# design 1

Design 1, register map, names as in the netlist:
Drawn at 1 px/µm.
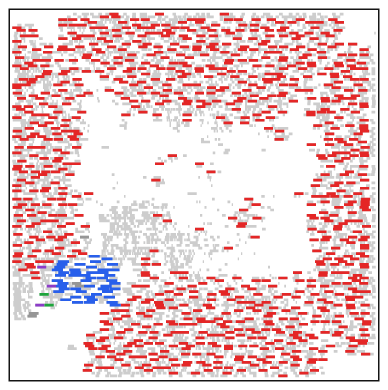

===== src/rtl/map_pkg.sv =====
// Shared definitions for the map update arbiter: cell codes, map geometry, write entry and FSM encoding.
// The CLR_PEND/CLEAR states exist only when MAP_CLEAR_EN is defined.
package map_pkg;

  localparam int unsigned MAP_W         = 900;
  localparam int unsigned CELLS_DEFAULT = 300;
  localparam int unsigned IDX_W         = 9;
  localparam int unsigned VAL_W         = 3;

  typedef enum logic [VAL_W-1:0] {
    NONE     = 3'd0,
    LINE     = 3'd1,
    TERMINAL = 3'd2,
    STAR     = 3'd3
  } cell_t;

  typedef struct packed {
    logic [IDX_W-1:0] idx;
    logic [VAL_W-1:0] val;
  } wr_entry_t;

  typedef enum logic [1:0] {
    IDLE     = 2'd0,
    DRAIN    = 2'd1
`ifdef MAP_CLEAR_EN
    ,
    CLR_PEND = 2'd2,
    CLEAR    = 2'd3
`endif
  } arb_state_t;

  // First bit of a cell inside the flat map vector; idx < 300 keeps the result below 900.
  function automatic logic [9:0] cell_base(input logic [IDX_W-1:0] idx);
    return {1'b0, idx} * 10'd3;
  endfunction

endpackage


===== src/rtl/map_wr_fifo.sv =====
// Synchronous FIFO of pending {idx,val} map writes with push, pop, flush, full and empty.
// Pointers wrap naturally because DEPTH is a power of two.
module map_wr_fifo
  import map_pkg::*;
#(
  parameter int unsigned DEPTH = 4
) (
  input  logic      clk,
  input  logic      rst,
  input  logic      push,
  input  wr_entry_t din,
  input  logic      pop,
  input  logic      flush,
  output wr_entry_t dout,
  output logic      full,
  output logic      empty
);

  localparam int unsigned AW = (DEPTH > 1) ? $clog2(DEPTH) : 1;
  localparam logic [AW:0] FULL_CNT = (AW+1)'(DEPTH);

  wr_entry_t     mem [DEPTH];
  logic [AW-1:0] wr_ptr;
  logic [AW-1:0] rd_ptr;
  logic [AW:0]   count;
  logic          do_push;
  logic          do_pop;

  assign do_push = push && !full;
  assign do_pop  = pop && !empty;
  assign full    = (count == FULL_CNT);
  assign empty   = (count == '0);
  assign dout    = mem[rd_ptr];

  // NOTE: state registers use non-blocking assignments so every flop samples pre-edge values.
  always_ff @(posedge clk or posedge rst) begin
    if (rst) begin
      wr_ptr <= '0;
      rd_ptr <= '0;
      count  <= '0;
    end else if (flush) begin
      wr_ptr <= '0;
      rd_ptr <= '0;
      count  <= '0;
    end else begin
      if (do_push) wr_ptr <= wr_ptr + 1'b1;
      if (do_pop)  rd_ptr <= rd_ptr + 1'b1;
      case ({do_push, do_pop})
        2'b10:   count <= count + 1'b1;
        2'b01:   count <= count - 1'b1;
        default: count <= count;
      endcase
    end
  end

  // NOTE: storage is not reset; the pointers and count alone decide which entries are valid.
  always_ff @(posedge clk) begin
    if (do_push) mem[wr_ptr] <= din;
  end

endmodule


===== src/rtl/map_update_arbiter.sv =====
// Arbitrates game-logic (A) and star-spawner (B) map writes, buffers them and commits during vblank.
// Optional full-map clear (clr_req/clr_done, CLR_PEND/CLEAR states) is built when MAP_CLEAR_EN is defined.
module map_update_arbiter
  import map_pkg::*;
#(
  parameter int unsigned FIFO_DEPTH = 4,
  parameter int unsigned CELLS      = CELLS_DEFAULT
) (
  input  logic             div_2,
  input  logic             rst,
  input  logic             vblank,
  input  logic             req_a,
  input  logic [IDX_W-1:0] idx_a,
  input  logic [VAL_W-1:0] val_a,
  input  logic             req_b,
  input  logic [IDX_W-1:0] idx_b,
  input  logic [VAL_W-1:0] val_b,
  output logic             gnt_a,
  output logic             gnt_b,
  input  logic             clr_req,
  output logic             clr_done,
  output logic [0:MAP_W-1] map,
  output logic             fifo_full,
  output logic             err
);

  arb_state_t state;
  arb_state_t state_nx;
  logic       prefer_a;
  logic       grant_ok;
  logic       clr_block;
  logic       accept;
  logic       take_in_range;
  logic       push;
  logic       pop_en;
  logic       clear_now;
  logic       fifo_empty;
  wr_entry_t  take;
  wr_entry_t  head;

`ifdef MAP_CLEAR_EN
  assign clr_block = (state == CLR_PEND) || (state == CLEAR);
  assign clr_done  = (state == CLEAR);
`else
  logic unused_clr_req;
  assign unused_clr_req = clr_req;
  assign clr_block      = 1'b0;
  assign clr_done       = 1'b0;
`endif

  // Grants are held low during reset so a stalled requester never sees a stray accept.
  assign grant_ok = !rst && !fifo_full && !clr_block;
  assign gnt_a    = grant_ok && req_a && (prefer_a || !req_b);
  assign gnt_b    = grant_ok && req_b && (!prefer_a || !req_a);
  assign accept   = gnt_a || gnt_b;

  always_comb begin
    take = '{idx: idx_b, val: val_b};
    if (gnt_a) take = '{idx: idx_a, val: val_a};
  end

  assign take_in_range = (32'(take.idx) < CELLS);
  assign push          = accept && take_in_range;

  map_wr_fifo #(
    .DEPTH (FIFO_DEPTH)
  ) u_fifo (
    .clk   (div_2),
    .rst   (rst),
    .push  (push),
    .din   (take),
    .pop   (pop_en),
    .flush (clear_now),
    .dout  (head),
    .full  (fifo_full),
    .empty (fifo_empty)
  );

  always_ff @(posedge div_2 or posedge rst) begin
    if (rst) state <= IDLE;
    else     state <= state_nx;
  end

  // Popping starts on the IDLE->DRAIN edge so every vblank cycle with data commits one entry.
  always_comb begin
    // NOTE: every output of this block gets a default first, so no path can infer a latch.
    state_nx  = state;
    pop_en    = 1'b0;
    clear_now = 1'b0;
    case (state)
      IDLE: begin
        if (vblank && !fifo_empty) begin
          state_nx = DRAIN;
          pop_en   = 1'b1;
        end
      end
      DRAIN: begin
        if (!vblank || fifo_empty) state_nx = IDLE;
        else                       pop_en   = 1'b1;
      end
`ifdef MAP_CLEAR_EN
      CLR_PEND: begin
        if (vblank) begin
          state_nx  = CLEAR;
          clear_now = 1'b1;
        end
      end
      CLEAR: state_nx = IDLE;
`endif
      default: state_nx = IDLE;
    endcase
`ifdef MAP_CLEAR_EN
    // A clear outranks draining; a repeat request while already pending is absorbed.
    if (clr_req && (state != CLR_PEND)) begin
      state_nx  = CLR_PEND;
      pop_en    = 1'b0;
      clear_now = 1'b0;
    end
`endif
  end

  always_ff @(posedge div_2 or posedge rst) begin
    if (rst) begin
      prefer_a <= 1'b1;
      err      <= 1'b0;
    end else begin
      if (accept) prefer_a <= gnt_b;
      err <= accept && !take_in_range;
    end
  end

  always_ff @(posedge div_2 or posedge rst) begin
    if (rst) begin
      map <= '0;
    end else if (clear_now) begin
      map <= '0;
    end else if (pop_en) begin
      map[cell_base(head.idx) +: VAL_W] <= head.val;
    end
  end

endmodule


===== config.mk =====
export PLATFORM = sky130hd
export DESIGN_NAME = map_update_arbiter
export DESIGN_NICKNAME = d
export VERILOG_FILES = /design/src/rtl/map_pkg.sv /design/src/rtl/map_wr_fifo.sv /design/src/rtl/map_update_arbiter.sv
export SDC_FILE = /design/constraint.sdc
export NUM_CORES = 2
export LEC_CHECK = 0
export CAP_MARGIN = 10
export CORE_AREA = 2 2 366 368
export DETAILED_ROUTE_END_ITERATION = 6
export DIE_AREA = 0 0 368 370
export SYNTH_ARGS = -nofsm -noshare
export SYNTH_HDL_FRONTEND = slang
export SYNTH_SLANG_ARGS = --single-unit

===== constraint.sdc =====
create_clock -name div_2 -period 41.6 [get_ports div_2]
set_clock_uncertainty 0.2 [all_clocks]
set_input_delay 8.32 -clock div_2 [delete_from_list [all_inputs] [get_ports div_2]]
set_output_delay 8.32 -clock div_2 [all_outputs]
set_load 0.01 [all_outputs]

# design 2

<file path="config.mk">
export PLATFORM = sky130hd
export DESIGN_NAME = wide_addsub_seq
export DESIGN_NICKNAME = d
export VERILOG_FILES = /design/src/rtl/wide_addsub_seq.sv
export SDC_FILE = /design/constraint.sdc
export NUM_CORES = 1
export LEC_CHECK = 0
export ABC_AREA = 0
export CELL_PAD_IN_SITES_DETAIL_PLACEMENT = 1
export CELL_PAD_IN_SITES_GLOBAL_PLACEMENT = 2
export CORE_MARGIN = 5
export CORE_UTILIZATION = 30
export DETAILED_ROUTE_END_ITERATION = 7
export HOLD_SLACK_MARGIN = 0.15
export PLACE_DENSITY_LB_ADDON = 0.2
export SYNTH_ARGS = -nofsm -noshare
export SYNTH_HDL_FRONTEND = slang
export SYNTH_SLANG_ARGS = --single-unit
</file>
<file path="constraint.sdc">
create_clock -name clk_i -period 1.7 [get_ports clk_i]
set_input_delay 0.255 -clock clk_i [delete_from_list [all_inputs] [get_ports clk_i]]
set_output_delay 0.255 -clock clk_i [all_outputs]
set_load 0.01 [all_outputs]
</file>
<file path="src/rtl/wide_addsub_seq.sv">
`default_nettype none
// ============================================================================
// wide_addsub_seq : word-serial W-bit add/sub over a shared external N-bit adder.
// Optional flags (rsp_zero_o, rsp_ovf_o) enabled by WIDE_ADDSUB_FLAGS_EN.
// Revision: 1.0
// ============================================================================
module wide_addsub_seq #(
  parameter int N     = 32,
  parameter int WORDS = 2
) (
  input  logic                 clk_i,
  input  logic                 rstn_i,
  input  logic                 req_valid_i,
  output logic                 req_ready_o,
  input  logic                 req_sub_i,
  input  logic [N*WORDS-1:0]   req_opa_i,
  input  logic [N*WORDS-1:0]   req_opb_i,
  input  logic                 flush_i,
  output logic                 rsp_valid_o,
  input  logic                 rsp_ready_i,
  output logic [N*WORDS-1:0]   rsp_res_o,
  output logic                 rsp_carry_o,
  output logic [N-1:0]         add_opa_o,
  output logic [N-1:0]         add_opb_o,
  output logic                 add_carry_o,
  output logic                 add_inv_b_o,
  input  logic [N-1:0]         add_res_i,
  input  logic                 add_carry_i
`ifdef WIDE_ADDSUB_FLAGS_EN
  ,
  output logic                 rsp_zero_o,
  output logic                 rsp_ovf_o
`endif
);

  localparam int KW = (WORDS > 1) ? $clog2(WORDS) : 1;
  localparam logic [KW-1:0] K_LAST = KW'(WORDS - 1);

  typedef enum logic [1:0] {
    IDLE = 2'd0,
    RUN  = 2'd1,
    DONE = 2'd2
  } state_e;

  state_e                   state_q, state_d;
  logic [KW-1:0]            k_q, k_d;
  logic [WORDS-1:0][N-1:0]  opa_q, opa_d;
  logic [WORDS-1:0][N-1:0]  opb_q, opb_d;
  logic [WORDS-1:0][N-1:0]  res_q, res_d;
  logic                     sub_q, sub_d;
  logic                     carry_q, carry_d;
  logic                     c_eff;
`ifdef WIDE_ADDSUB_FLAGS_EN
  logic                     msb_cin_q, msb_cin_d;
`endif

  always_comb begin
    state_d     = state_q;
    k_d         = k_q;
    opa_d       = opa_q;
    opb_d       = opb_q;
    res_d       = res_q;
    sub_d       = sub_q;
    carry_d     = carry_q;
    c_eff       = 1'b0;
    add_opa_o   = '0;
    add_opb_o   = '0;
    add_carry_o = 1'b0;
    add_inv_b_o = 1'b0;
    req_ready_o = (state_q == IDLE);
    rsp_valid_o = (state_q == DONE);
`ifdef WIDE_ADDSUB_FLAGS_EN
    msb_cin_d   = msb_cin_q;
`endif

    unique case (state_q)
      IDLE: begin
        if (req_valid_i && !flush_i) begin
          opa_d   = req_opa_i;
          opb_d   = req_opb_i;
          sub_d   = req_sub_i;
          k_d     = '0;
          state_d = RUN;
        end
      end
      RUN: begin
        // The adder adds inv_b to its carry-in, so pre-cancel it here.
        c_eff       = (k_q == '0) ? sub_q : carry_q;
        add_opa_o   = opa_q[k_q];
        add_opb_o   = opb_q[k_q];
        add_inv_b_o = sub_q;
        add_carry_o = c_eff ^ sub_q;
        res_d[k_q]  = add_res_i;
        carry_d     = add_carry_i;
        if (k_q == K_LAST) begin
`ifdef WIDE_ADDSUB_FLAGS_EN
          msb_cin_d = opa_q[k_q][N-1] ^ opb_q[k_q][N-1] ^ sub_q ^ add_res_i[N-1];
`endif
          state_d = DONE;
        end else begin
          k_d = k_q + 1'b1;
        end
      end
      DONE: begin
        if (rsp_ready_i) state_d = IDLE;
      end
      default: state_d = IDLE;
    endcase

    if (flush_i) begin
      state_d = IDLE;
      k_d     = '0;
    end
  end

  always_ff @(posedge clk_i or negedge rstn_i) begin
    if (!rstn_i) begin
      state_q   <= IDLE;
      k_q       <= '0;
      opa_q     <= '0;
      opb_q     <= '0;
      res_q     <= '0;
      sub_q     <= 1'b0;
      carry_q   <= 1'b0;
`ifdef WIDE_ADDSUB_FLAGS_EN
      msb_cin_q <= 1'b0;
`endif
    end else begin
      state_q   <= state_d;
      k_q       <= k_d;
      opa_q     <= opa_d;
      opb_q     <= opb_d;
      res_q     <= res_d;
      sub_q     <= sub_d;
      carry_q   <= carry_d;
`ifdef WIDE_ADDSUB_FLAGS_EN
      msb_cin_q <= msb_cin_d;
`endif
    end
  end

  assign rsp_res_o   = res_q;
  assign rsp_carry_o = carry_q;

`ifdef WIDE_ADDSUB_FLAGS_EN
  assign rsp_zero_o = (state_q == DONE) && (res_q == '0);
  assign rsp_ovf_o  = (state_q == DONE) && (msb_cin_q ^ carry_q);
`endif

endmodule
`default_nettype wire

</file>
# design 3

--- src/rtl/mul32_seq_ctrl.sv ---
// Sequential unsigned 32x32 -> 64 shift-add multiplier controller.
// Drives one shared external 33-bit adder; owns no arithmetic of its own.
module mul32_seq_ctrl #(
   parameter int unsigned WIDTH = 32,
   parameter int unsigned CNT_W = 6
) (
   input  logic               clk,
   input  logic               rst_n,
   input  logic               start,
   input  logic [WIDTH-1:0]   a,
   input  logic [WIDTH-1:0]   b,
   output logic               ready,
   output logic               busy,
   output logic               done,
   output logic [2*WIDTH-1:0] product,
   output logic [WIDTH-1:0]   add_a,
   output logic [WIDTH-1:0]   add_b,
   output logic               add_c0,
   input  logic [WIDTH:0]     add_s
);

   localparam logic [1:0] IDLE = 2'b00;
   localparam logic [1:0] BUSY = 2'b01;
   localparam logic [1:0] DONE = 2'b10;

   localparam logic [CNT_W-1:0] LAST_ITER = CNT_W'(WIDTH - 1);

   logic [1:0]       state;
   logic [1:0]       state_nxt;
   logic [WIDTH-1:0] mcand;
   logic [WIDTH-1:0] mcand_nxt;
   logic [WIDTH-1:0] hi;
   logic [WIDTH-1:0] hi_nxt;
   logic [WIDTH-1:0] lo;
   logic [WIDTH-1:0] lo_nxt;
   logic [CNT_W-1:0] cnt;
   logic [CNT_W-1:0] cnt_nxt;
   logic             load;

   // Next-state and datapath update; one shift-add iteration per BUSY cycle.
   always_comb begin
      state_nxt = state;
      mcand_nxt = mcand;
      hi_nxt    = hi;
      lo_nxt    = lo;
      cnt_nxt   = cnt;
      load      = 1'b0;

      case (state)
         IDLE: begin
            if (start) begin
               load = 1'b1;
            end
         end
         BUSY: begin
            {hi_nxt, lo_nxt} = {add_s, lo[WIDTH-1:1]};
            cnt_nxt          = cnt + CNT_W'(1);
            if (cnt == LAST_ITER) begin
               state_nxt = DONE;
            end
         end
         DONE: begin
            if (start) begin
               load = 1'b1;
            end else begin
               state_nxt = IDLE;
            end
         end
         default: begin
            state_nxt = IDLE;
         end
      endcase

      if (load) begin
         mcand_nxt = a;
         hi_nxt    = '0;
         lo_nxt    = b;
         cnt_nxt   = '0;
         state_nxt = BUSY;
      end
   end

   // Adder operands are registered from next-state values so the shared
   // adder sees exactly hi / (lo[0] ? mcand : 0) in BUSY and zeros elsewhere.
   always_ff @(posedge clk) begin
      if (!rst_n) begin
         state <= IDLE;
         mcand <= '0;
         hi    <= '0;
         lo    <= '0;
         cnt   <= '0;
         ready <= 1'b1;
         busy  <= 1'b0;
         done  <= 1'b0;
         add_a <= '0;
         add_b <= '0;
      end else begin
         state <= state_nxt;
         mcand <= mcand_nxt;
         hi    <= hi_nxt;
         lo    <= lo_nxt;
         cnt   <= cnt_nxt;
         ready <= (state_nxt != BUSY);
         busy  <= (state_nxt == BUSY);
         done  <= (state_nxt == DONE);
         add_a <= (state_nxt == BUSY) ? hi_nxt : '0;
         add_b <= ((state_nxt == BUSY) && lo_nxt[0]) ? mcand_nxt : '0;
      end
   end

   assign product = {hi, lo};
   assign add_c0  = 1'b0;

endmodule
--- config.mk ---
export PLATFORM = sky130hd
export DESIGN_NAME = mul32_seq_ctrl
export DESIGN_NICKNAME = d
export VERILOG_FILES = /design/src/rtl/mul32_seq_ctrl.sv
export SDC_FILE = /design/constraint.sdc
export NUM_CORES = 1
export LEC_CHECK = 0
export CAP_MARGIN = 20
export CORE_MARGIN = 8
export CORE_UTILIZATION = 47
export DETAILED_ROUTE_END_ITERATION = 6
export GPL_TIMING_DRIVEN = 0
export PLACE_DENSITY = 0.91
export SLEW_MARGIN = 40
export SYNTH_ARGS = -nofsm -noshare
export SYNTH_HDL_FRONTEND = slang
export SYNTH_SLANG_ARGS = --single-unit
--- constraint.sdc ---
create_clock -name clk -period 2.5 [get_ports clk]
set_clock_uncertainty 0.05 [all_clocks]
set_input_delay 0.5 -clock clk [delete_from_list [all_inputs] [get_ports clk]]
set_output_delay 0.5 -clock clk [all_outputs]
set_load 0.03 [all_outputs]
# design 4

**src/rtl/regfile_pkg.sv**
```systemverilog
// -----------------------------------------------------------------------------
// regfile_pkg
// Shared constants and FSM state encoding for the regfile access controller.
//   DW     data width, equal to the regfile word width
//   AW     register-number width
//   NREG   register count (2**AW)
//   state_t / IDLE, READ_A, READ_B, HOLD : 2-bit operand-fetch FSM states
// Optional feature (in the modules that use this package):
//   `REGACC_BYPASS_EN  forward a same-cycle writeback into operand capture
//                      and into the RAW stall check
// -----------------------------------------------------------------------------
package regfile_pkg;

    localparam int DW   = 16;
    localparam int AW   = 3;
    localparam int NREG = 8;

    typedef logic [1:0] state_t;

    localparam state_t IDLE   = 2'd0;
    localparam state_t READ_A = 2'd1;
    localparam state_t READ_B = 2'd2;
    localparam state_t HOLD   = 2'd3;

endpackage

```
**src/rtl/regfile_scoreboard.sv**
```systemverilog
// -----------------------------------------------------------------------------
// regfile_scoreboard
// Pending-write scoreboard: one busy bit per register, plus the RAW stall
// check for the two source registers of the request being offered.
// Ports:
//   clk, reset_n       clock, asynchronous active-low reset
//   set_en, set_idx    mark a register busy (accepted request that writes)
//   clr_en, clr_idx    clear a busy bit (writeback)
//   rs_a, rs_b         source registers of the offered request
//   busy               registered busy bits
//   stall              a source register has a write pending
// Macro: `REGACC_BYPASS_EN - a source whose writeback arrives this cycle
//   does not stall (the data is forwarded by the controller).
// -----------------------------------------------------------------------------
module regfile_scoreboard
    import regfile_pkg::*;
(
    input  logic            clk,
    input  logic            reset_n,
    input  logic            set_en,
    input  logic [AW-1:0]   set_idx,
    input  logic            clr_en,
    input  logic [AW-1:0]   clr_idx,
    input  logic [AW-1:0]   rs_a,
    input  logic [AW-1:0]   rs_b,
    output logic [NREG-1:0] busy,
    output logic            stall
);

    logic [NREG-1:0] busy_reg;
    logic [NREG-1:0] busy_next;

    // Set has priority over clear so a new writer issued in the same cycle
    // as an older writer's writeback keeps the register reserved.
    generate
        for (genvar gi = 0; gi < NREG; gi++) begin : g_busy
            assign busy_next[gi] = (set_en && set_idx == AW'(gi)) ? 1'b1 :
                                   (clr_en && clr_idx == AW'(gi)) ? 1'b0 :
                                   busy_reg[gi];
        end
    endgenerate

    always_ff @(posedge clk or negedge reset_n) begin
        if (!reset_n) begin
            busy_reg <= '0;
        end else begin
            busy_reg <= busy_next;
        end
    end

    assign busy = busy_reg;

`ifdef REGACC_BYPASS_EN
    logic fwd_a;
    logic fwd_b;
    assign fwd_a = clr_en && (clr_idx == rs_a);
    assign fwd_b = clr_en && (clr_idx == rs_b);
    assign stall = (busy_reg[rs_a] & ~fwd_a) | (busy_reg[rs_b] & ~fwd_b);
`else
    assign stall = busy_reg[rs_a] | busy_reg[rs_b];
`endif

endmodule

```
**src/rtl/regfile_access_ctrl.sv**
```systemverilog
// -----------------------------------------------------------------------------
// regfile_access_ctrl
// Client-side sequencer for a 1R/1W regfile. Fetches two source operands per
// request (one per cycle through the single read port), presents them with a
// valid/ready handshake, passes writebacks straight to the write port, and
// stalls requests whose sources have a pending write.
// Ports:
//   clk, reset_n                      clock, asynchronous active-low reset
//   req_valid/req_ready               request handshake
//   req_rs_a, req_rs_b, req_rd, req_wr  request fields
//   op_valid/op_ready                 operand handshake
//   op_a, op_b, op_rd, op_wr          fetched operands and echoed fields
//   wb_valid, wb_num, wb_data         writeback (always accepted)
//   rf_readnum, rf_data_out           regfile read port (combinational read)
//   rf_write, rf_writenum, rf_data_in regfile write port
//   busy                              scoreboard, bit i = write to Ri pending
// Macro: `REGACC_BYPASS_EN - capture wb_data when the writeback targets the
//   register being read this cycle, and let it release a RAW stall.
// -----------------------------------------------------------------------------
module regfile_access_ctrl
    import regfile_pkg::*;
(
    input  logic            clk,
    input  logic            reset_n,
    input  logic            req_valid,
    output logic            req_ready,
    input  logic [AW-1:0]   req_rs_a,
    input  logic [AW-1:0]   req_rs_b,
    input  logic [AW-1:0]   req_rd,
    input  logic            req_wr,
    output logic            op_valid,
    input  logic            op_ready,
    output logic [DW-1:0]   op_a,
    output logic [DW-1:0]   op_b,
    output logic [AW-1:0]   op_rd,
    output logic            op_wr,
    input  logic            wb_valid,
    input  logic [AW-1:0]   wb_num,
    input  logic [DW-1:0]   wb_data,
    output logic [AW-1:0]   rf_readnum,
    input  logic [DW-1:0]   rf_data_out,
    output logic            rf_write,
    output logic [AW-1:0]   rf_writenum,
    output logic [DW-1:0]   rf_data_in,
    output logic [NREG-1:0] busy
);

    state_t          state_reg;
    state_t          state_next;
    logic [AW-1:0]   rs_a_reg;
    logic [AW-1:0]   rs_b_reg;
    logic [AW-1:0]   op_rd_reg;
    logic            op_wr_reg;
    logic [DW-1:0]   op_a_reg;
    logic [DW-1:0]   op_b_reg;
    logic            op_valid_reg;
    logic            stall;
    logic            accept;
    logic [DW-1:0]   read_data;

    assign req_ready = (state_reg == IDLE) & ~stall;
    assign accept    = req_valid & req_ready;

    regfile_scoreboard u_scoreboard (
        .clk     (clk),
        .reset_n (reset_n),
        .set_en  (accept & req_wr),
        .set_idx (req_rd),
        .clr_en  (wb_valid),
        .clr_idx (wb_num),
        .rs_a    (req_rs_a),
        .rs_b    (req_rs_b),
        .busy    (busy),
        .stall   (stall)
    );

    // Read port address: only driven with a real register while fetching.
    always_comb begin
        rf_readnum = '0;
        case (state_reg)
            READ_A:  rf_readnum = rs_a_reg;
            READ_B:  rf_readnum = rs_b_reg;
            default: rf_readnum = '0;
        endcase
    end

`ifdef REGACC_BYPASS_EN
    // The regfile commits a writeback only at the edge, so its output still
    // holds the old value this cycle; take the writeback data directly.
    assign read_data = (wb_valid && (wb_num == rf_readnum)) ? wb_data : rf_data_out;
`else
    assign read_data = rf_data_out;
`endif

    always_comb begin
        state_next = state_reg;
        case (state_reg)
            IDLE:    if (accept) state_next = READ_A;
            READ_A:  state_next = READ_B;
            READ_B:  state_next = HOLD;
            HOLD:    if (op_ready) state_next = IDLE;
            default: state_next = IDLE;
        endcase
    end

    always_ff @(posedge clk or negedge reset_n) begin
        if (!reset_n) begin
            state_reg    <= IDLE;
            rs_a_reg     <= '0;
            rs_b_reg     <= '0;
            op_rd_reg    <= '0;
            op_wr_reg    <= 1'b0;
            op_a_reg     <= '0;
            op_b_reg     <= '0;
            op_valid_reg <= 1'b0;
        end else begin
            state_reg <= state_next;
            case (state_reg)
                IDLE: begin
                    if (accept) begin
                        rs_a_reg  <= req_rs_a;
                        rs_b_reg  <= req_rs_b;
                        op_rd_reg <= req_rd;
                        op_wr_reg <= req_wr;
                    end
                end
                READ_A: begin
                    op_a_reg <= read_data;
                end
                READ_B: begin
                    op_b_reg     <= read_data;
                    op_valid_reg <= 1'b1;
                end
                HOLD: begin
                    if (op_ready) op_valid_reg <= 1'b0;
                end
                default: ;
            endcase
        end
    end

    assign op_valid = op_valid_reg;
    assign op_a     = op_a_reg;
    assign op_b     = op_b_reg;
    assign op_rd    = op_rd_reg;
    assign op_wr    = op_wr_reg;

    // Writeback pass-through; the write strobe is suppressed during reset.
    assign rf_write    = wb_valid & reset_n;
    assign rf_writenum = wb_num;
    assign rf_data_in  = wb_data;

endmodule
```
**config.mk**
```make
export PLATFORM = sky130hd
export DESIGN_NAME = regfile_access_ctrl
export DESIGN_NICKNAME = d
export VERILOG_FILES = /design/src/rtl/regfile_pkg.sv /design/src/rtl/regfile_scoreboard.sv /design/src/rtl/regfile_access_ctrl.sv
export SDC_FILE = /design/constraint.sdc
export NUM_CORES = 1
export LEC_CHECK = 0
export ABC_AREA = 1
export CELL_PAD_IN_SITES_DETAIL_PLACEMENT = 2
export CELL_PAD_IN_SITES_GLOBAL_PLACEMENT = 2
export CORE_AREA = 2 2 110 112
export DETAILED_ROUTE_END_ITERATION = 7
export DIE_AREA = 0 0 112 114
export GPL_ROUTABILITY_DRIVEN = 0
export PLACE_DENSITY_LB_ADDON = 0.1
export RECOVER_POWER = 25
export SLEW_MARGIN = 15
export SYNTH_ARGS = -nofsm -noshare
export SYNTH_HDL_FRONTEND = slang
export SYNTH_SLANG_ARGS = --single-unit
```
**constraint.sdc**
```tcl
create_clock -name clk -period 2.2 [get_ports clk]
set_clock_uncertainty 0.15 [all_clocks]
set_input_delay 0.44 -clock clk [delete_from_list [all_inputs] [get_ports clk]]
set_output_delay 0.44 -clock clk [all_outputs]
set_load 0.03 [all_outputs]
```
Design 1, cell density map:
Drawn at 1 px/µm. 37 x 37 tiles, from white (low) to dark blue (high), 0 to 100% covered.
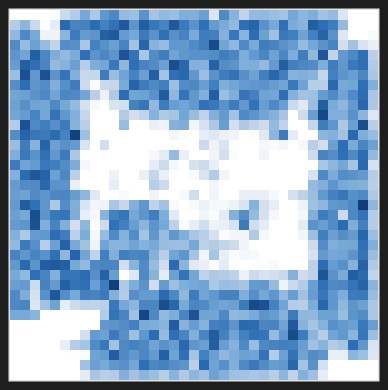
tiles over 75% full: 7.5%
nearly empty tiles: 16%
emptiest ninth of the die: center

Design 1, clock nets:
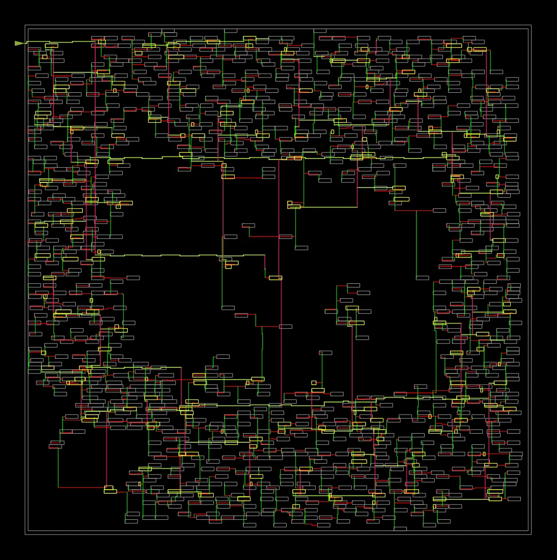
Seq cells: 958
CTS buffer count: 108
clk sinks: 958
clkbuf count: 148

About 'register map, names as in the netlist' of design 1:
[green] `u_fifo.wr_ptr` | sequential cells: 2
[blue] `u_fifo.mem` | sequential cells: 48 | where: lower left
[purple] `u_fifo.count` | sequential cells: 3
[red] `map` | sequential cells: 900 | where: all over the die
not colored: 5
Reg area: 24200 µm²
Core Util, Final: 0.442
fraction of area in registers: 0.414

==> reports/summary.txt, design 1 <==
Status: finished, final reports clean
Share of cells above drive strength 1: 0.174
Tapcells: 1768
CP startpoint kind: primary input
GR Layer Usage met2: 0.442
WP depth: 4
CTS H-tree depth: 3
Setup CP Type: primary input to output pin
GRT met1 Usage: 0.376
Post-synth EDFFs: 48
M1 WL: 83100 µm
Post-Route WL: 200000 µm
Crit path buf inv count: 2
Non-CTS buffers: 1038
Unrepaired setup endpoints after global routing: no
Number of warnings the tools reported: 48
Core box area: 132000 µm²
Post-Syn Instances: 3832
Post-synth ARST share: 0.950
Rel. slew slack: 0.0587
Final hold violation count: 0
CTS tree: yes
Area Overhead vs Synth: 34.8%
Commonest Layout Cell: clkdlybuf4s50_1
DRC: 0
Worst r2r src: u_fifo.rd_ptr[0]
Number of diodes: 4
Adder Area Share: 0.00698
Synth cell count leaders: dfrtp_1 (909), o31ai_1 (484), mux2_2 (429), o21ai_0 (316), nor3_1 (285)
Worst hold slack: 0.287 ns
Top Layout Cells: clkdlybuf4s50_1 (932), dfrtp_1 (909), o31ai_1 (482), mux2_2 (429), o21ai_0 (316)
CTS Hold Buffers Added: 0
Post-route ant nets: 0
Logic area: 17900 µm²
DP Area: 54600 µm²
Yosys xor share: 0.00559
Top delay family on crit path: buffers and inverters
Final setup margin: 22.67 ns
Dominant flop cell: dfrtp_1
Most flops, register: map
Largest net degree at the start of global routing: 201
First-pass GRT wire length: 280000 µm
DP Wirelength: 140000 µm
Tmin final: 18.93 ns
CP Capture Type: output pin
Yosys warns: 0
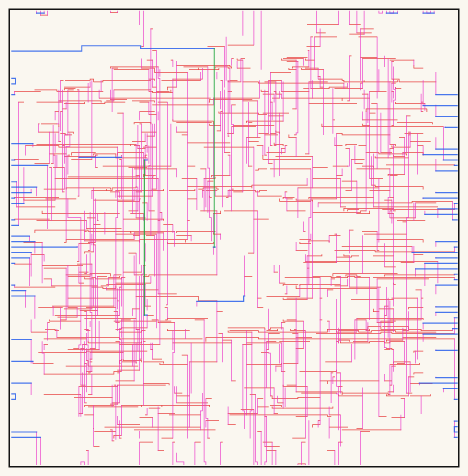
Design 4: metal layers overlaid
Drawn at 4 px/µm.
[blue] M3 | wire length: 379 µm
[red] M1 | wire length: 3640 µm
[green] M4 | wire length: 88.4 µm
[magenta] M2 | wire length: 4040 µm

==> reports/summary.txt, design 4 <==
Area Overhead vs Synth: 44.5%
Avg Cell Area, Syn: 9.14 µm²
Post-Syn Instances: 286
Crit path buf inv count: 3
Post-synth EDFFs: 0
DIE AREA: 12800 µm²
Status: finished, final reports clean
Tapcells: 147
Routed vias/inst: 4.29
IO Pins: 119
Post-CTS Resized: 8
Adder Area Share: 0.0239
Post-synth ARST share: 1.00
CP max-delay cell: dfrtp_1
CP startpoint kind: register
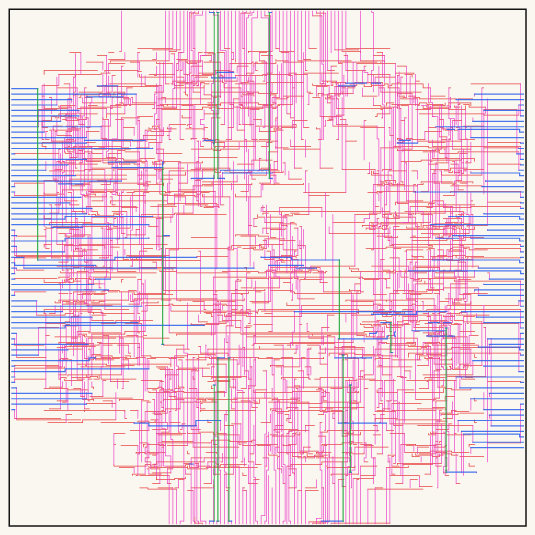
Design 3: metal layers overlaid
Drawn at 4 px/µm.
[blue] M3 | wire length: 1920 µm
[green] M4 | wire length: 454 µm
[magenta] M2 | wire length: 9240 µm
[red] M1 | wire length: 7210 µm
total track usage: 0.222
Avg WL per Cell: 18.5 µm
Vias: 5424
Post-Route WL: 18800 µm

Design 3, clock nets:
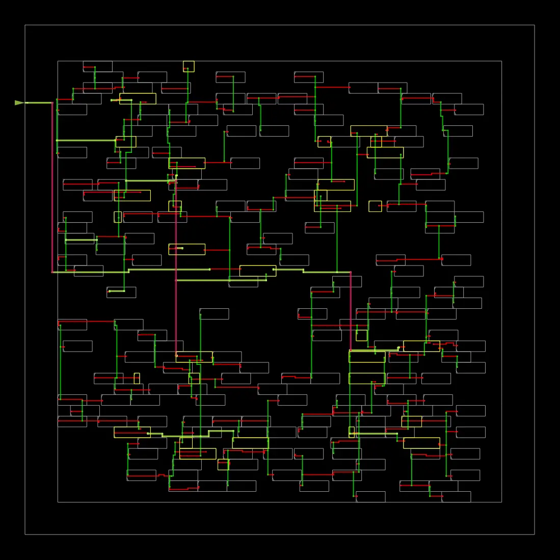
clk sinks: 171

==> reports/summary.txt, design 3 <==
Reg2reg path depth: 5
CP Cell Sequence: clkdlybuf4s50_1
Grt peak-use layer: met2
Status: finished, final reports clean
Avg Cell Area, Syn: 10.2 µm²
Unrepaired setup endpoints after global routing: no
Clock Root Buffer: clkbuf_16
Synth area leader: dfxtp_1
Final hold violation count: 0
Dominant flop cell: dfxtp_1
Seq cells: 171
Non-CTS buffers: 283
Seq/Total Area, Yosys: 0.572
First-pass GRT wire length: 28600 µm
Setup crit start: lo[1]
CTS Hold Buffers Added: 0
Post-synth area hogs: dfxtp_1 (57%), a22oi_1 (7.9%), mux2_2 (6.0%)
Cell Rows: 41
Non-clk invs: 1
Tmin final: 2.13 ns
Top Layer Used: met4
Final worst path period share: 0.850
Post-synth ARST share: 0
Yosys xor share: 0.00293
Post-synth EDFFs: 0
Clock Latency Late Sink: 0.42 ns
Top Layout Cells: clkdlybuf4s50_1 (230), dfxtp_1 (171), nor2_1 (69), nor3_1 (64), a22oi_1 (63)
Yosys cell types: 33
Comb area leader: simple AND/OR/NAND/NOR gates
Hold endpoint: cnt[1]
Clock-pin slew on the worst setup and hold paths: 0.07 ns
CTS tree: yes
Clock-cell share: 0.0605
DRC: 0
GR Layer Usage met3: 0.0890
DP Wirelength: 13900 µm
CP startpoint kind: register
Tapcells: 172
Worst hold slack: 0.429 ns
Die Ht: 129 µm
Synth cell count leaders: dfxtp_1 (171), nor2_1 (69), nor3_1 (64), a22oi_1 (63), a21oi_1 (35)
GR Layer Usage met2: 0.373
Yosys simple share: 0.146
Post-CTS Setup Repair Bufs: 0
Design area: 9040 µm²
Buffers added on ports: 230
M1 WL: 7210 µm
Routed wl met3: 1920 µm
Final setup margin: 0.374 ns
Mapped Area: 5980 µm²
IO Pins: 232
GRT met1 Usage: 0.241
Ys cells: 585
CP Capture Type: output pin
Design 2, metal layers overlaid:
Drawn at 3 px/µm.
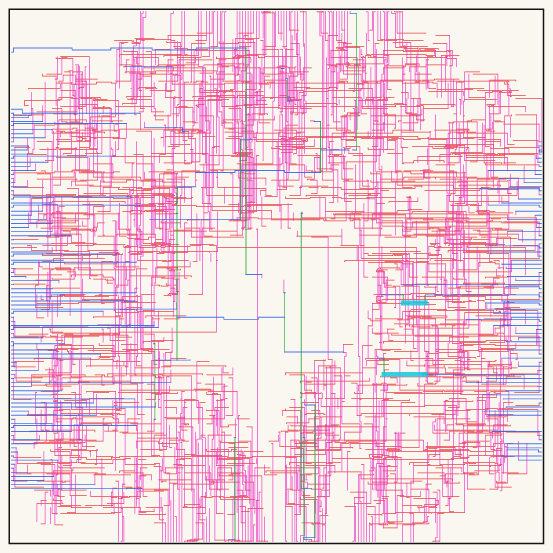
[blue] M3 | wire length: 2560 µm
[green] M4 | wire length: 490 µm
[cyan] M5 | wire length: 21.2 µm
[red] M1 | wire length: 12300 µm
[magenta] M2 | wire length: 14900 µm

==> reports/summary.txt, design 2 <==
Post-CTS Resized: 428
Initial Util: 0.303
DRC: 0
Comb area leader: multiplexers
Max Freq: 511 MHz
Setup crit end: add_opb_o[27]
Clk sinks: 197
DP Wirelength: 19300 µm
Yosys Chip Area: 8420 µm²
Logic Gate Count: 341
Logic area: 3840 µm²
Hold crit path type: primary input to async pin
Area Overhead vs Synth: 65.4%
Unrepaired setup endpoints after global routing: yes
Status: finished with violations
Grt peak-use layer: met2
Dominant flop cell: dfrtp_1
WP depth: 5
Setup CP Type: register to output pin
Final setup vio count: 185
Post-Syn Instances: 574
Synth cell count leaders: dfrtp_1 (197), mux2_1 (140), nor2_1 (66), mux2i_1 (64), mux2_2 (53)
Failing checks: setup timing
IO Pins: 300
FF-to-FF setup slack: -0.25 ns
Top Layout Cells: clkdlybuf4s50_1 (223), dfrtp_1 (196), mux2_4 (157), nor2_1 (64), buf_2 (59)
CTS H-tree depth: 4
Final hold violation count: 0
Design area: 13900 µm²
Post-synth area hogs: dfrtp_1 (59%), mux2_1 (19%), mux2i_1 (7.6%)
Seq/Total Area, Yosys: 0.585
Fillcell total: 2789
Placed Cells: 1251
Non-CTS buffers: 383
Max-Cap Viols: 0
NonClk Buf Share: 0.291
CTS max path bufs: 2
Initial antenna violation count: 2
Tmin final: 1.96 ns
Clock-pin slew on the worst setup and hold paths: 0.08 ns
M1 WL: 12300 µm
Initial DRC Count: 209
CTS buffer count: 17
Yosys cell types: 24
Final setup margin: -0.257 ns
Worst r2r src: state_q[0]
TNS Setup: -24.41 ns
GR Layer Usage met2: 0.307
Required arrival time at the worst endpoint: 1.44 ns
Number of warnings the tools reported: 28
Reg area: 4930 µm²
Crit path buf inv count: 3

# design 5

File: config.mk
export PLATFORM = sky130hd
export DESIGN_NAME = spike_event_scheduler
export DESIGN_NICKNAME = d
export VERILOG_FILES = /design/src/rtl/snn_sched_pkg.sv /design/src/rtl/spike_mask_encoder.sv /design/src/rtl/spike_event_scheduler.sv
export SDC_FILE = /design/constraint.sdc
export NUM_CORES = 1
export LEC_CHECK = 0
export ABC_AREA = 1
export CORE_MARGIN = 8
export CORE_UTILIZATION = 38
export CTS_CLUSTER_DIAMETER = 80
export DETAILED_ROUTE_END_ITERATION = 8
export PLACE_DENSITY = 0.7
export SLEW_MARGIN = 10
export SYNTH_ARGS = -nofsm -noshare
export SYNTH_HDL_FRONTEND = slang
export SYNTH_SLANG_ARGS = --single-unit
File: constraint.sdc
create_clock -name clk -period 2.1 [get_ports clk]
set_input_delay 0.42 -clock clk [delete_from_list [all_inputs] [get_ports clk]]
set_output_delay 0.42 -clock clk [all_outputs]
set_load 0.01 [all_outputs]
File: src/rtl/snn_sched_pkg.sv
// Shared types and helpers for the spike event scheduler.
package snn_sched_pkg;

   typedef enum logic [2:0] {
      ST_IDLE = 3'd0,
      ST_RUN  = 3'd1,
      ST_RD   = 3'd2,
      ST_WR   = 3'd3,
      ST_DONE = 3'd4
   } sched_state_e;

   // Encoded so the reset value (all zero) selects the update path.
   typedef enum logic {
      SW_UPD = 1'b0,
      SW_ACC = 1'b1
   } sweep_e;

   // Synapse rows below this value belong to external sources; the top
   // NR_DEPTH rows are the recurrent rows of the internal neurons.
   function automatic int unsigned ext_rows(input int unsigned sr_depth,
                                            input int unsigned nr_depth);
      return sr_depth - nr_depth;
   endfunction

endpackage

File: src/rtl/spike_mask_encoder.sv
// Lowest-set-bit priority encoder over the pending fire mask.
module spike_mask_encoder #(
   parameter int unsigned WIDTH = 16,
   localparam int unsigned IW   = (WIDTH > 1) ? $clog2(WIDTH) : 1
) (
   input  logic [WIDTH-1:0] mask,
   output logic             any,
   output logic [IW-1:0]    idx
);

   // Scan downwards so the lowest set bit is the last one written.
   always_comb begin
      any = 1'b0;
      idx = '0;
      for (int i = WIDTH - 1; i >= 0; i--) begin
         if (mask[i]) begin
            any = 1'b1;
            idx = IW'(i);
         end
      end
   end

endmodule

File: src/rtl/spike_event_scheduler.sv
// Event sequencer for the time-multiplexed neuron datapath: queues external and
// recurrent spikes and runs accumulate/update sweeps. Option: SCHED_RECURRENT_EN.
module spike_event_scheduler
   import snn_sched_pkg::*;
#(
   parameter int unsigned NR_DEPTH         = 16,
   parameter int unsigned SR_DEPTH         = 16384,
   parameter int unsigned FIFO_DEPTH       = 8,
   parameter int unsigned MAX_NETWORK_TIME = 65536
) (
   input  logic                                clk,
   input  logic                                reset,
   input  logic                                start,
   input  logic                                ext_valid,
   input  logic [$clog2(SR_DEPTH)-1:0]         ext_index,
   output logic                                ext_ready,
   input  logic                                tick,
   input  logic                                fire,
   output logic [$clog2(NR_DEPTH)-1:0]         c_neuron_index,
   output logic [$clog2(SR_DEPTH)-1:0]         c_synapse_index,
   output logic                                c_neuron_we,
   output logic                                c_input,
   output logic                                spike_out_valid,
   output logic [$clog2(NR_DEPTH)-1:0]         spike_out_index,
   output logic [$clog2(MAX_NETWORK_TIME)-1:0] network_time,
   output logic                                busy,
   output logic                                done
);

   localparam int unsigned NIW      = $clog2(NR_DEPTH);
   localparam int unsigned SIW      = $clog2(SR_DEPTH);
   localparam int unsigned FAW      = $clog2(FIFO_DEPTH);
   localparam int unsigned PW       = FAW + 1;
   localparam int unsigned TW       = $clog2(MAX_NETWORK_TIME);
   localparam int unsigned EXT_ROWS = ext_rows(SR_DEPTH, NR_DEPTH);

   sched_state_e   state_q, state_d;
   sweep_e         sweep_q, sweep_d;
   logic [NIW-1:0] cnt_q, cnt_d;
   logic [SIW-1:0] row_q, row_d;
   logic           tick_pend_q, tick_pend_d;
   logic [PW-1:0]  wr_ptr_q, wr_ptr_d;
   logic [PW-1:0]  rd_ptr_q, rd_ptr_d;
   logic           spk_valid_q, spk_valid_d;
   logic [NIW-1:0] spk_idx_q, spk_idx_d;
   logic [TW-1:0]  ntime_q, ntime_d;
   logic [SIW-1:0] fifo_mem_q [FIFO_DEPTH];

   logic fifo_empty;
   logic fifo_full;
   logic fifo_push;
   logic active;

`ifdef SCHED_RECURRENT_EN
   logic [NR_DEPTH-1:0] mask_q, mask_d;
   logic                mask_any;
   logic [NIW-1:0]      mask_idx;

   spike_mask_encoder #(
      .WIDTH (NR_DEPTH)
   ) u_mask_enc (
      .mask (mask_q),
      .any  (mask_any),
      .idx  (mask_idx)
   );
`endif

   // FIFO status; the extra pointer bit separates full from empty.
   always_comb begin
      fifo_empty = (wr_ptr_q == rd_ptr_q);
      fifo_full  = (wr_ptr_q[FAW] != rd_ptr_q[FAW]) &&
                   (wr_ptr_q[FAW-1:0] == rd_ptr_q[FAW-1:0]);
      active     = (state_q == ST_RUN) || (state_q == ST_RD) || (state_q == ST_WR);
      fifo_push  = ext_valid && !fifo_full && active;
      wr_ptr_d   = fifo_push ? (wr_ptr_q + PW'(1)) : wr_ptr_q;
   end

   // Next-state: arbitration in RUN, sweep sequencing in RD/WR.
   always_comb begin
      state_d     = state_q;
      sweep_d     = sweep_q;
      cnt_d       = cnt_q;
      row_d       = row_q;
      tick_pend_d = tick_pend_q | tick;
      rd_ptr_d    = rd_ptr_q;
      spk_valid_d = 1'b0;
      spk_idx_d   = spk_idx_q;
      ntime_d     = ntime_q;
`ifdef SCHED_RECURRENT_EN
      mask_d      = mask_q;
`endif

      case (state_q)
         ST_IDLE: begin
            if (start) state_d = ST_RUN;
         end

         ST_RUN: begin
`ifdef SCHED_RECURRENT_EN
            if (mask_any) begin
               state_d          = ST_RD;
               sweep_d          = SW_ACC;
               cnt_d            = '0;
               row_d            = SIW'(EXT_ROWS) + SIW'(mask_idx);
               mask_d[mask_idx] = 1'b0;
            end else
`endif
            if (tick_pend_q) begin
               state_d     = ST_RD;
               sweep_d     = SW_UPD;
               cnt_d       = '0;
               row_d       = '0;
               tick_pend_d = tick;
            end else if (!fifo_empty) begin
               state_d  = ST_RD;
               sweep_d  = SW_ACC;
               cnt_d    = '0;
               row_d    = fifo_mem_q[rd_ptr_q[FAW-1:0]];
               rd_ptr_d = rd_ptr_q + PW'(1);
            end
         end

         ST_RD: begin
            state_d = ST_WR;
         end

         ST_WR: begin
            if ((sweep_q == SW_UPD) && fire) begin
               spk_valid_d = 1'b1;
               spk_idx_d   = cnt_q;
`ifdef SCHED_RECURRENT_EN
               mask_d[cnt_q] = 1'b1;
`endif
            end
            if (cnt_q == NIW'(NR_DEPTH - 1)) begin
               cnt_d   = '0;
               state_d = ST_RUN;
               if (sweep_q == SW_UPD) begin
                  if (ntime_q == TW'(MAX_NETWORK_TIME - 1)) state_d = ST_DONE;
                  else                                      ntime_d = ntime_q + TW'(1);
               end
            end else begin
               cnt_d   = cnt_q + NIW'(1);
               state_d = ST_RD;
            end
         end

         ST_DONE: begin
            state_d = ST_DONE;
         end

         default: begin
            state_d = ST_IDLE;
         end
      endcase
   end

   always_ff @(posedge clk) begin
      if (reset) begin
         state_q     <= ST_IDLE;
         sweep_q     <= SW_UPD;
         cnt_q       <= '0;
         row_q       <= '0;
         tick_pend_q <= 1'b0;
         wr_ptr_q    <= '0;
         rd_ptr_q    <= '0;
         spk_valid_q <= 1'b0;
         spk_idx_q   <= '0;
         ntime_q     <= '0;
      end else begin
         state_q     <= state_d;
         sweep_q     <= sweep_d;
         cnt_q       <= cnt_d;
         row_q       <= row_d;
         tick_pend_q <= tick_pend_d;
         wr_ptr_q    <= wr_ptr_d;
         rd_ptr_q    <= rd_ptr_d;
         spk_valid_q <= spk_valid_d;
         spk_idx_q   <= spk_idx_d;
         ntime_q     <= ntime_d;
      end
   end

`ifdef SCHED_RECURRENT_EN
   always_ff @(posedge clk) begin
      if (reset) mask_q <= '0;
      else       mask_q <= mask_d;
   end
`endif

   // Storage needs no reset: an entry is only read after it has been written.
   always_ff @(posedge clk) begin
      if (!reset && fifo_push) fifo_mem_q[wr_ptr_q[FAW-1:0]] <= ext_index;
   end

   always_comb begin
      ext_ready       = !fifo_full && active;
      c_neuron_index  = cnt_q;
      c_synapse_index = row_q;
      c_neuron_we     = (state_q == ST_WR);
      c_input         = (sweep_q == SW_ACC);
      spike_out_valid = spk_valid_q;
      spike_out_index = spk_idx_q;
      network_time    = ntime_q;
      busy            = (state_q == ST_RD) || (state_q == ST_WR);
      done            = (state_q == ST_DONE);
   end

endmodule

# design 6

File: src/rtl/uc_pkg.sv
// Shared opcode, state and ALU-operation constants for the uc_seq control unit.
package uc_pkg;

    localparam logic [5:0] OP_NOP        = 6'b000000;
    localparam logic [2:0] OP_ALU_PREFIX = 3'b001;
    localparam logic [5:0] OP_LI         = 6'b010000;
    localparam logic [5:0] OP_J          = 6'b100000;
    localparam logic [5:0] OP_JZ         = 6'b100001;
    localparam logic [5:0] OP_JNZ        = 6'b100010;
    localparam logic [5:0] OP_WAIT       = 6'b110000;
    localparam logic [5:0] OP_HALT       = 6'b111111;

    typedef enum logic [1:0] {
        S_IDLE,
        S_RUN,
        S_WAIT,
        S_HALT
    } uc_state_e;

    // ALU operation codes, carried straight from opcode[2:0] to the alu block
    localparam logic [2:0] ALU_ADD    = 3'b000;
    localparam logic [2:0] ALU_SUB    = 3'b001;
    localparam logic [2:0] ALU_AND    = 3'b010;
    localparam logic [2:0] ALU_OR     = 3'b011;
    localparam logic [2:0] ALU_XOR    = 3'b100;
    localparam logic [2:0] ALU_NOT_A  = 3'b101;
    localparam logic [2:0] ALU_PASS_A = 3'b110;
    localparam logic [2:0] ALU_PASS_B = 3'b111;

    function automatic logic op_is_legal(input logic [5:0] op);
        return (op == OP_NOP) || (op[5:3] == OP_ALU_PREFIX) || (op == OP_LI) ||
               (op == OP_J) || (op == OP_JZ) || (op == OP_JNZ) ||
               (op == OP_WAIT) || (op == OP_HALT);
    endfunction

endpackage

File: src/rtl/wait_timer.sv
// 8-bit load/decrement down-counter with zero flag; times the WAIT stall.
module wait_timer (
    input  logic       clk_i,
    input  logic       reset_i,
    input  logic       load_i,
    input  logic       dec_i,
    input  logic [7:0] load_val_i,
    output logic       zero_o
);

    logic [7:0] cnt_q;
    logic [7:0] cnt_d;

    always_comb begin
        cnt_d = cnt_q;
        if (load_i) begin
            cnt_d = load_val_i;
        end else if (dec_i && (cnt_q != '0)) begin
            cnt_d = cnt_q - 8'd1;
        end
    end

    always_ff @(posedge clk_i) begin
        if (reset_i) begin
            cnt_q <= '0;
        end else begin
            cnt_q <= cnt_d;
        end
    end

    assign zero_o = (cnt_q == '0);

endmodule

File: src/rtl/uc_seq.sv
// Sequencing control unit for the cd datapath: opcode decode plus IDLE/RUN/WAIT/HALT run control.
// Optional build macro UC_ILLEGAL_TRAP_EN turns illegal opcodes into a HALT-style trap.
module uc_seq
    import uc_pkg::*;
#(
    parameter int unsigned WAIT_CYCLES = 4,
    parameter int unsigned CNT_W       = 16
) (
    input  logic             clk,
    input  logic             reset,
    input  logic             start,
    input  logic [5:0]       opcode,
    input  logic             z,
    output logic             s_inc,
    output logic             s_inm,
    output logic             we3,
    output logic             wez,
    output logic [2:0]       op_alu,
    output logic             pc_en,
    output logic             halted,
    output logic             illegal,
    output logic [CNT_W-1:0] instr_count
);

    localparam logic [7:0] WAIT_LOAD = 8'(WAIT_CYCLES - 1);

    uc_state_e        state_q, state_d;
    logic             illegal_q, illegal_d;
    logic             halted_q;
    logic [CNT_W-1:0] cnt_q, cnt_d;
    logic             tmr_load, tmr_dec, tmr_zero;

    wait_timer u_timer (
        .clk_i      (clk),
        .reset_i    (reset),
        .load_i     (tmr_load),
        .dec_i      (tmr_dec),
        .load_val_i (WAIT_LOAD),
        .zero_o     (tmr_zero)
    );

    always_comb begin
        s_inc     = 1'b0;
        s_inm     = 1'b0;
        we3       = 1'b0;
        wez       = 1'b0;
        op_alu    = ALU_ADD;
        pc_en     = 1'b0;
        tmr_load  = 1'b0;
        tmr_dec   = 1'b0;
        state_d   = state_q;
        illegal_d = illegal_q;

        unique case (state_q)
            S_IDLE: begin
                if (start) state_d = S_RUN;
            end
            S_RUN: begin
                s_inc = 1'b1;
                if (opcode == OP_WAIT) begin
                    tmr_load = 1'b1;
                    state_d  = S_WAIT;
                end else if (opcode == OP_HALT) begin
                    state_d = S_HALT;
                end else if (!op_is_legal(opcode)) begin
                    illegal_d = 1'b1;
`ifdef UC_ILLEGAL_TRAP_EN
                    state_d = S_HALT;
`else
                    pc_en = 1'b1;
`endif
                end else begin
                    pc_en = 1'b1;
                    if (opcode[5:3] == OP_ALU_PREFIX) begin
                        we3    = 1'b1;
                        wez    = 1'b1;
                        op_alu = opcode[2:0];
                    end
                    case (opcode)
                        OP_LI: begin
                            s_inm = 1'b1;
                            we3   = 1'b1;
                        end
                        OP_J:    s_inc = 1'b0;
                        OP_JZ:   s_inc = ~z;
                        OP_JNZ:  s_inc = z;
                        default: ;
                    endcase
                end
            end
            S_WAIT: begin
                s_inc = 1'b1;
                // WAIT retires on the exit cycle, so the PC only moves here
                if (tmr_zero) begin
                    pc_en   = 1'b1;
                    state_d = S_RUN;
                end else begin
                    tmr_dec = 1'b1;
                end
            end
            S_HALT: begin
                s_inc = 1'b1;
                if (start) begin
                    pc_en   = 1'b1;
                    state_d = S_RUN;
                end
            end
            default: state_d = S_IDLE;
        endcase

        cnt_d = (pc_en && (cnt_q != '1)) ? cnt_q + 1'b1 : cnt_q;
    end

    always_ff @(posedge clk) begin
        if (reset) begin
            state_q   <= S_IDLE;
            illegal_q <= 1'b0;
            halted_q  <= 1'b0;
            cnt_q     <= '0;
        end else begin
            state_q   <= state_d;
            illegal_q <= illegal_d;
            halted_q  <= (state_d == S_HALT);
            cnt_q     <= cnt_d;
        end
    end

    assign halted      = halted_q;
    assign illegal     = illegal_q;
    assign instr_count = cnt_q;

endmodule

File: config.mk
export PLATFORM = sky130hd
export DESIGN_NAME = uc_seq
export DESIGN_NICKNAME = d
export VERILOG_FILES = /design/src/rtl/uc_pkg.sv /design/src/rtl/wait_timer.sv /design/src/rtl/uc_seq.sv
export SDC_FILE = /design/constraint.sdc
export NUM_CORES = 1
export LEC_CHECK = 0
export ABC_CLOCK_PERIOD_IN_PS = 5000
export CAP_MARGIN = 20
export CORE_MARGIN = 2
export CORE_UTILIZATION = 54
export DETAILED_ROUTE_END_ITERATION = 6
export PLACE_DENSITY = 0.91
export SYNTH_ARGS = -nofsm -noshare
export SYNTH_HDL_FRONTEND = slang
export SYNTH_SLANG_ARGS = --single-unit
File: constraint.sdc
create_clock -name clk -period 5 [get_ports clk]
set_input_delay 1 -clock clk [delete_from_list [all_inputs] [get_ports clk]]
set_output_delay 1 -clock clk [all_outputs]
set_load 0.02 [all_outputs]
# design 7

`config.mk`:
```
export PLATFORM = sky130hd
export DESIGN_NAME = deser_align_ctrl
export DESIGN_NICKNAME = d
export VERILOG_FILES = /design/src/rtl/deser_align_ctrl.sv
export SDC_FILE = /design/constraint.sdc
export NUM_CORES = 1
export LEC_CHECK = 0
export CORE_MARGIN = 8
export CORE_UTILIZATION = 50
export DETAILED_ROUTE_END_ITERATION = 10
export GPL_ROUTABILITY_DRIVEN = 0
export GPL_TIMING_DRIVEN = 0
export PLACE_DENSITY = 0.74
export SETUP_SLACK_MARGIN = 0.1
export SLEW_MARGIN = 5
export SYNTH_ARGS = -nofsm -noshare
export SYNTH_HDL_FRONTEND = slang
export SYNTH_SLANG_ARGS = --single-unit
```
`constraint.sdc`:
```
create_clock -name clk -period 2.1 [get_ports clk]
set_clock_uncertainty 0.1 [all_clocks]
set_input_delay 0.42 -clock clk [delete_from_list [all_inputs] [get_ports clk]]
set_output_delay 0.42 -clock clk [all_outputs]
set_load 0.03 [all_outputs]
```
`src/rtl/deser_align_ctrl.sv`:
```
// Word-alignment controller for the 10-bit deserializer: hunts for K28.5,
// confirms the boundary over several commas, then emits aligned words.
module deser_align_ctrl #(
   parameter logic [9:0] COMMA_N       = 10'h17C,
   parameter logic [9:0] COMMA_P       = 10'h283,
   parameter int         LOCK_COMMAS   = 3,
   parameter int         ERR_LIMIT     = 4,
   parameter int         TIMEOUT_WORDS = 16
) (
   input  logic       clk,
   input  logic       rst,
   input  logic       ip,
   input  logic       force_realign,
   output logic [9:0] op,
   output logic       word_valid,
   output logic       word_is_comma,
   output logic       locked,
   output logic       realign
);

   localparam int CW = $clog2(LOCK_COMMAS + 1);
   localparam int EW = $clog2(ERR_LIMIT + 1);
   localparam int TW = $clog2(TIMEOUT_WORDS + 1);
   localparam logic [CW-1:0] COMMA_MAX = CW'(LOCK_COMMAS);
   localparam logic [EW-1:0] ERR_MAX   = EW'(ERR_LIMIT);
   localparam logic [TW-1:0] TO_MAX    = TW'(TIMEOUT_WORDS);

   typedef enum logic [1:0] {
      HUNT    = 2'd0,
      CONFIRM = 2'd1,
      LOCKED  = 2'd2
   } state_t;

   state_t          state_q, state_d;
   logic [9:0]      sr;
   logic [3:0]      phase_q, phase_d;
   logic [CW-1:0]   comma_cnt_q, comma_cnt_d;
   logic [EW-1:0]   err_cnt_q, err_cnt_d;
   logic [TW-1:0]   to_cnt_q, to_cnt_d;
   logic [9:0]      op_d;
   logic            word_valid_d, word_is_comma_d, realign_d;
   logic            comma_hit, aligned;

   assign comma_hit = (sr == COMMA_N) || (sr == COMMA_P);
   assign aligned   = (phase_q == 4'd0);

   always_comb begin
      state_d         = state_q;
      comma_cnt_d     = comma_cnt_q;
      err_cnt_d       = err_cnt_q;
      to_cnt_d        = to_cnt_q;
      phase_d         = (phase_q == 4'd9) ? 4'd0 : phase_q + 4'd1;
      op_d            = op;
      word_is_comma_d = word_is_comma;
      word_valid_d    = 1'b0;
      realign_d       = 1'b0;

      if (force_realign) begin
         // Phase keeps running; the next comma in HUNT re-anchors it anyway.
         state_d     = HUNT;
         comma_cnt_d = '0;
         err_cnt_d   = '0;
         to_cnt_d    = '0;
      end else begin
         unique case (state_q)
            HUNT: begin
               if (comma_hit) begin
                  phase_d     = 4'd1;
                  comma_cnt_d = CW'(1);
                  realign_d   = 1'b1;
                  err_cnt_d   = '0;
                  to_cnt_d    = '0;
                  state_d     = (LOCK_COMMAS <= 1) ? LOCKED : CONFIRM;
               end
            end
            CONFIRM: begin
               if (comma_hit && aligned) begin
                  if (comma_cnt_q >= COMMA_MAX - CW'(1)) begin
                     comma_cnt_d = COMMA_MAX;
                     err_cnt_d   = '0;
                     to_cnt_d    = '0;
                     state_d     = LOCKED;
                  end else begin
                     comma_cnt_d = comma_cnt_q + CW'(1);
                  end
               end else if (comma_hit) begin
                  phase_d     = 4'd1;
                  comma_cnt_d = CW'(1);
                  realign_d   = 1'b1;
               end
            end
            LOCKED: begin
               if (aligned) begin
                  op_d            = sr;
                  word_valid_d    = 1'b1;
                  word_is_comma_d = comma_hit;
                  if (comma_hit) begin
                     err_cnt_d = '0;
                     to_cnt_d  = '0;
                  end else if (to_cnt_q >= TO_MAX - TW'(1)) begin
                     to_cnt_d = TO_MAX;
                     state_d  = HUNT;
                  end else begin
                     to_cnt_d = to_cnt_q + TW'(1);
                  end
               end else if (comma_hit) begin
                  if (err_cnt_q >= ERR_MAX - EW'(1)) begin
                     err_cnt_d = ERR_MAX;
                     state_d   = HUNT;
                  end else begin
                     err_cnt_d = err_cnt_q + EW'(1);
                  end
               end
            end
            default: state_d = HUNT;
         endcase
      end
   end

   // locked follows the next state so it drops together with leaving LOCKED.
   always_ff @(posedge clk) begin
      if (rst) begin
         sr            <= '0;
         phase_q       <= '0;
         state_q       <= HUNT;
         comma_cnt_q   <= '0;
         err_cnt_q     <= '0;
         to_cnt_q      <= '0;
         op            <= '0;
         word_valid    <= 1'b0;
         word_is_comma <= 1'b0;
         locked        <= 1'b0;
         realign       <= 1'b0;
      end else begin
         sr            <= {ip, sr[9:1]};
         phase_q       <= phase_d;
         state_q       <= state_d;
         comma_cnt_q   <= comma_cnt_d;
         err_cnt_q     <= err_cnt_d;
         to_cnt_q      <= to_cnt_d;
         op            <= op_d;
         word_valid    <= word_valid_d;
         word_is_comma <= word_is_comma_d;
         locked        <= (state_d == LOCKED);
         realign       <= realign_d;
      end
   end

endmodule

```
# design 8

===== config.mk =====
export PLATFORM = sky130hd
export DESIGN_NAME = apb4_master
export DESIGN_NICKNAME = d
export VERILOG_FILES = /design/src/rtl/apb4_master.sv
export SDC_FILE = /design/constraint.sdc
export NUM_CORES = 1
export LEC_CHECK = 0
export CORE_ASPECT_RATIO = 0.8
export CORE_MARGIN = 1
export CORE_UTILIZATION = 42
export DETAILED_ROUTE_END_ITERATION = 8
export PLACE_DENSITY = 0.8
export SLEW_MARGIN = 20
export SYNTH_ARGS = -nofsm -noshare
export SYNTH_HDL_FRONTEND = slang
export SYNTH_SLANG_ARGS = --single-unit
export TNS_END_PERCENT = 30

===== constraint.sdc =====
create_clock -name clk -period 4 [get_ports clk]
set_clock_uncertainty 0.15 [all_clocks]
set_input_delay 0.8 -clock clk [delete_from_list [all_inputs] [get_ports clk]]
set_output_delay 0.8 -clock clk [all_outputs]
set_load 0.01 [all_outputs]

===== src/rtl/apb4_master.sv =====
`default_nettype none
// ============================================================================
// Module   : apb4_master
// Purpose  : APB4 requester. Turns a valid/ready command stream into single,
//            non-pipelined APB4 SETUP/ACCESS transfers and returns the result
//            on a valid/ready response channel. One transfer in flight at a
//            time; every output is driven straight from a flop.
// Ports    : clk, rst          - clock, asynchronous active-high reset
//            cmd_*             - command channel (valid/ready, write, addr,
//                                wdata, wstrb, prot)
//            rsp_*             - response channel (valid/ready, rdata, err)
//            paddr..pprot      - APB4 requester outputs
//            prdata, pready,
//            pslverr           - APB4 completer returns
// Options  : APB4_MASTER_TIMEOUT_EN - when defined, an ACCESS phase that sees
//            pready low for TIMEOUT_CYCLES cycles is aborted with rsp_err=1.
//            DATA_WIDTH must be 8, 16 or 32.
// Revision : 1.0 - initial release
// ============================================================================
module apb4_master #(
  parameter int ADDR_WIDTH     = 3,
  parameter int DATA_WIDTH     = 32,
  parameter int TIMEOUT_CYCLES = 256
) (
  input  logic                    clk,
  input  logic                    rst,
  // command channel
  input  logic                    cmd_valid,
  output logic                    cmd_ready,
  input  logic                    cmd_write,
  input  logic [ADDR_WIDTH-1:0]   cmd_addr,
  input  logic [DATA_WIDTH-1:0]   cmd_wdata,
  input  logic [DATA_WIDTH/8-1:0] cmd_wstrb,
  input  logic [2:0]              cmd_prot,
  // response channel
  output logic                    rsp_valid,
  input  logic                    rsp_ready,
  output logic [DATA_WIDTH-1:0]   rsp_rdata,
  output logic                    rsp_err,
  // APB4 requester interface
  output logic [ADDR_WIDTH-1:0]   paddr,
  output logic                    psel,
  output logic                    penable,
  output logic                    pwrite,
  output logic [DATA_WIDTH-1:0]   pwdata,
  output logic [DATA_WIDTH/8-1:0] pstrb,
  output logic [2:0]              pprot,
  input  logic [DATA_WIDTH-1:0]   prdata,
  input  logic                    pready,
  input  logic                    pslverr
);

  localparam int STRB_WIDTH = DATA_WIDTH / 8;

  typedef enum logic [1:0] {
    ST_IDLE   = 2'd0,
    ST_SETUP  = 2'd1,
    ST_ACCESS = 2'd2,
    ST_RESP   = 2'd3
  } state_t;

  state_t                  state_q,     state_d;
  logic                    cmd_ready_q, cmd_ready_d;
  logic                    rsp_valid_q, rsp_valid_d;
  logic [DATA_WIDTH-1:0]   rsp_rdata_q, rsp_rdata_d;
  logic                    rsp_err_q,   rsp_err_d;
  logic [ADDR_WIDTH-1:0]   paddr_q,     paddr_d;
  logic                    psel_q,      psel_d;
  logic                    penable_q,   penable_d;
  logic                    pwrite_q,    pwrite_d;
  logic [DATA_WIDTH-1:0]   pwdata_q,    pwdata_d;
  logic [STRB_WIDTH-1:0]   pstrb_q,     pstrb_d;
  logic [2:0]              pprot_q,     pprot_d;

`ifdef APB4_MASTER_TIMEOUT_EN
  localparam int CNT_W = $clog2(TIMEOUT_CYCLES + 1);

  logic [CNT_W-1:0] tmo_cnt_q, tmo_cnt_d;
  logic             w_tmo_last;

  // The current ACCESS cycle is the TIMEOUT_CYCLES-th wait cycle: if pready
  // is still low here the counter reaches the limit on this edge and the
  // transfer is abandoned. A pready on this same cycle takes priority.
  assign w_tmo_last = (tmo_cnt_q == CNT_W'(TIMEOUT_CYCLES - 1));
`else
  logic w_unused_timeout;
  assign w_unused_timeout = (TIMEOUT_CYCLES != 0);
`endif

  // --------------------------------------------------------------------------
  // Next-state and registered-output logic
  // --------------------------------------------------------------------------
  always_comb begin
    state_d     = state_q;
    cmd_ready_d = cmd_ready_q;
    rsp_valid_d = rsp_valid_q;
    rsp_rdata_d = rsp_rdata_q;
    rsp_err_d   = rsp_err_q;
    paddr_d     = paddr_q;
    psel_d      = psel_q;
    penable_d   = penable_q;
    pwrite_d    = pwrite_q;
    pwdata_d    = pwdata_q;
    pstrb_d     = pstrb_q;
    pprot_d     = pprot_q;
`ifdef APB4_MASTER_TIMEOUT_EN
    tmo_cnt_d   = tmo_cnt_q;
`endif

    unique case (state_q)
      ST_IDLE: begin
        cmd_ready_d = 1'b1;
        // cmd_ready is always high in IDLE, so cmd_valid alone is the
        // handshake. The APB output flops double as the command capture.
        if (cmd_valid) begin
          state_d     = ST_SETUP;
          cmd_ready_d = 1'b0;
          psel_d      = 1'b1;
          penable_d   = 1'b0;
          paddr_d     = cmd_addr;
          pwrite_d    = cmd_write;
          pprot_d     = cmd_prot;
          // Reads never present data or strobes on the bus.
          pwdata_d    = cmd_write ? cmd_wdata : '0;
          pstrb_d     = cmd_write ? cmd_wstrb : '0;
`ifdef APB4_MASTER_TIMEOUT_EN
          tmo_cnt_d   = '0;
`endif
        end
      end

      ST_SETUP: begin
        state_d   = ST_ACCESS;
        penable_d = 1'b1;
      end

      ST_ACCESS: begin
        if (pready) begin
          state_d     = ST_RESP;
          psel_d      = 1'b0;
          penable_d   = 1'b0;
          pwdata_d    = '0;
          pstrb_d     = '0;
          rsp_valid_d = 1'b1;
          rsp_rdata_d = pwrite_q ? '0 : prdata;
          rsp_err_d   = pslverr;
        end
`ifdef APB4_MASTER_TIMEOUT_EN
        else begin
          tmo_cnt_d = tmo_cnt_q + 1'b1;
          if (w_tmo_last) begin
            state_d     = ST_RESP;
            psel_d      = 1'b0;
            penable_d   = 1'b0;
            pwdata_d    = '0;
            pstrb_d     = '0;
            rsp_valid_d = 1'b1;
            rsp_rdata_d = '0;
            rsp_err_d   = 1'b1;
          end
        end
`endif
      end

      ST_RESP: begin
        // Response fields stay frozen until the consumer takes them; the
        // command channel reopens on the cycle after the handshake.
        if (rsp_ready) begin
          state_d     = ST_IDLE;
          rsp_valid_d = 1'b0;
          rsp_rdata_d = '0;
          rsp_err_d   = 1'b0;
          cmd_ready_d = 1'b1;
        end
      end

      default: begin
        state_d     = ST_IDLE;
        cmd_ready_d = 1'b1;
        psel_d      = 1'b0;
        penable_d   = 1'b0;
        rsp_valid_d = 1'b0;
      end
    endcase
  end

  // --------------------------------------------------------------------------
  // State and output registers. cmd_ready resets high so the block is ready
  // to accept as soon as reset is released; everything else resets to 0,
  // which drops psel/penable and discards any pending response at once.
  // --------------------------------------------------------------------------
  always_ff @(posedge clk or posedge rst) begin
    if (rst) begin
      state_q     <= ST_IDLE;
      cmd_ready_q <= 1'b1;
      rsp_valid_q <= 1'b0;
      rsp_rdata_q <= '0;
      rsp_err_q   <= 1'b0;
      paddr_q     <= '0;
      psel_q      <= 1'b0;
      penable_q   <= 1'b0;
      pwrite_q    <= 1'b0;
      pwdata_q    <= '0;
      pstrb_q     <= '0;
      pprot_q     <= '0;
    end else begin
      state_q     <= state_d;
      cmd_ready_q <= cmd_ready_d;
      rsp_valid_q <= rsp_valid_d;
      rsp_rdata_q <= rsp_rdata_d;
      rsp_err_q   <= rsp_err_d;
      paddr_q     <= paddr_d;
      psel_q      <= psel_d;
      penable_q   <= penable_d;
      pwrite_q    <= pwrite_d;
      pwdata_q    <= pwdata_d;
      pstrb_q     <= pstrb_d;
      pprot_q     <= pprot_d;
    end
  end

`ifdef APB4_MASTER_TIMEOUT_EN
  always_ff @(posedge clk or posedge rst) begin
    if (rst) begin
      tmo_cnt_q <= '0;
    end else begin
      tmo_cnt_q <= tmo_cnt_d;
    end
  end
`endif

  // --------------------------------------------------------------------------
  // Outputs
  // --------------------------------------------------------------------------
  assign cmd_ready = cmd_ready_q;
  assign rsp_valid = rsp_valid_q;
  assign rsp_rdata = rsp_rdata_q;
  assign rsp_err   = rsp_err_q;
  assign paddr     = paddr_q;
  assign psel      = psel_q;
  assign penable   = penable_q;
  assign pwrite    = pwrite_q;
  assign pwdata    = pwdata_q;
  assign pstrb     = pstrb_q;
  assign pprot     = pprot_q;

endmodule
`default_nettype wire


Design 5, metal layers overlaid:
Drawn at 3 px/µm.
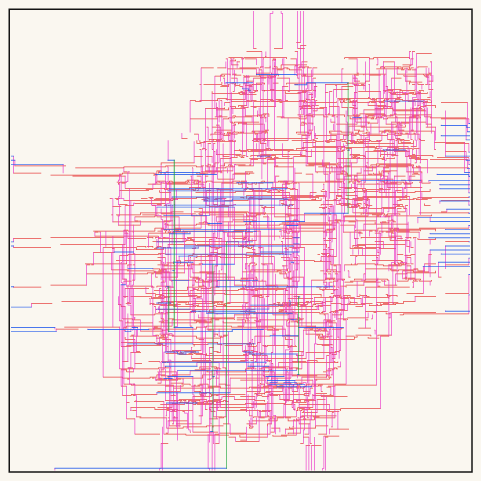
[green] M4 | wire length: 271 µm
[red] M1 | wire length: 7620 µm
[blue] M3 | wire length: 1460 µm
[magenta] M2 | wire length: 7620 µm

==> reports/summary.txt, design 5 <==
Max reg flops: 112
Synth cell count leaders: nand2_1 (193), nor2_1 (153), edfxtp_1 (112), o21ai_0 (65), dfxtp_1 (55)
Hold Path Origin: reset
Sequential power: 3.60 mW
GR Layer Usage met2: 0.223
Final hold violation count: 0
DRC: 0
Reg2reg path depth: 7
GR Layer Usage met3: 0.0367
Hold endpoint: wr_ptr_q[1]
Fillcell total: 1689
Slew Viols, Final: 0
Static Leak: 3.19 nW
Seq cells: 167
Tmin final: 2.04 ns
Clock-pin slew on the worst setup and hold paths: 0.07 ns
Pwr top: sequential cells
Clock-cell share: 0.0627
Status: finished, final reports clean
Clkbuf count: 19
Combinational share of cell area: 0.280
Fraction of area in registers: 0.512
Placed Cells: 1048
Vias: 5316
Required arrival time at the worst endpoint: 1.68 ns
CTS H-tree depth: 4
Unrepaired setup endpoints after global routing: yes
Synth area leader: edfxtp_1
CTS tree: yes
Post-Syn Instances: 757
NonClk Buf Share: 0.0953
Yosys xor share: 0.0182
Post-synth EDFFs: 112
DIE AREA: 23600 µm²
Grt peak-use layer: met2
Worst hold slack: 0.423 ns
Top Layer Used: met4
Arrival time at the worst endpoint: 1.62 ns
Yosys simple share: 0.225
Synth flops: 167
Post-synth ARST share: 0
Reg area: 4480 µm²
Comb pwr share: 0.100
Die Ht: 154 µm
Place WS: 0.100 ns
Number of warnings the tools reported: 28
Clock Skews: 0.00934 ns
Post-route ant nets: 0
WP depth: 4
Logic area: 2440 µm²
WL met2: 7620 µm
Switching share of power: 0.254
Setup CP Type: register to output pin
Dominant flop cell: edfxtp_1
DP Wirelength: 11700 µm
Rel. slew slack: 0.662
First-pass GRT wire length: 26800 µm
Area Overhead vs Synth: 21.1%
Total track usage: 0.146
Max-Cap Viols: 0
Design 6, cell density map:
Drawn at 6 px/µm. 12 x 12 tiles, from white (low) to dark blue (high), 0 to 100% covered.
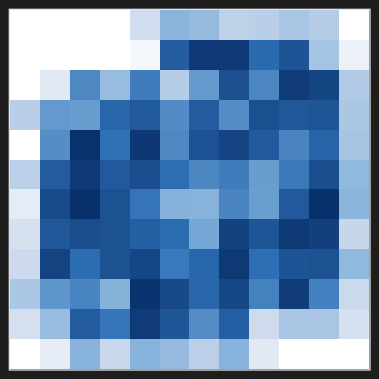
emptiest ninth of the die: upper left
fullest tile: 100%
tiles over 75% full: 40%
nearly empty tiles: 10%
mean over tiles: 57%

Design 6, supply network:
Drawn at 6 px/µm. Pins as bars on the die edge. Tap cells in gray.
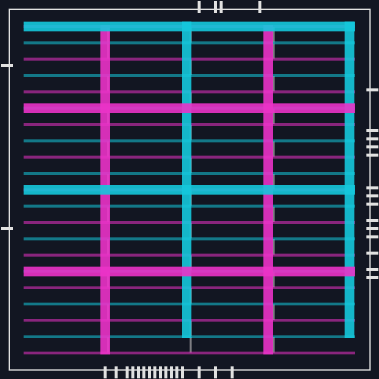
[magenta] VSS
[cyan] VDD
tap cells: 33
signal pins: 36
met1 rails: 21
met4 straps: 4

==> reports/summary.txt, design 6 <==
GRT met1 Usage: 0.307
Post-synth EDFFs: 0
Vias: 1630
FF-to-FF setup slack: 2.65 ns
Clk pwr share: 0.229
CTS tree: yes
First-pass GRT wire length: 6180 µm
Post-Syn Instances: 204
Post-synth ARST share: 0
Setup crit end: pc_en
Slew @ Worst Pin: 0.837 ns
NonClk Buf Share: 0.173
Number of warnings the tools reported: 29
Clock Skews: 0.0203 ns
CTS buffer count: 3
Yosys xor share: 0.0312
Cell class ranked first by area: multi-input combinational cells
Reg area: 561 µm²
Design area: 2070 µm²
Commonest Layout Cell: clkdlybuf4s50_1
Routed vias/inst: 6.06
Share of cells above drive strength 1: 0.0636
Hold crit path type: register to register
Ys cells: 204
Mux frac, synth: 0.0326
Switching share of power: 0.287
Initial antenna violation count: 0
Setup crit start: opcode[0]
Avg Cell Area, Syn: 8.27 µm²
Initial DRC Count: 93
Rel. slew slack: 0.440
Place WS: 0.958 ns
Initial Util: 0.562
Buffers added on ports: 35
Comb pwr: 0.0851 mW
CP max-delay cell: or4_1
Post-CTS Setup Repair Bufs: 0
Sequential power: 0.230 mW
Final worst path period share: 0.811
Non-clk invs: 10
Status: finished, final reports clean
Layout Nets: 254
Hold Path Origin: u_timer.cnt_q[3]
CP startpoint kind: primary input
Crit Reg-Reg Endpoint: instr_count[9]
Worst path most repeated cell: clkdlybuf4s50_1
Seq/Total Area, Yosys: 0.332
Clk pwr: 0.0936 mW
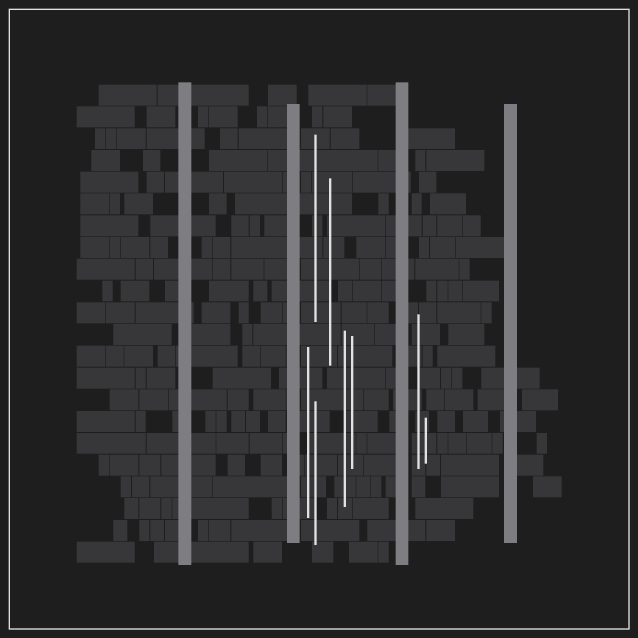
Design 7: M4 wires
Drawn at 8 px/µm. Supply wires on this layer in gray. Cells faint in the background.
main direction: vertical
share of all routed wire: 3.2%
longest straight run: 23.1 µm
wire length on this layer: 148 µm

==> reports/summary.txt, design 7 <==
Post-CTS Resized: 33
Seq/Total Area, Yosys: 0.426
Yosys cell types: 48
Clkbuf count: 6
Initial Util: 0.517
Post-Syn Instances: 210
TNS Setup: -3.32 ns
Final worst path period share: 1.15
Floorplan net count: 222
Core box area: 3630 µm²
Worst hold slack: 0.396 ns
Clock-cell share: 0.0347
DRC: 0
Pwr top: sequential cells
Total track usage: 0.148
Yosys Chip Area: 1880 µm²
GR Layer Usage met3: 0.0478
Static Leak: 1.02 nW
Adder Area Share: 0.0533
Post-synth EDFFs: 0
WP depth: 6
Area Overhead vs Synth: 36.4%
Commonest Layout Cell: dfxtp_1
Buffers added on ports: 17
Final setup vio count: 18
GRT met1 Usage: 0.173
Clock-pin slew on the worst setup and hold paths: 0.08 ns
CP Capture Type: register
Worst r2r src: sr[8]
Top-area cell share: 0.426
WL met2: 2200 µm
Clock Latency Late Sink: 0.29 ns
Combinational share of cell area: 0.459
Top Layout Cells: dfxtp_1 (37), nor2_1 (24), clkdlybuf4s50_1 (17), nand2_1 (15), mux2i_1 (13)
Synth area leader: dfxtp_1
Tapcells: 48
Crit path buf inv count: 1
Most frequent cell after synthesis: dfxtp_1
Worst VDD drop: 0.000508 V
Max Freq: 415 MHz
Final setup margin: -0.308 ns
Vias: 1741
Post-synth area hogs: dfxtp_1 (43%), mux2i_1 (6.9%), ha_1 (5.3%)
Status: finished with violations
Mapped Area: 1880 µm²
Top delay family on crit path: simple AND/OR/NAND/NOR gates
Yosys simple share: 0.237
P_sw: 0.324 mW
Clock Root Buffer: clkbuf_8
Clk pwr share: 0.371
Largest net degree at the start of global routing: 14
Design area: 2560 µm²
Reg area: 810 µm²
CP Cell Sequence: or4b_4, or4_4, buf_6, a31o_2, a311oi_2, nor3b_1
Vias in the first global route: 1696
Seq pwr share: 0.567
Failing checks: setup timing
Dominant flop cell: dfxtp_1
Share of cells above drive strength 1: 0.236
Comb pwr share: 0.062
Logic Gate Count: 153
Clk pwr: 0.507 mW
Design 8, clock nets:
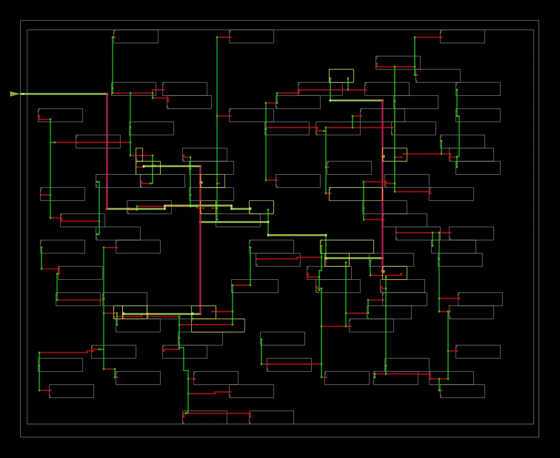
Seq cells: 82
Clock Latency Late Sink: 0.34 ns

==> reports/summary.txt, design 8 <==
Share of cells above drive strength 1: 0.0739
Logic Gate Count: 176
Comb area leader: multiplexers
Pwr/cell area: 814 nW/µm²
Dominant flop cell: dfrtp_1
Largest net degree at the start of global routing: 38
Sequential power: 1.47 mW
Final hold violation count: 0
Yosys warns: 0
Layout Nets: 598
Slew @ Worst Pin: 0.630 ns
Initial antenna violation count: 0
Area fraction in compound gates after synthesis: 0.00772
NonClk Buf Share: 0.293
Post-route ant nets: 0
Required arrival time at the worst endpoint: 3.05 ns
Crit path buf inv count: 1
Logic area: 1290 µm²
CTS max path bufs: 2
CTS tree: yes
Top Layout Cells: clkdlybuf4s50_1 (160), dfrtp_1 (81), inv_1 (73), mux2i_1 (71), nand2_1 (70)
Post-Syn Instances: 346
Max Freq: 419 MHz
Final setup margin: 1.61 ns
Vias in the first global route: 3017
Synth area leader: dfrtp_1
Place WS: 1.29 ns
Unrepaired setup endpoints after global routing: no
DP Wirelength: 6350 µm
Status: finished, final reports clean
CP Capture Type: output pin
Tapcells: 112
Worst-path maximum fanout: 3
Setup crit end: cmd_ready
Ys cells: 346
Clk sinks: 82
CTS H-tree depth: 3
Rel. slew slack: 0.580
Worst VDD drop: 0.000428 V
Avg WL per Cell: 13.9 µm
Static Leak: 2.61 nW
Vias: 2894
Hold path depth: 1
Power Total: 4.60 mW
GRT met1 Usage: 0.232
Clk pwr share: 0.152
Top-area cell share: 0.544
DP Area: 5420 µm²
Adder Area Share: 0.0235
P_sw: 1.63 mW
Mux frac, synth: 0.218
Placed Cells: 611
Core Util, Final: 0.660
Fillcell total: 712
Int Pwr: 2.97 mW
Post-Route WL: 8710 µm
Comb pwr: 2.43 mW
Final setup vio count: 0
Yosys cell types: 21
Post-synth EDFFs: 0
Post-synth area hogs: dfrtp_1 (54%), mux2i_1 (19%), inv_1 (7.4%)
Initial Util: 0.436
Slew Viols, Final: 0

# design 9

Design 9, metal layers overlaid:
Drawn at 10 px/µm.
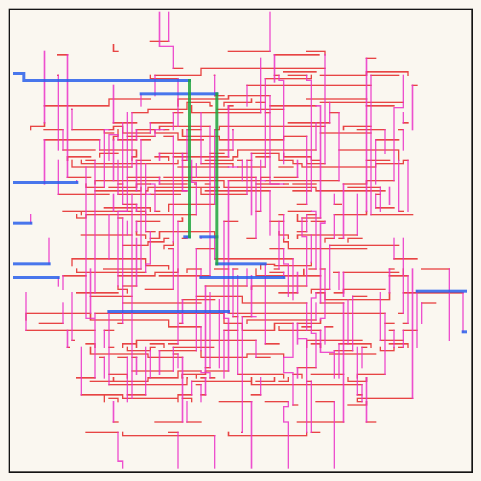
Design 9, clock nets:
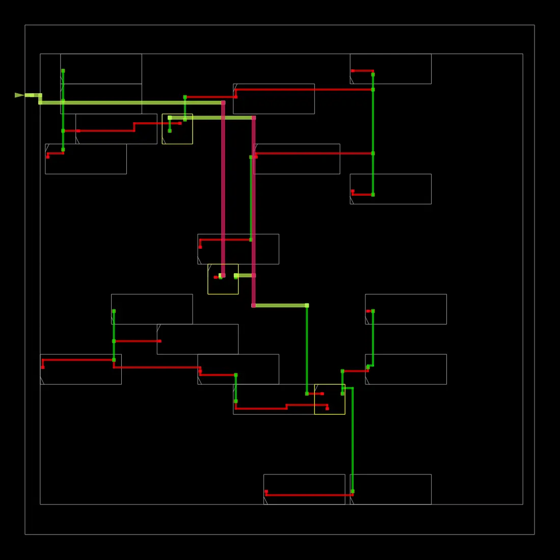
==> src/rtl/uart_tx_ctrl_module.sv <==
// UART TX frame controller: start bit, DATA_BITS LSB-first, STOP_BITS stop bits; one bit per BPS_CLK tick, 1-cycle accept latency.
// Define TX_PARITY_EN to insert an even-parity slot after the MSB. All outputs registered; TX_En is only sampled in IDLE.
module uart_tx_ctrl_module #(
    parameter int DATA_BITS = 8,
    parameter int STOP_BITS = 1
) (
    input  logic                 CLK,
    input  logic                 Rstn,
    input  logic                 TX_En,
    input  logic [DATA_BITS-1:0] TX_Data,
    input  logic                 BPS_CLK,
    output logic                 Count_Sig,
    output logic                 TX_Pin_Out,
    output logic                 TX_Busy,
    output logic                 TX_Done
);

`ifdef TX_PARITY_EN
    localparam int PAR_BITS = 1;
`else
    localparam int PAR_BITS = 0;
`endif
    localparam int CNT_W = $clog2(DATA_BITS + STOP_BITS + 4);
    localparam logic [CNT_W-1:0] START_K     = CNT_W'(1);
    localparam logic [CNT_W-1:0] LAST_DATA_K = CNT_W'(DATA_BITS + 1);
`ifdef TX_PARITY_EN
    localparam logic [CNT_W-1:0] PAR_K       = CNT_W'(DATA_BITS + 2);
`endif
    // The tick after the last stop bit closes the frame.
    localparam logic [CNT_W-1:0] LAST_K      = CNT_W'(DATA_BITS + PAR_BITS + STOP_BITS + 2);

    typedef enum logic [1:0] {IDLE, SEND, DONE} state_t;

    state_t               state_q, state_d;
    logic [CNT_W-1:0]     cnt_q, cnt_d, cnt_inc;
    logic [DATA_BITS-1:0] shift_q, shift_d;
    logic                 pin_q, pin_d;
    logic                 cs_q, cs_d;
    logic                 busy_q, busy_d;
    logic                 done_q, done_d;
`ifdef TX_PARITY_EN
    logic                 par_q, par_d;
`endif

    always_comb begin
        state_d = state_q;
        cnt_d   = cnt_q;
        cnt_inc = cnt_q + CNT_W'(1);
        shift_d = shift_q;
        pin_d   = pin_q;
        cs_d    = cs_q;
        busy_d  = busy_q;
        done_d  = 1'b0;
`ifdef TX_PARITY_EN
        par_d   = par_q;
`endif
        unique case (state_q)
            IDLE: begin
                pin_d = 1'b1;
                if (TX_En) begin
                    state_d = SEND;
                    shift_d = TX_Data;
                    cnt_d   = '0;
                    cs_d    = 1'b1;
                    busy_d  = 1'b1;
`ifdef TX_PARITY_EN
                    par_d   = ^TX_Data;
`endif
                end
            end
            SEND: begin
                if (BPS_CLK) begin
                    cnt_d = cnt_inc;
                    if (cnt_inc == START_K) begin
                        pin_d = 1'b0;
                    end else if (cnt_inc <= LAST_DATA_K) begin
                        pin_d   = shift_q[0];
                        shift_d = shift_q >> 1;
`ifdef TX_PARITY_EN
                    end else if (cnt_inc == PAR_K) begin
                        pin_d = par_q;
`endif
                    end else begin
                        pin_d = 1'b1;
                    end
                    if (cnt_inc == LAST_K) begin
                        state_d = DONE;
                        cs_d    = 1'b0;
                        done_d  = 1'b1;
                    end
                end
            end
            DONE: begin
                state_d = IDLE;
                busy_d  = 1'b0;
            end
            default: state_d = IDLE;
        endcase
    end

    always_ff @(posedge CLK) begin
        if (!Rstn) begin
            state_q <= IDLE;
            cnt_q   <= '0;
            shift_q <= '0;
            pin_q   <= 1'b1;
            cs_q    <= 1'b0;
            busy_q  <= 1'b0;
            done_q  <= 1'b0;
`ifdef TX_PARITY_EN
            par_q   <= 1'b0;
`endif
        end else begin
            state_q <= state_d;
            cnt_q   <= cnt_d;
            shift_q <= shift_d;
            pin_q   <= pin_d;
            cs_q    <= cs_d;
            busy_q  <= busy_d;
            done_q  <= done_d;
`ifdef TX_PARITY_EN
            par_q   <= par_d;
`endif
        end
    end

    assign Count_Sig  = cs_q;
    assign TX_Pin_Out = pin_q;
    assign TX_Busy    = busy_q;
    assign TX_Done    = done_q;

endmodule

==> config.mk <==
export PLATFORM = sky130hd
export DESIGN_NAME = uart_tx_ctrl_module
export DESIGN_NICKNAME = d
export VERILOG_FILES = /design/src/rtl/uart_tx_ctrl_module.sv
export SDC_FILE = /design/constraint.sdc
export NUM_CORES = 1
export LEC_CHECK = 0
export ABC_CLOCK_PERIOD_IN_PS = 2100
export CAP_MARGIN = 20
export CORE_UTILIZATION = 51
export DETAILED_ROUTE_END_ITERATION = 8
export PLACE_DENSITY_LB_ADDON = 0.25
export SYNTH_ARGS = -nofsm -noshare
export SYNTH_HDL_FRONTEND = slang
export SYNTH_SLANG_ARGS = --single-unit
==> constraint.sdc <==
create_clock -name CLK -period 2.1 [get_ports CLK]
set_clock_uncertainty 0.1 [all_clocks]
set_input_delay 0.315 -clock CLK [delete_from_list [all_inputs] [get_ports CLK]]
set_output_delay 0.315 -clock CLK [all_outputs]
set_load 0.05 [all_outputs]
==> reports/summary.txt <==
Combinational share of cell area: 0.483
Status: finished, final reports clean
Logic Gate Count: 98
Post-CTS Setup Repair Bufs: 0
Post-route ant nets: 0
Power Total: 0.688 mW
Top Layer Used: met4
Core box area: 1780 µm²
Ys cells: 127
Required arrival time at the worst endpoint: 2.19 ns
Pwr/cell area: 571 nW/µm²
Rel. slew slack: 0.671
Max reg flops: 8
FF-to-FF setup slack: 0.19 ns
M1 WL: 1050 µm
DIE AREA: 2130 µm²
Comb pwr share: 0.209
Hold endpoint: TX_Busy
IO Pins: 16
P_sw: 0.196 mW
First-pass GRT wire length: 3500 µm
Clock Root Buffer: clkbuf_4
CP Cell Sequence: ha_1, xnor2_1, a21oi_1, mux2i_2, nand2_4, mux2i_1
CP max-delay cell: dfxtp_1
Initial Util: 0.557
Core Util, Final: 0.675
Routed vias/inst: 5.29
Synth flops: 18
Hold path depth: 2
Fillcell total: 159
GRT met1 Usage: 0.328
DRC: 0
Seq/Total Area, Yosys: 0.363
Tmin final: 1.91 ns
Yosys Chip Area: 993 µm²
Mapped Area: 993 µm²
Clock-pin slew on the worst setup and hold paths: 0.10 ns
Crit path buf inv count: 0
Notes on 'metal layers overlaid' of design 9 above:
[blue] M3 | wire length: 73.4 µm
[magenta] M2 | wire length: 951 µm
[green] M4 | wire length: 32.6 µm
[red] M1 | wire length: 1050 µm
Avg WL per Cell: 12.4 µm
Vias: 900

Notes on 'clock nets' of design 9 above:
CTS buffer count: 3
Seq cells: 18
Clock Latency Late Sink: 0.29 ns
clkbuf count: 3
clk sinks: 18



==> gallery <==
Supply network.
image #1
Drawn at 3 px/µm. Pins as bars on the die edge. Tap cells in gray.
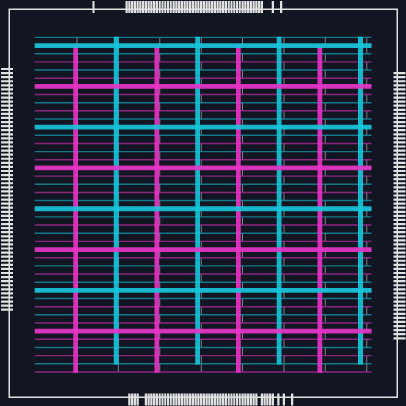
image #2
Drawn at 3 px/µm. Pins as bars on the die edge. Tap cells in gray.
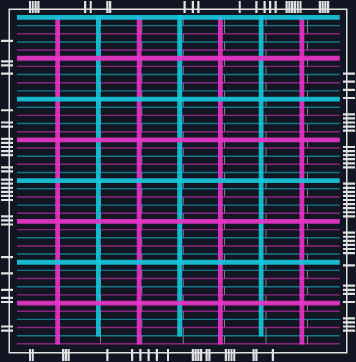
image #3
Drawn at 8 px/µm. Pins as bars on the die edge. Tap cells in gray.
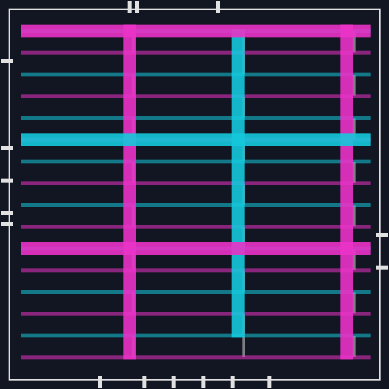
| picture | from |
|---|---|
| image #1 | design 3 |
| image #3 | design 9 |
| image #2 | design 4 |
Of these, fewest pins: image #3
Of these, most pins: image #1


==> gallery <==
Cell density map.
Plate I
Drawn at 3 px/µm. 11 x 9 tiles, from white (low) to dark blue (high), 0 to 100% covered.
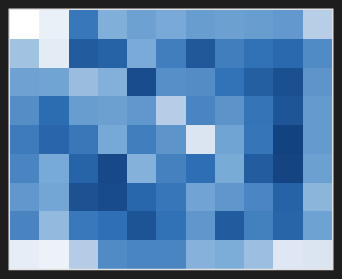
Plate II
Drawn at 3 px/µm. 11 x 11 tiles, from white (low) to dark blue (high), 0 to 100% covered.
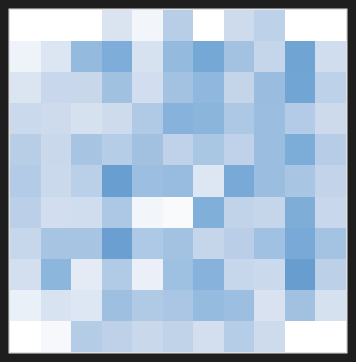
Plate III
Drawn at 2 px/µm. 15 x 15 tiles, from white (low) to dark blue (high), 0 to 100% covered.
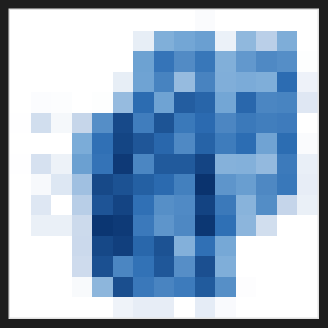
Plate IV
Drawn at 8 px/µm. 9 x 9 tiles, from white (low) to dark blue (high), 0 to 100% covered.
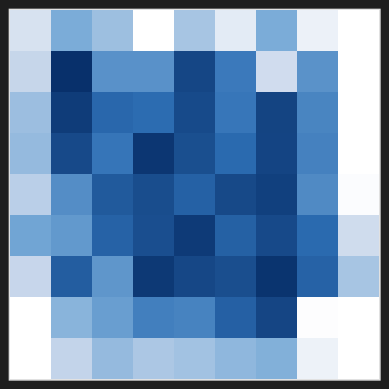
Plate V
Drawn at 2 px/µm. 18 x 18 tiles, from white (low) to dark blue (high), 0 to 100% covered.
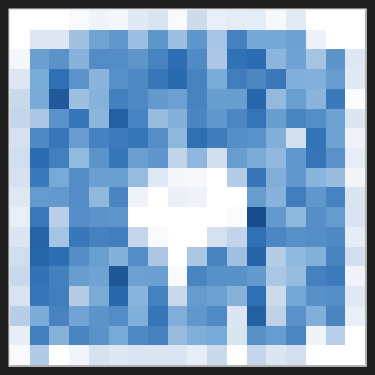
Plate VI
Drawn at 3 px/µm. 13 x 13 tiles, from white (low) to dark blue (high), 0 to 100% covered.
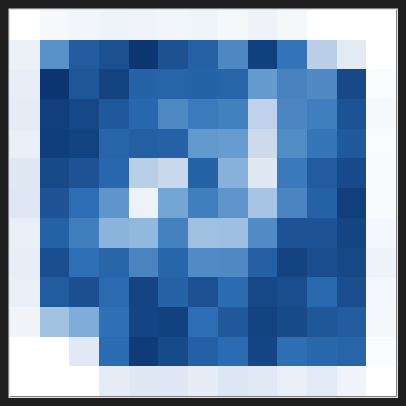
- largest die: Plate V
Plate VI -> design 3
Plate V -> design 2
Plate II -> design 4
Plate III -> design 5
Plate IV -> design 9
Plate I -> design 8

Key to Plate V:
mean over tiles: 43%
emptiest ninth of the die: center
tiles over 75% full: 4.6%

No activity file was given, so power comes from the tool's default toggle rates.
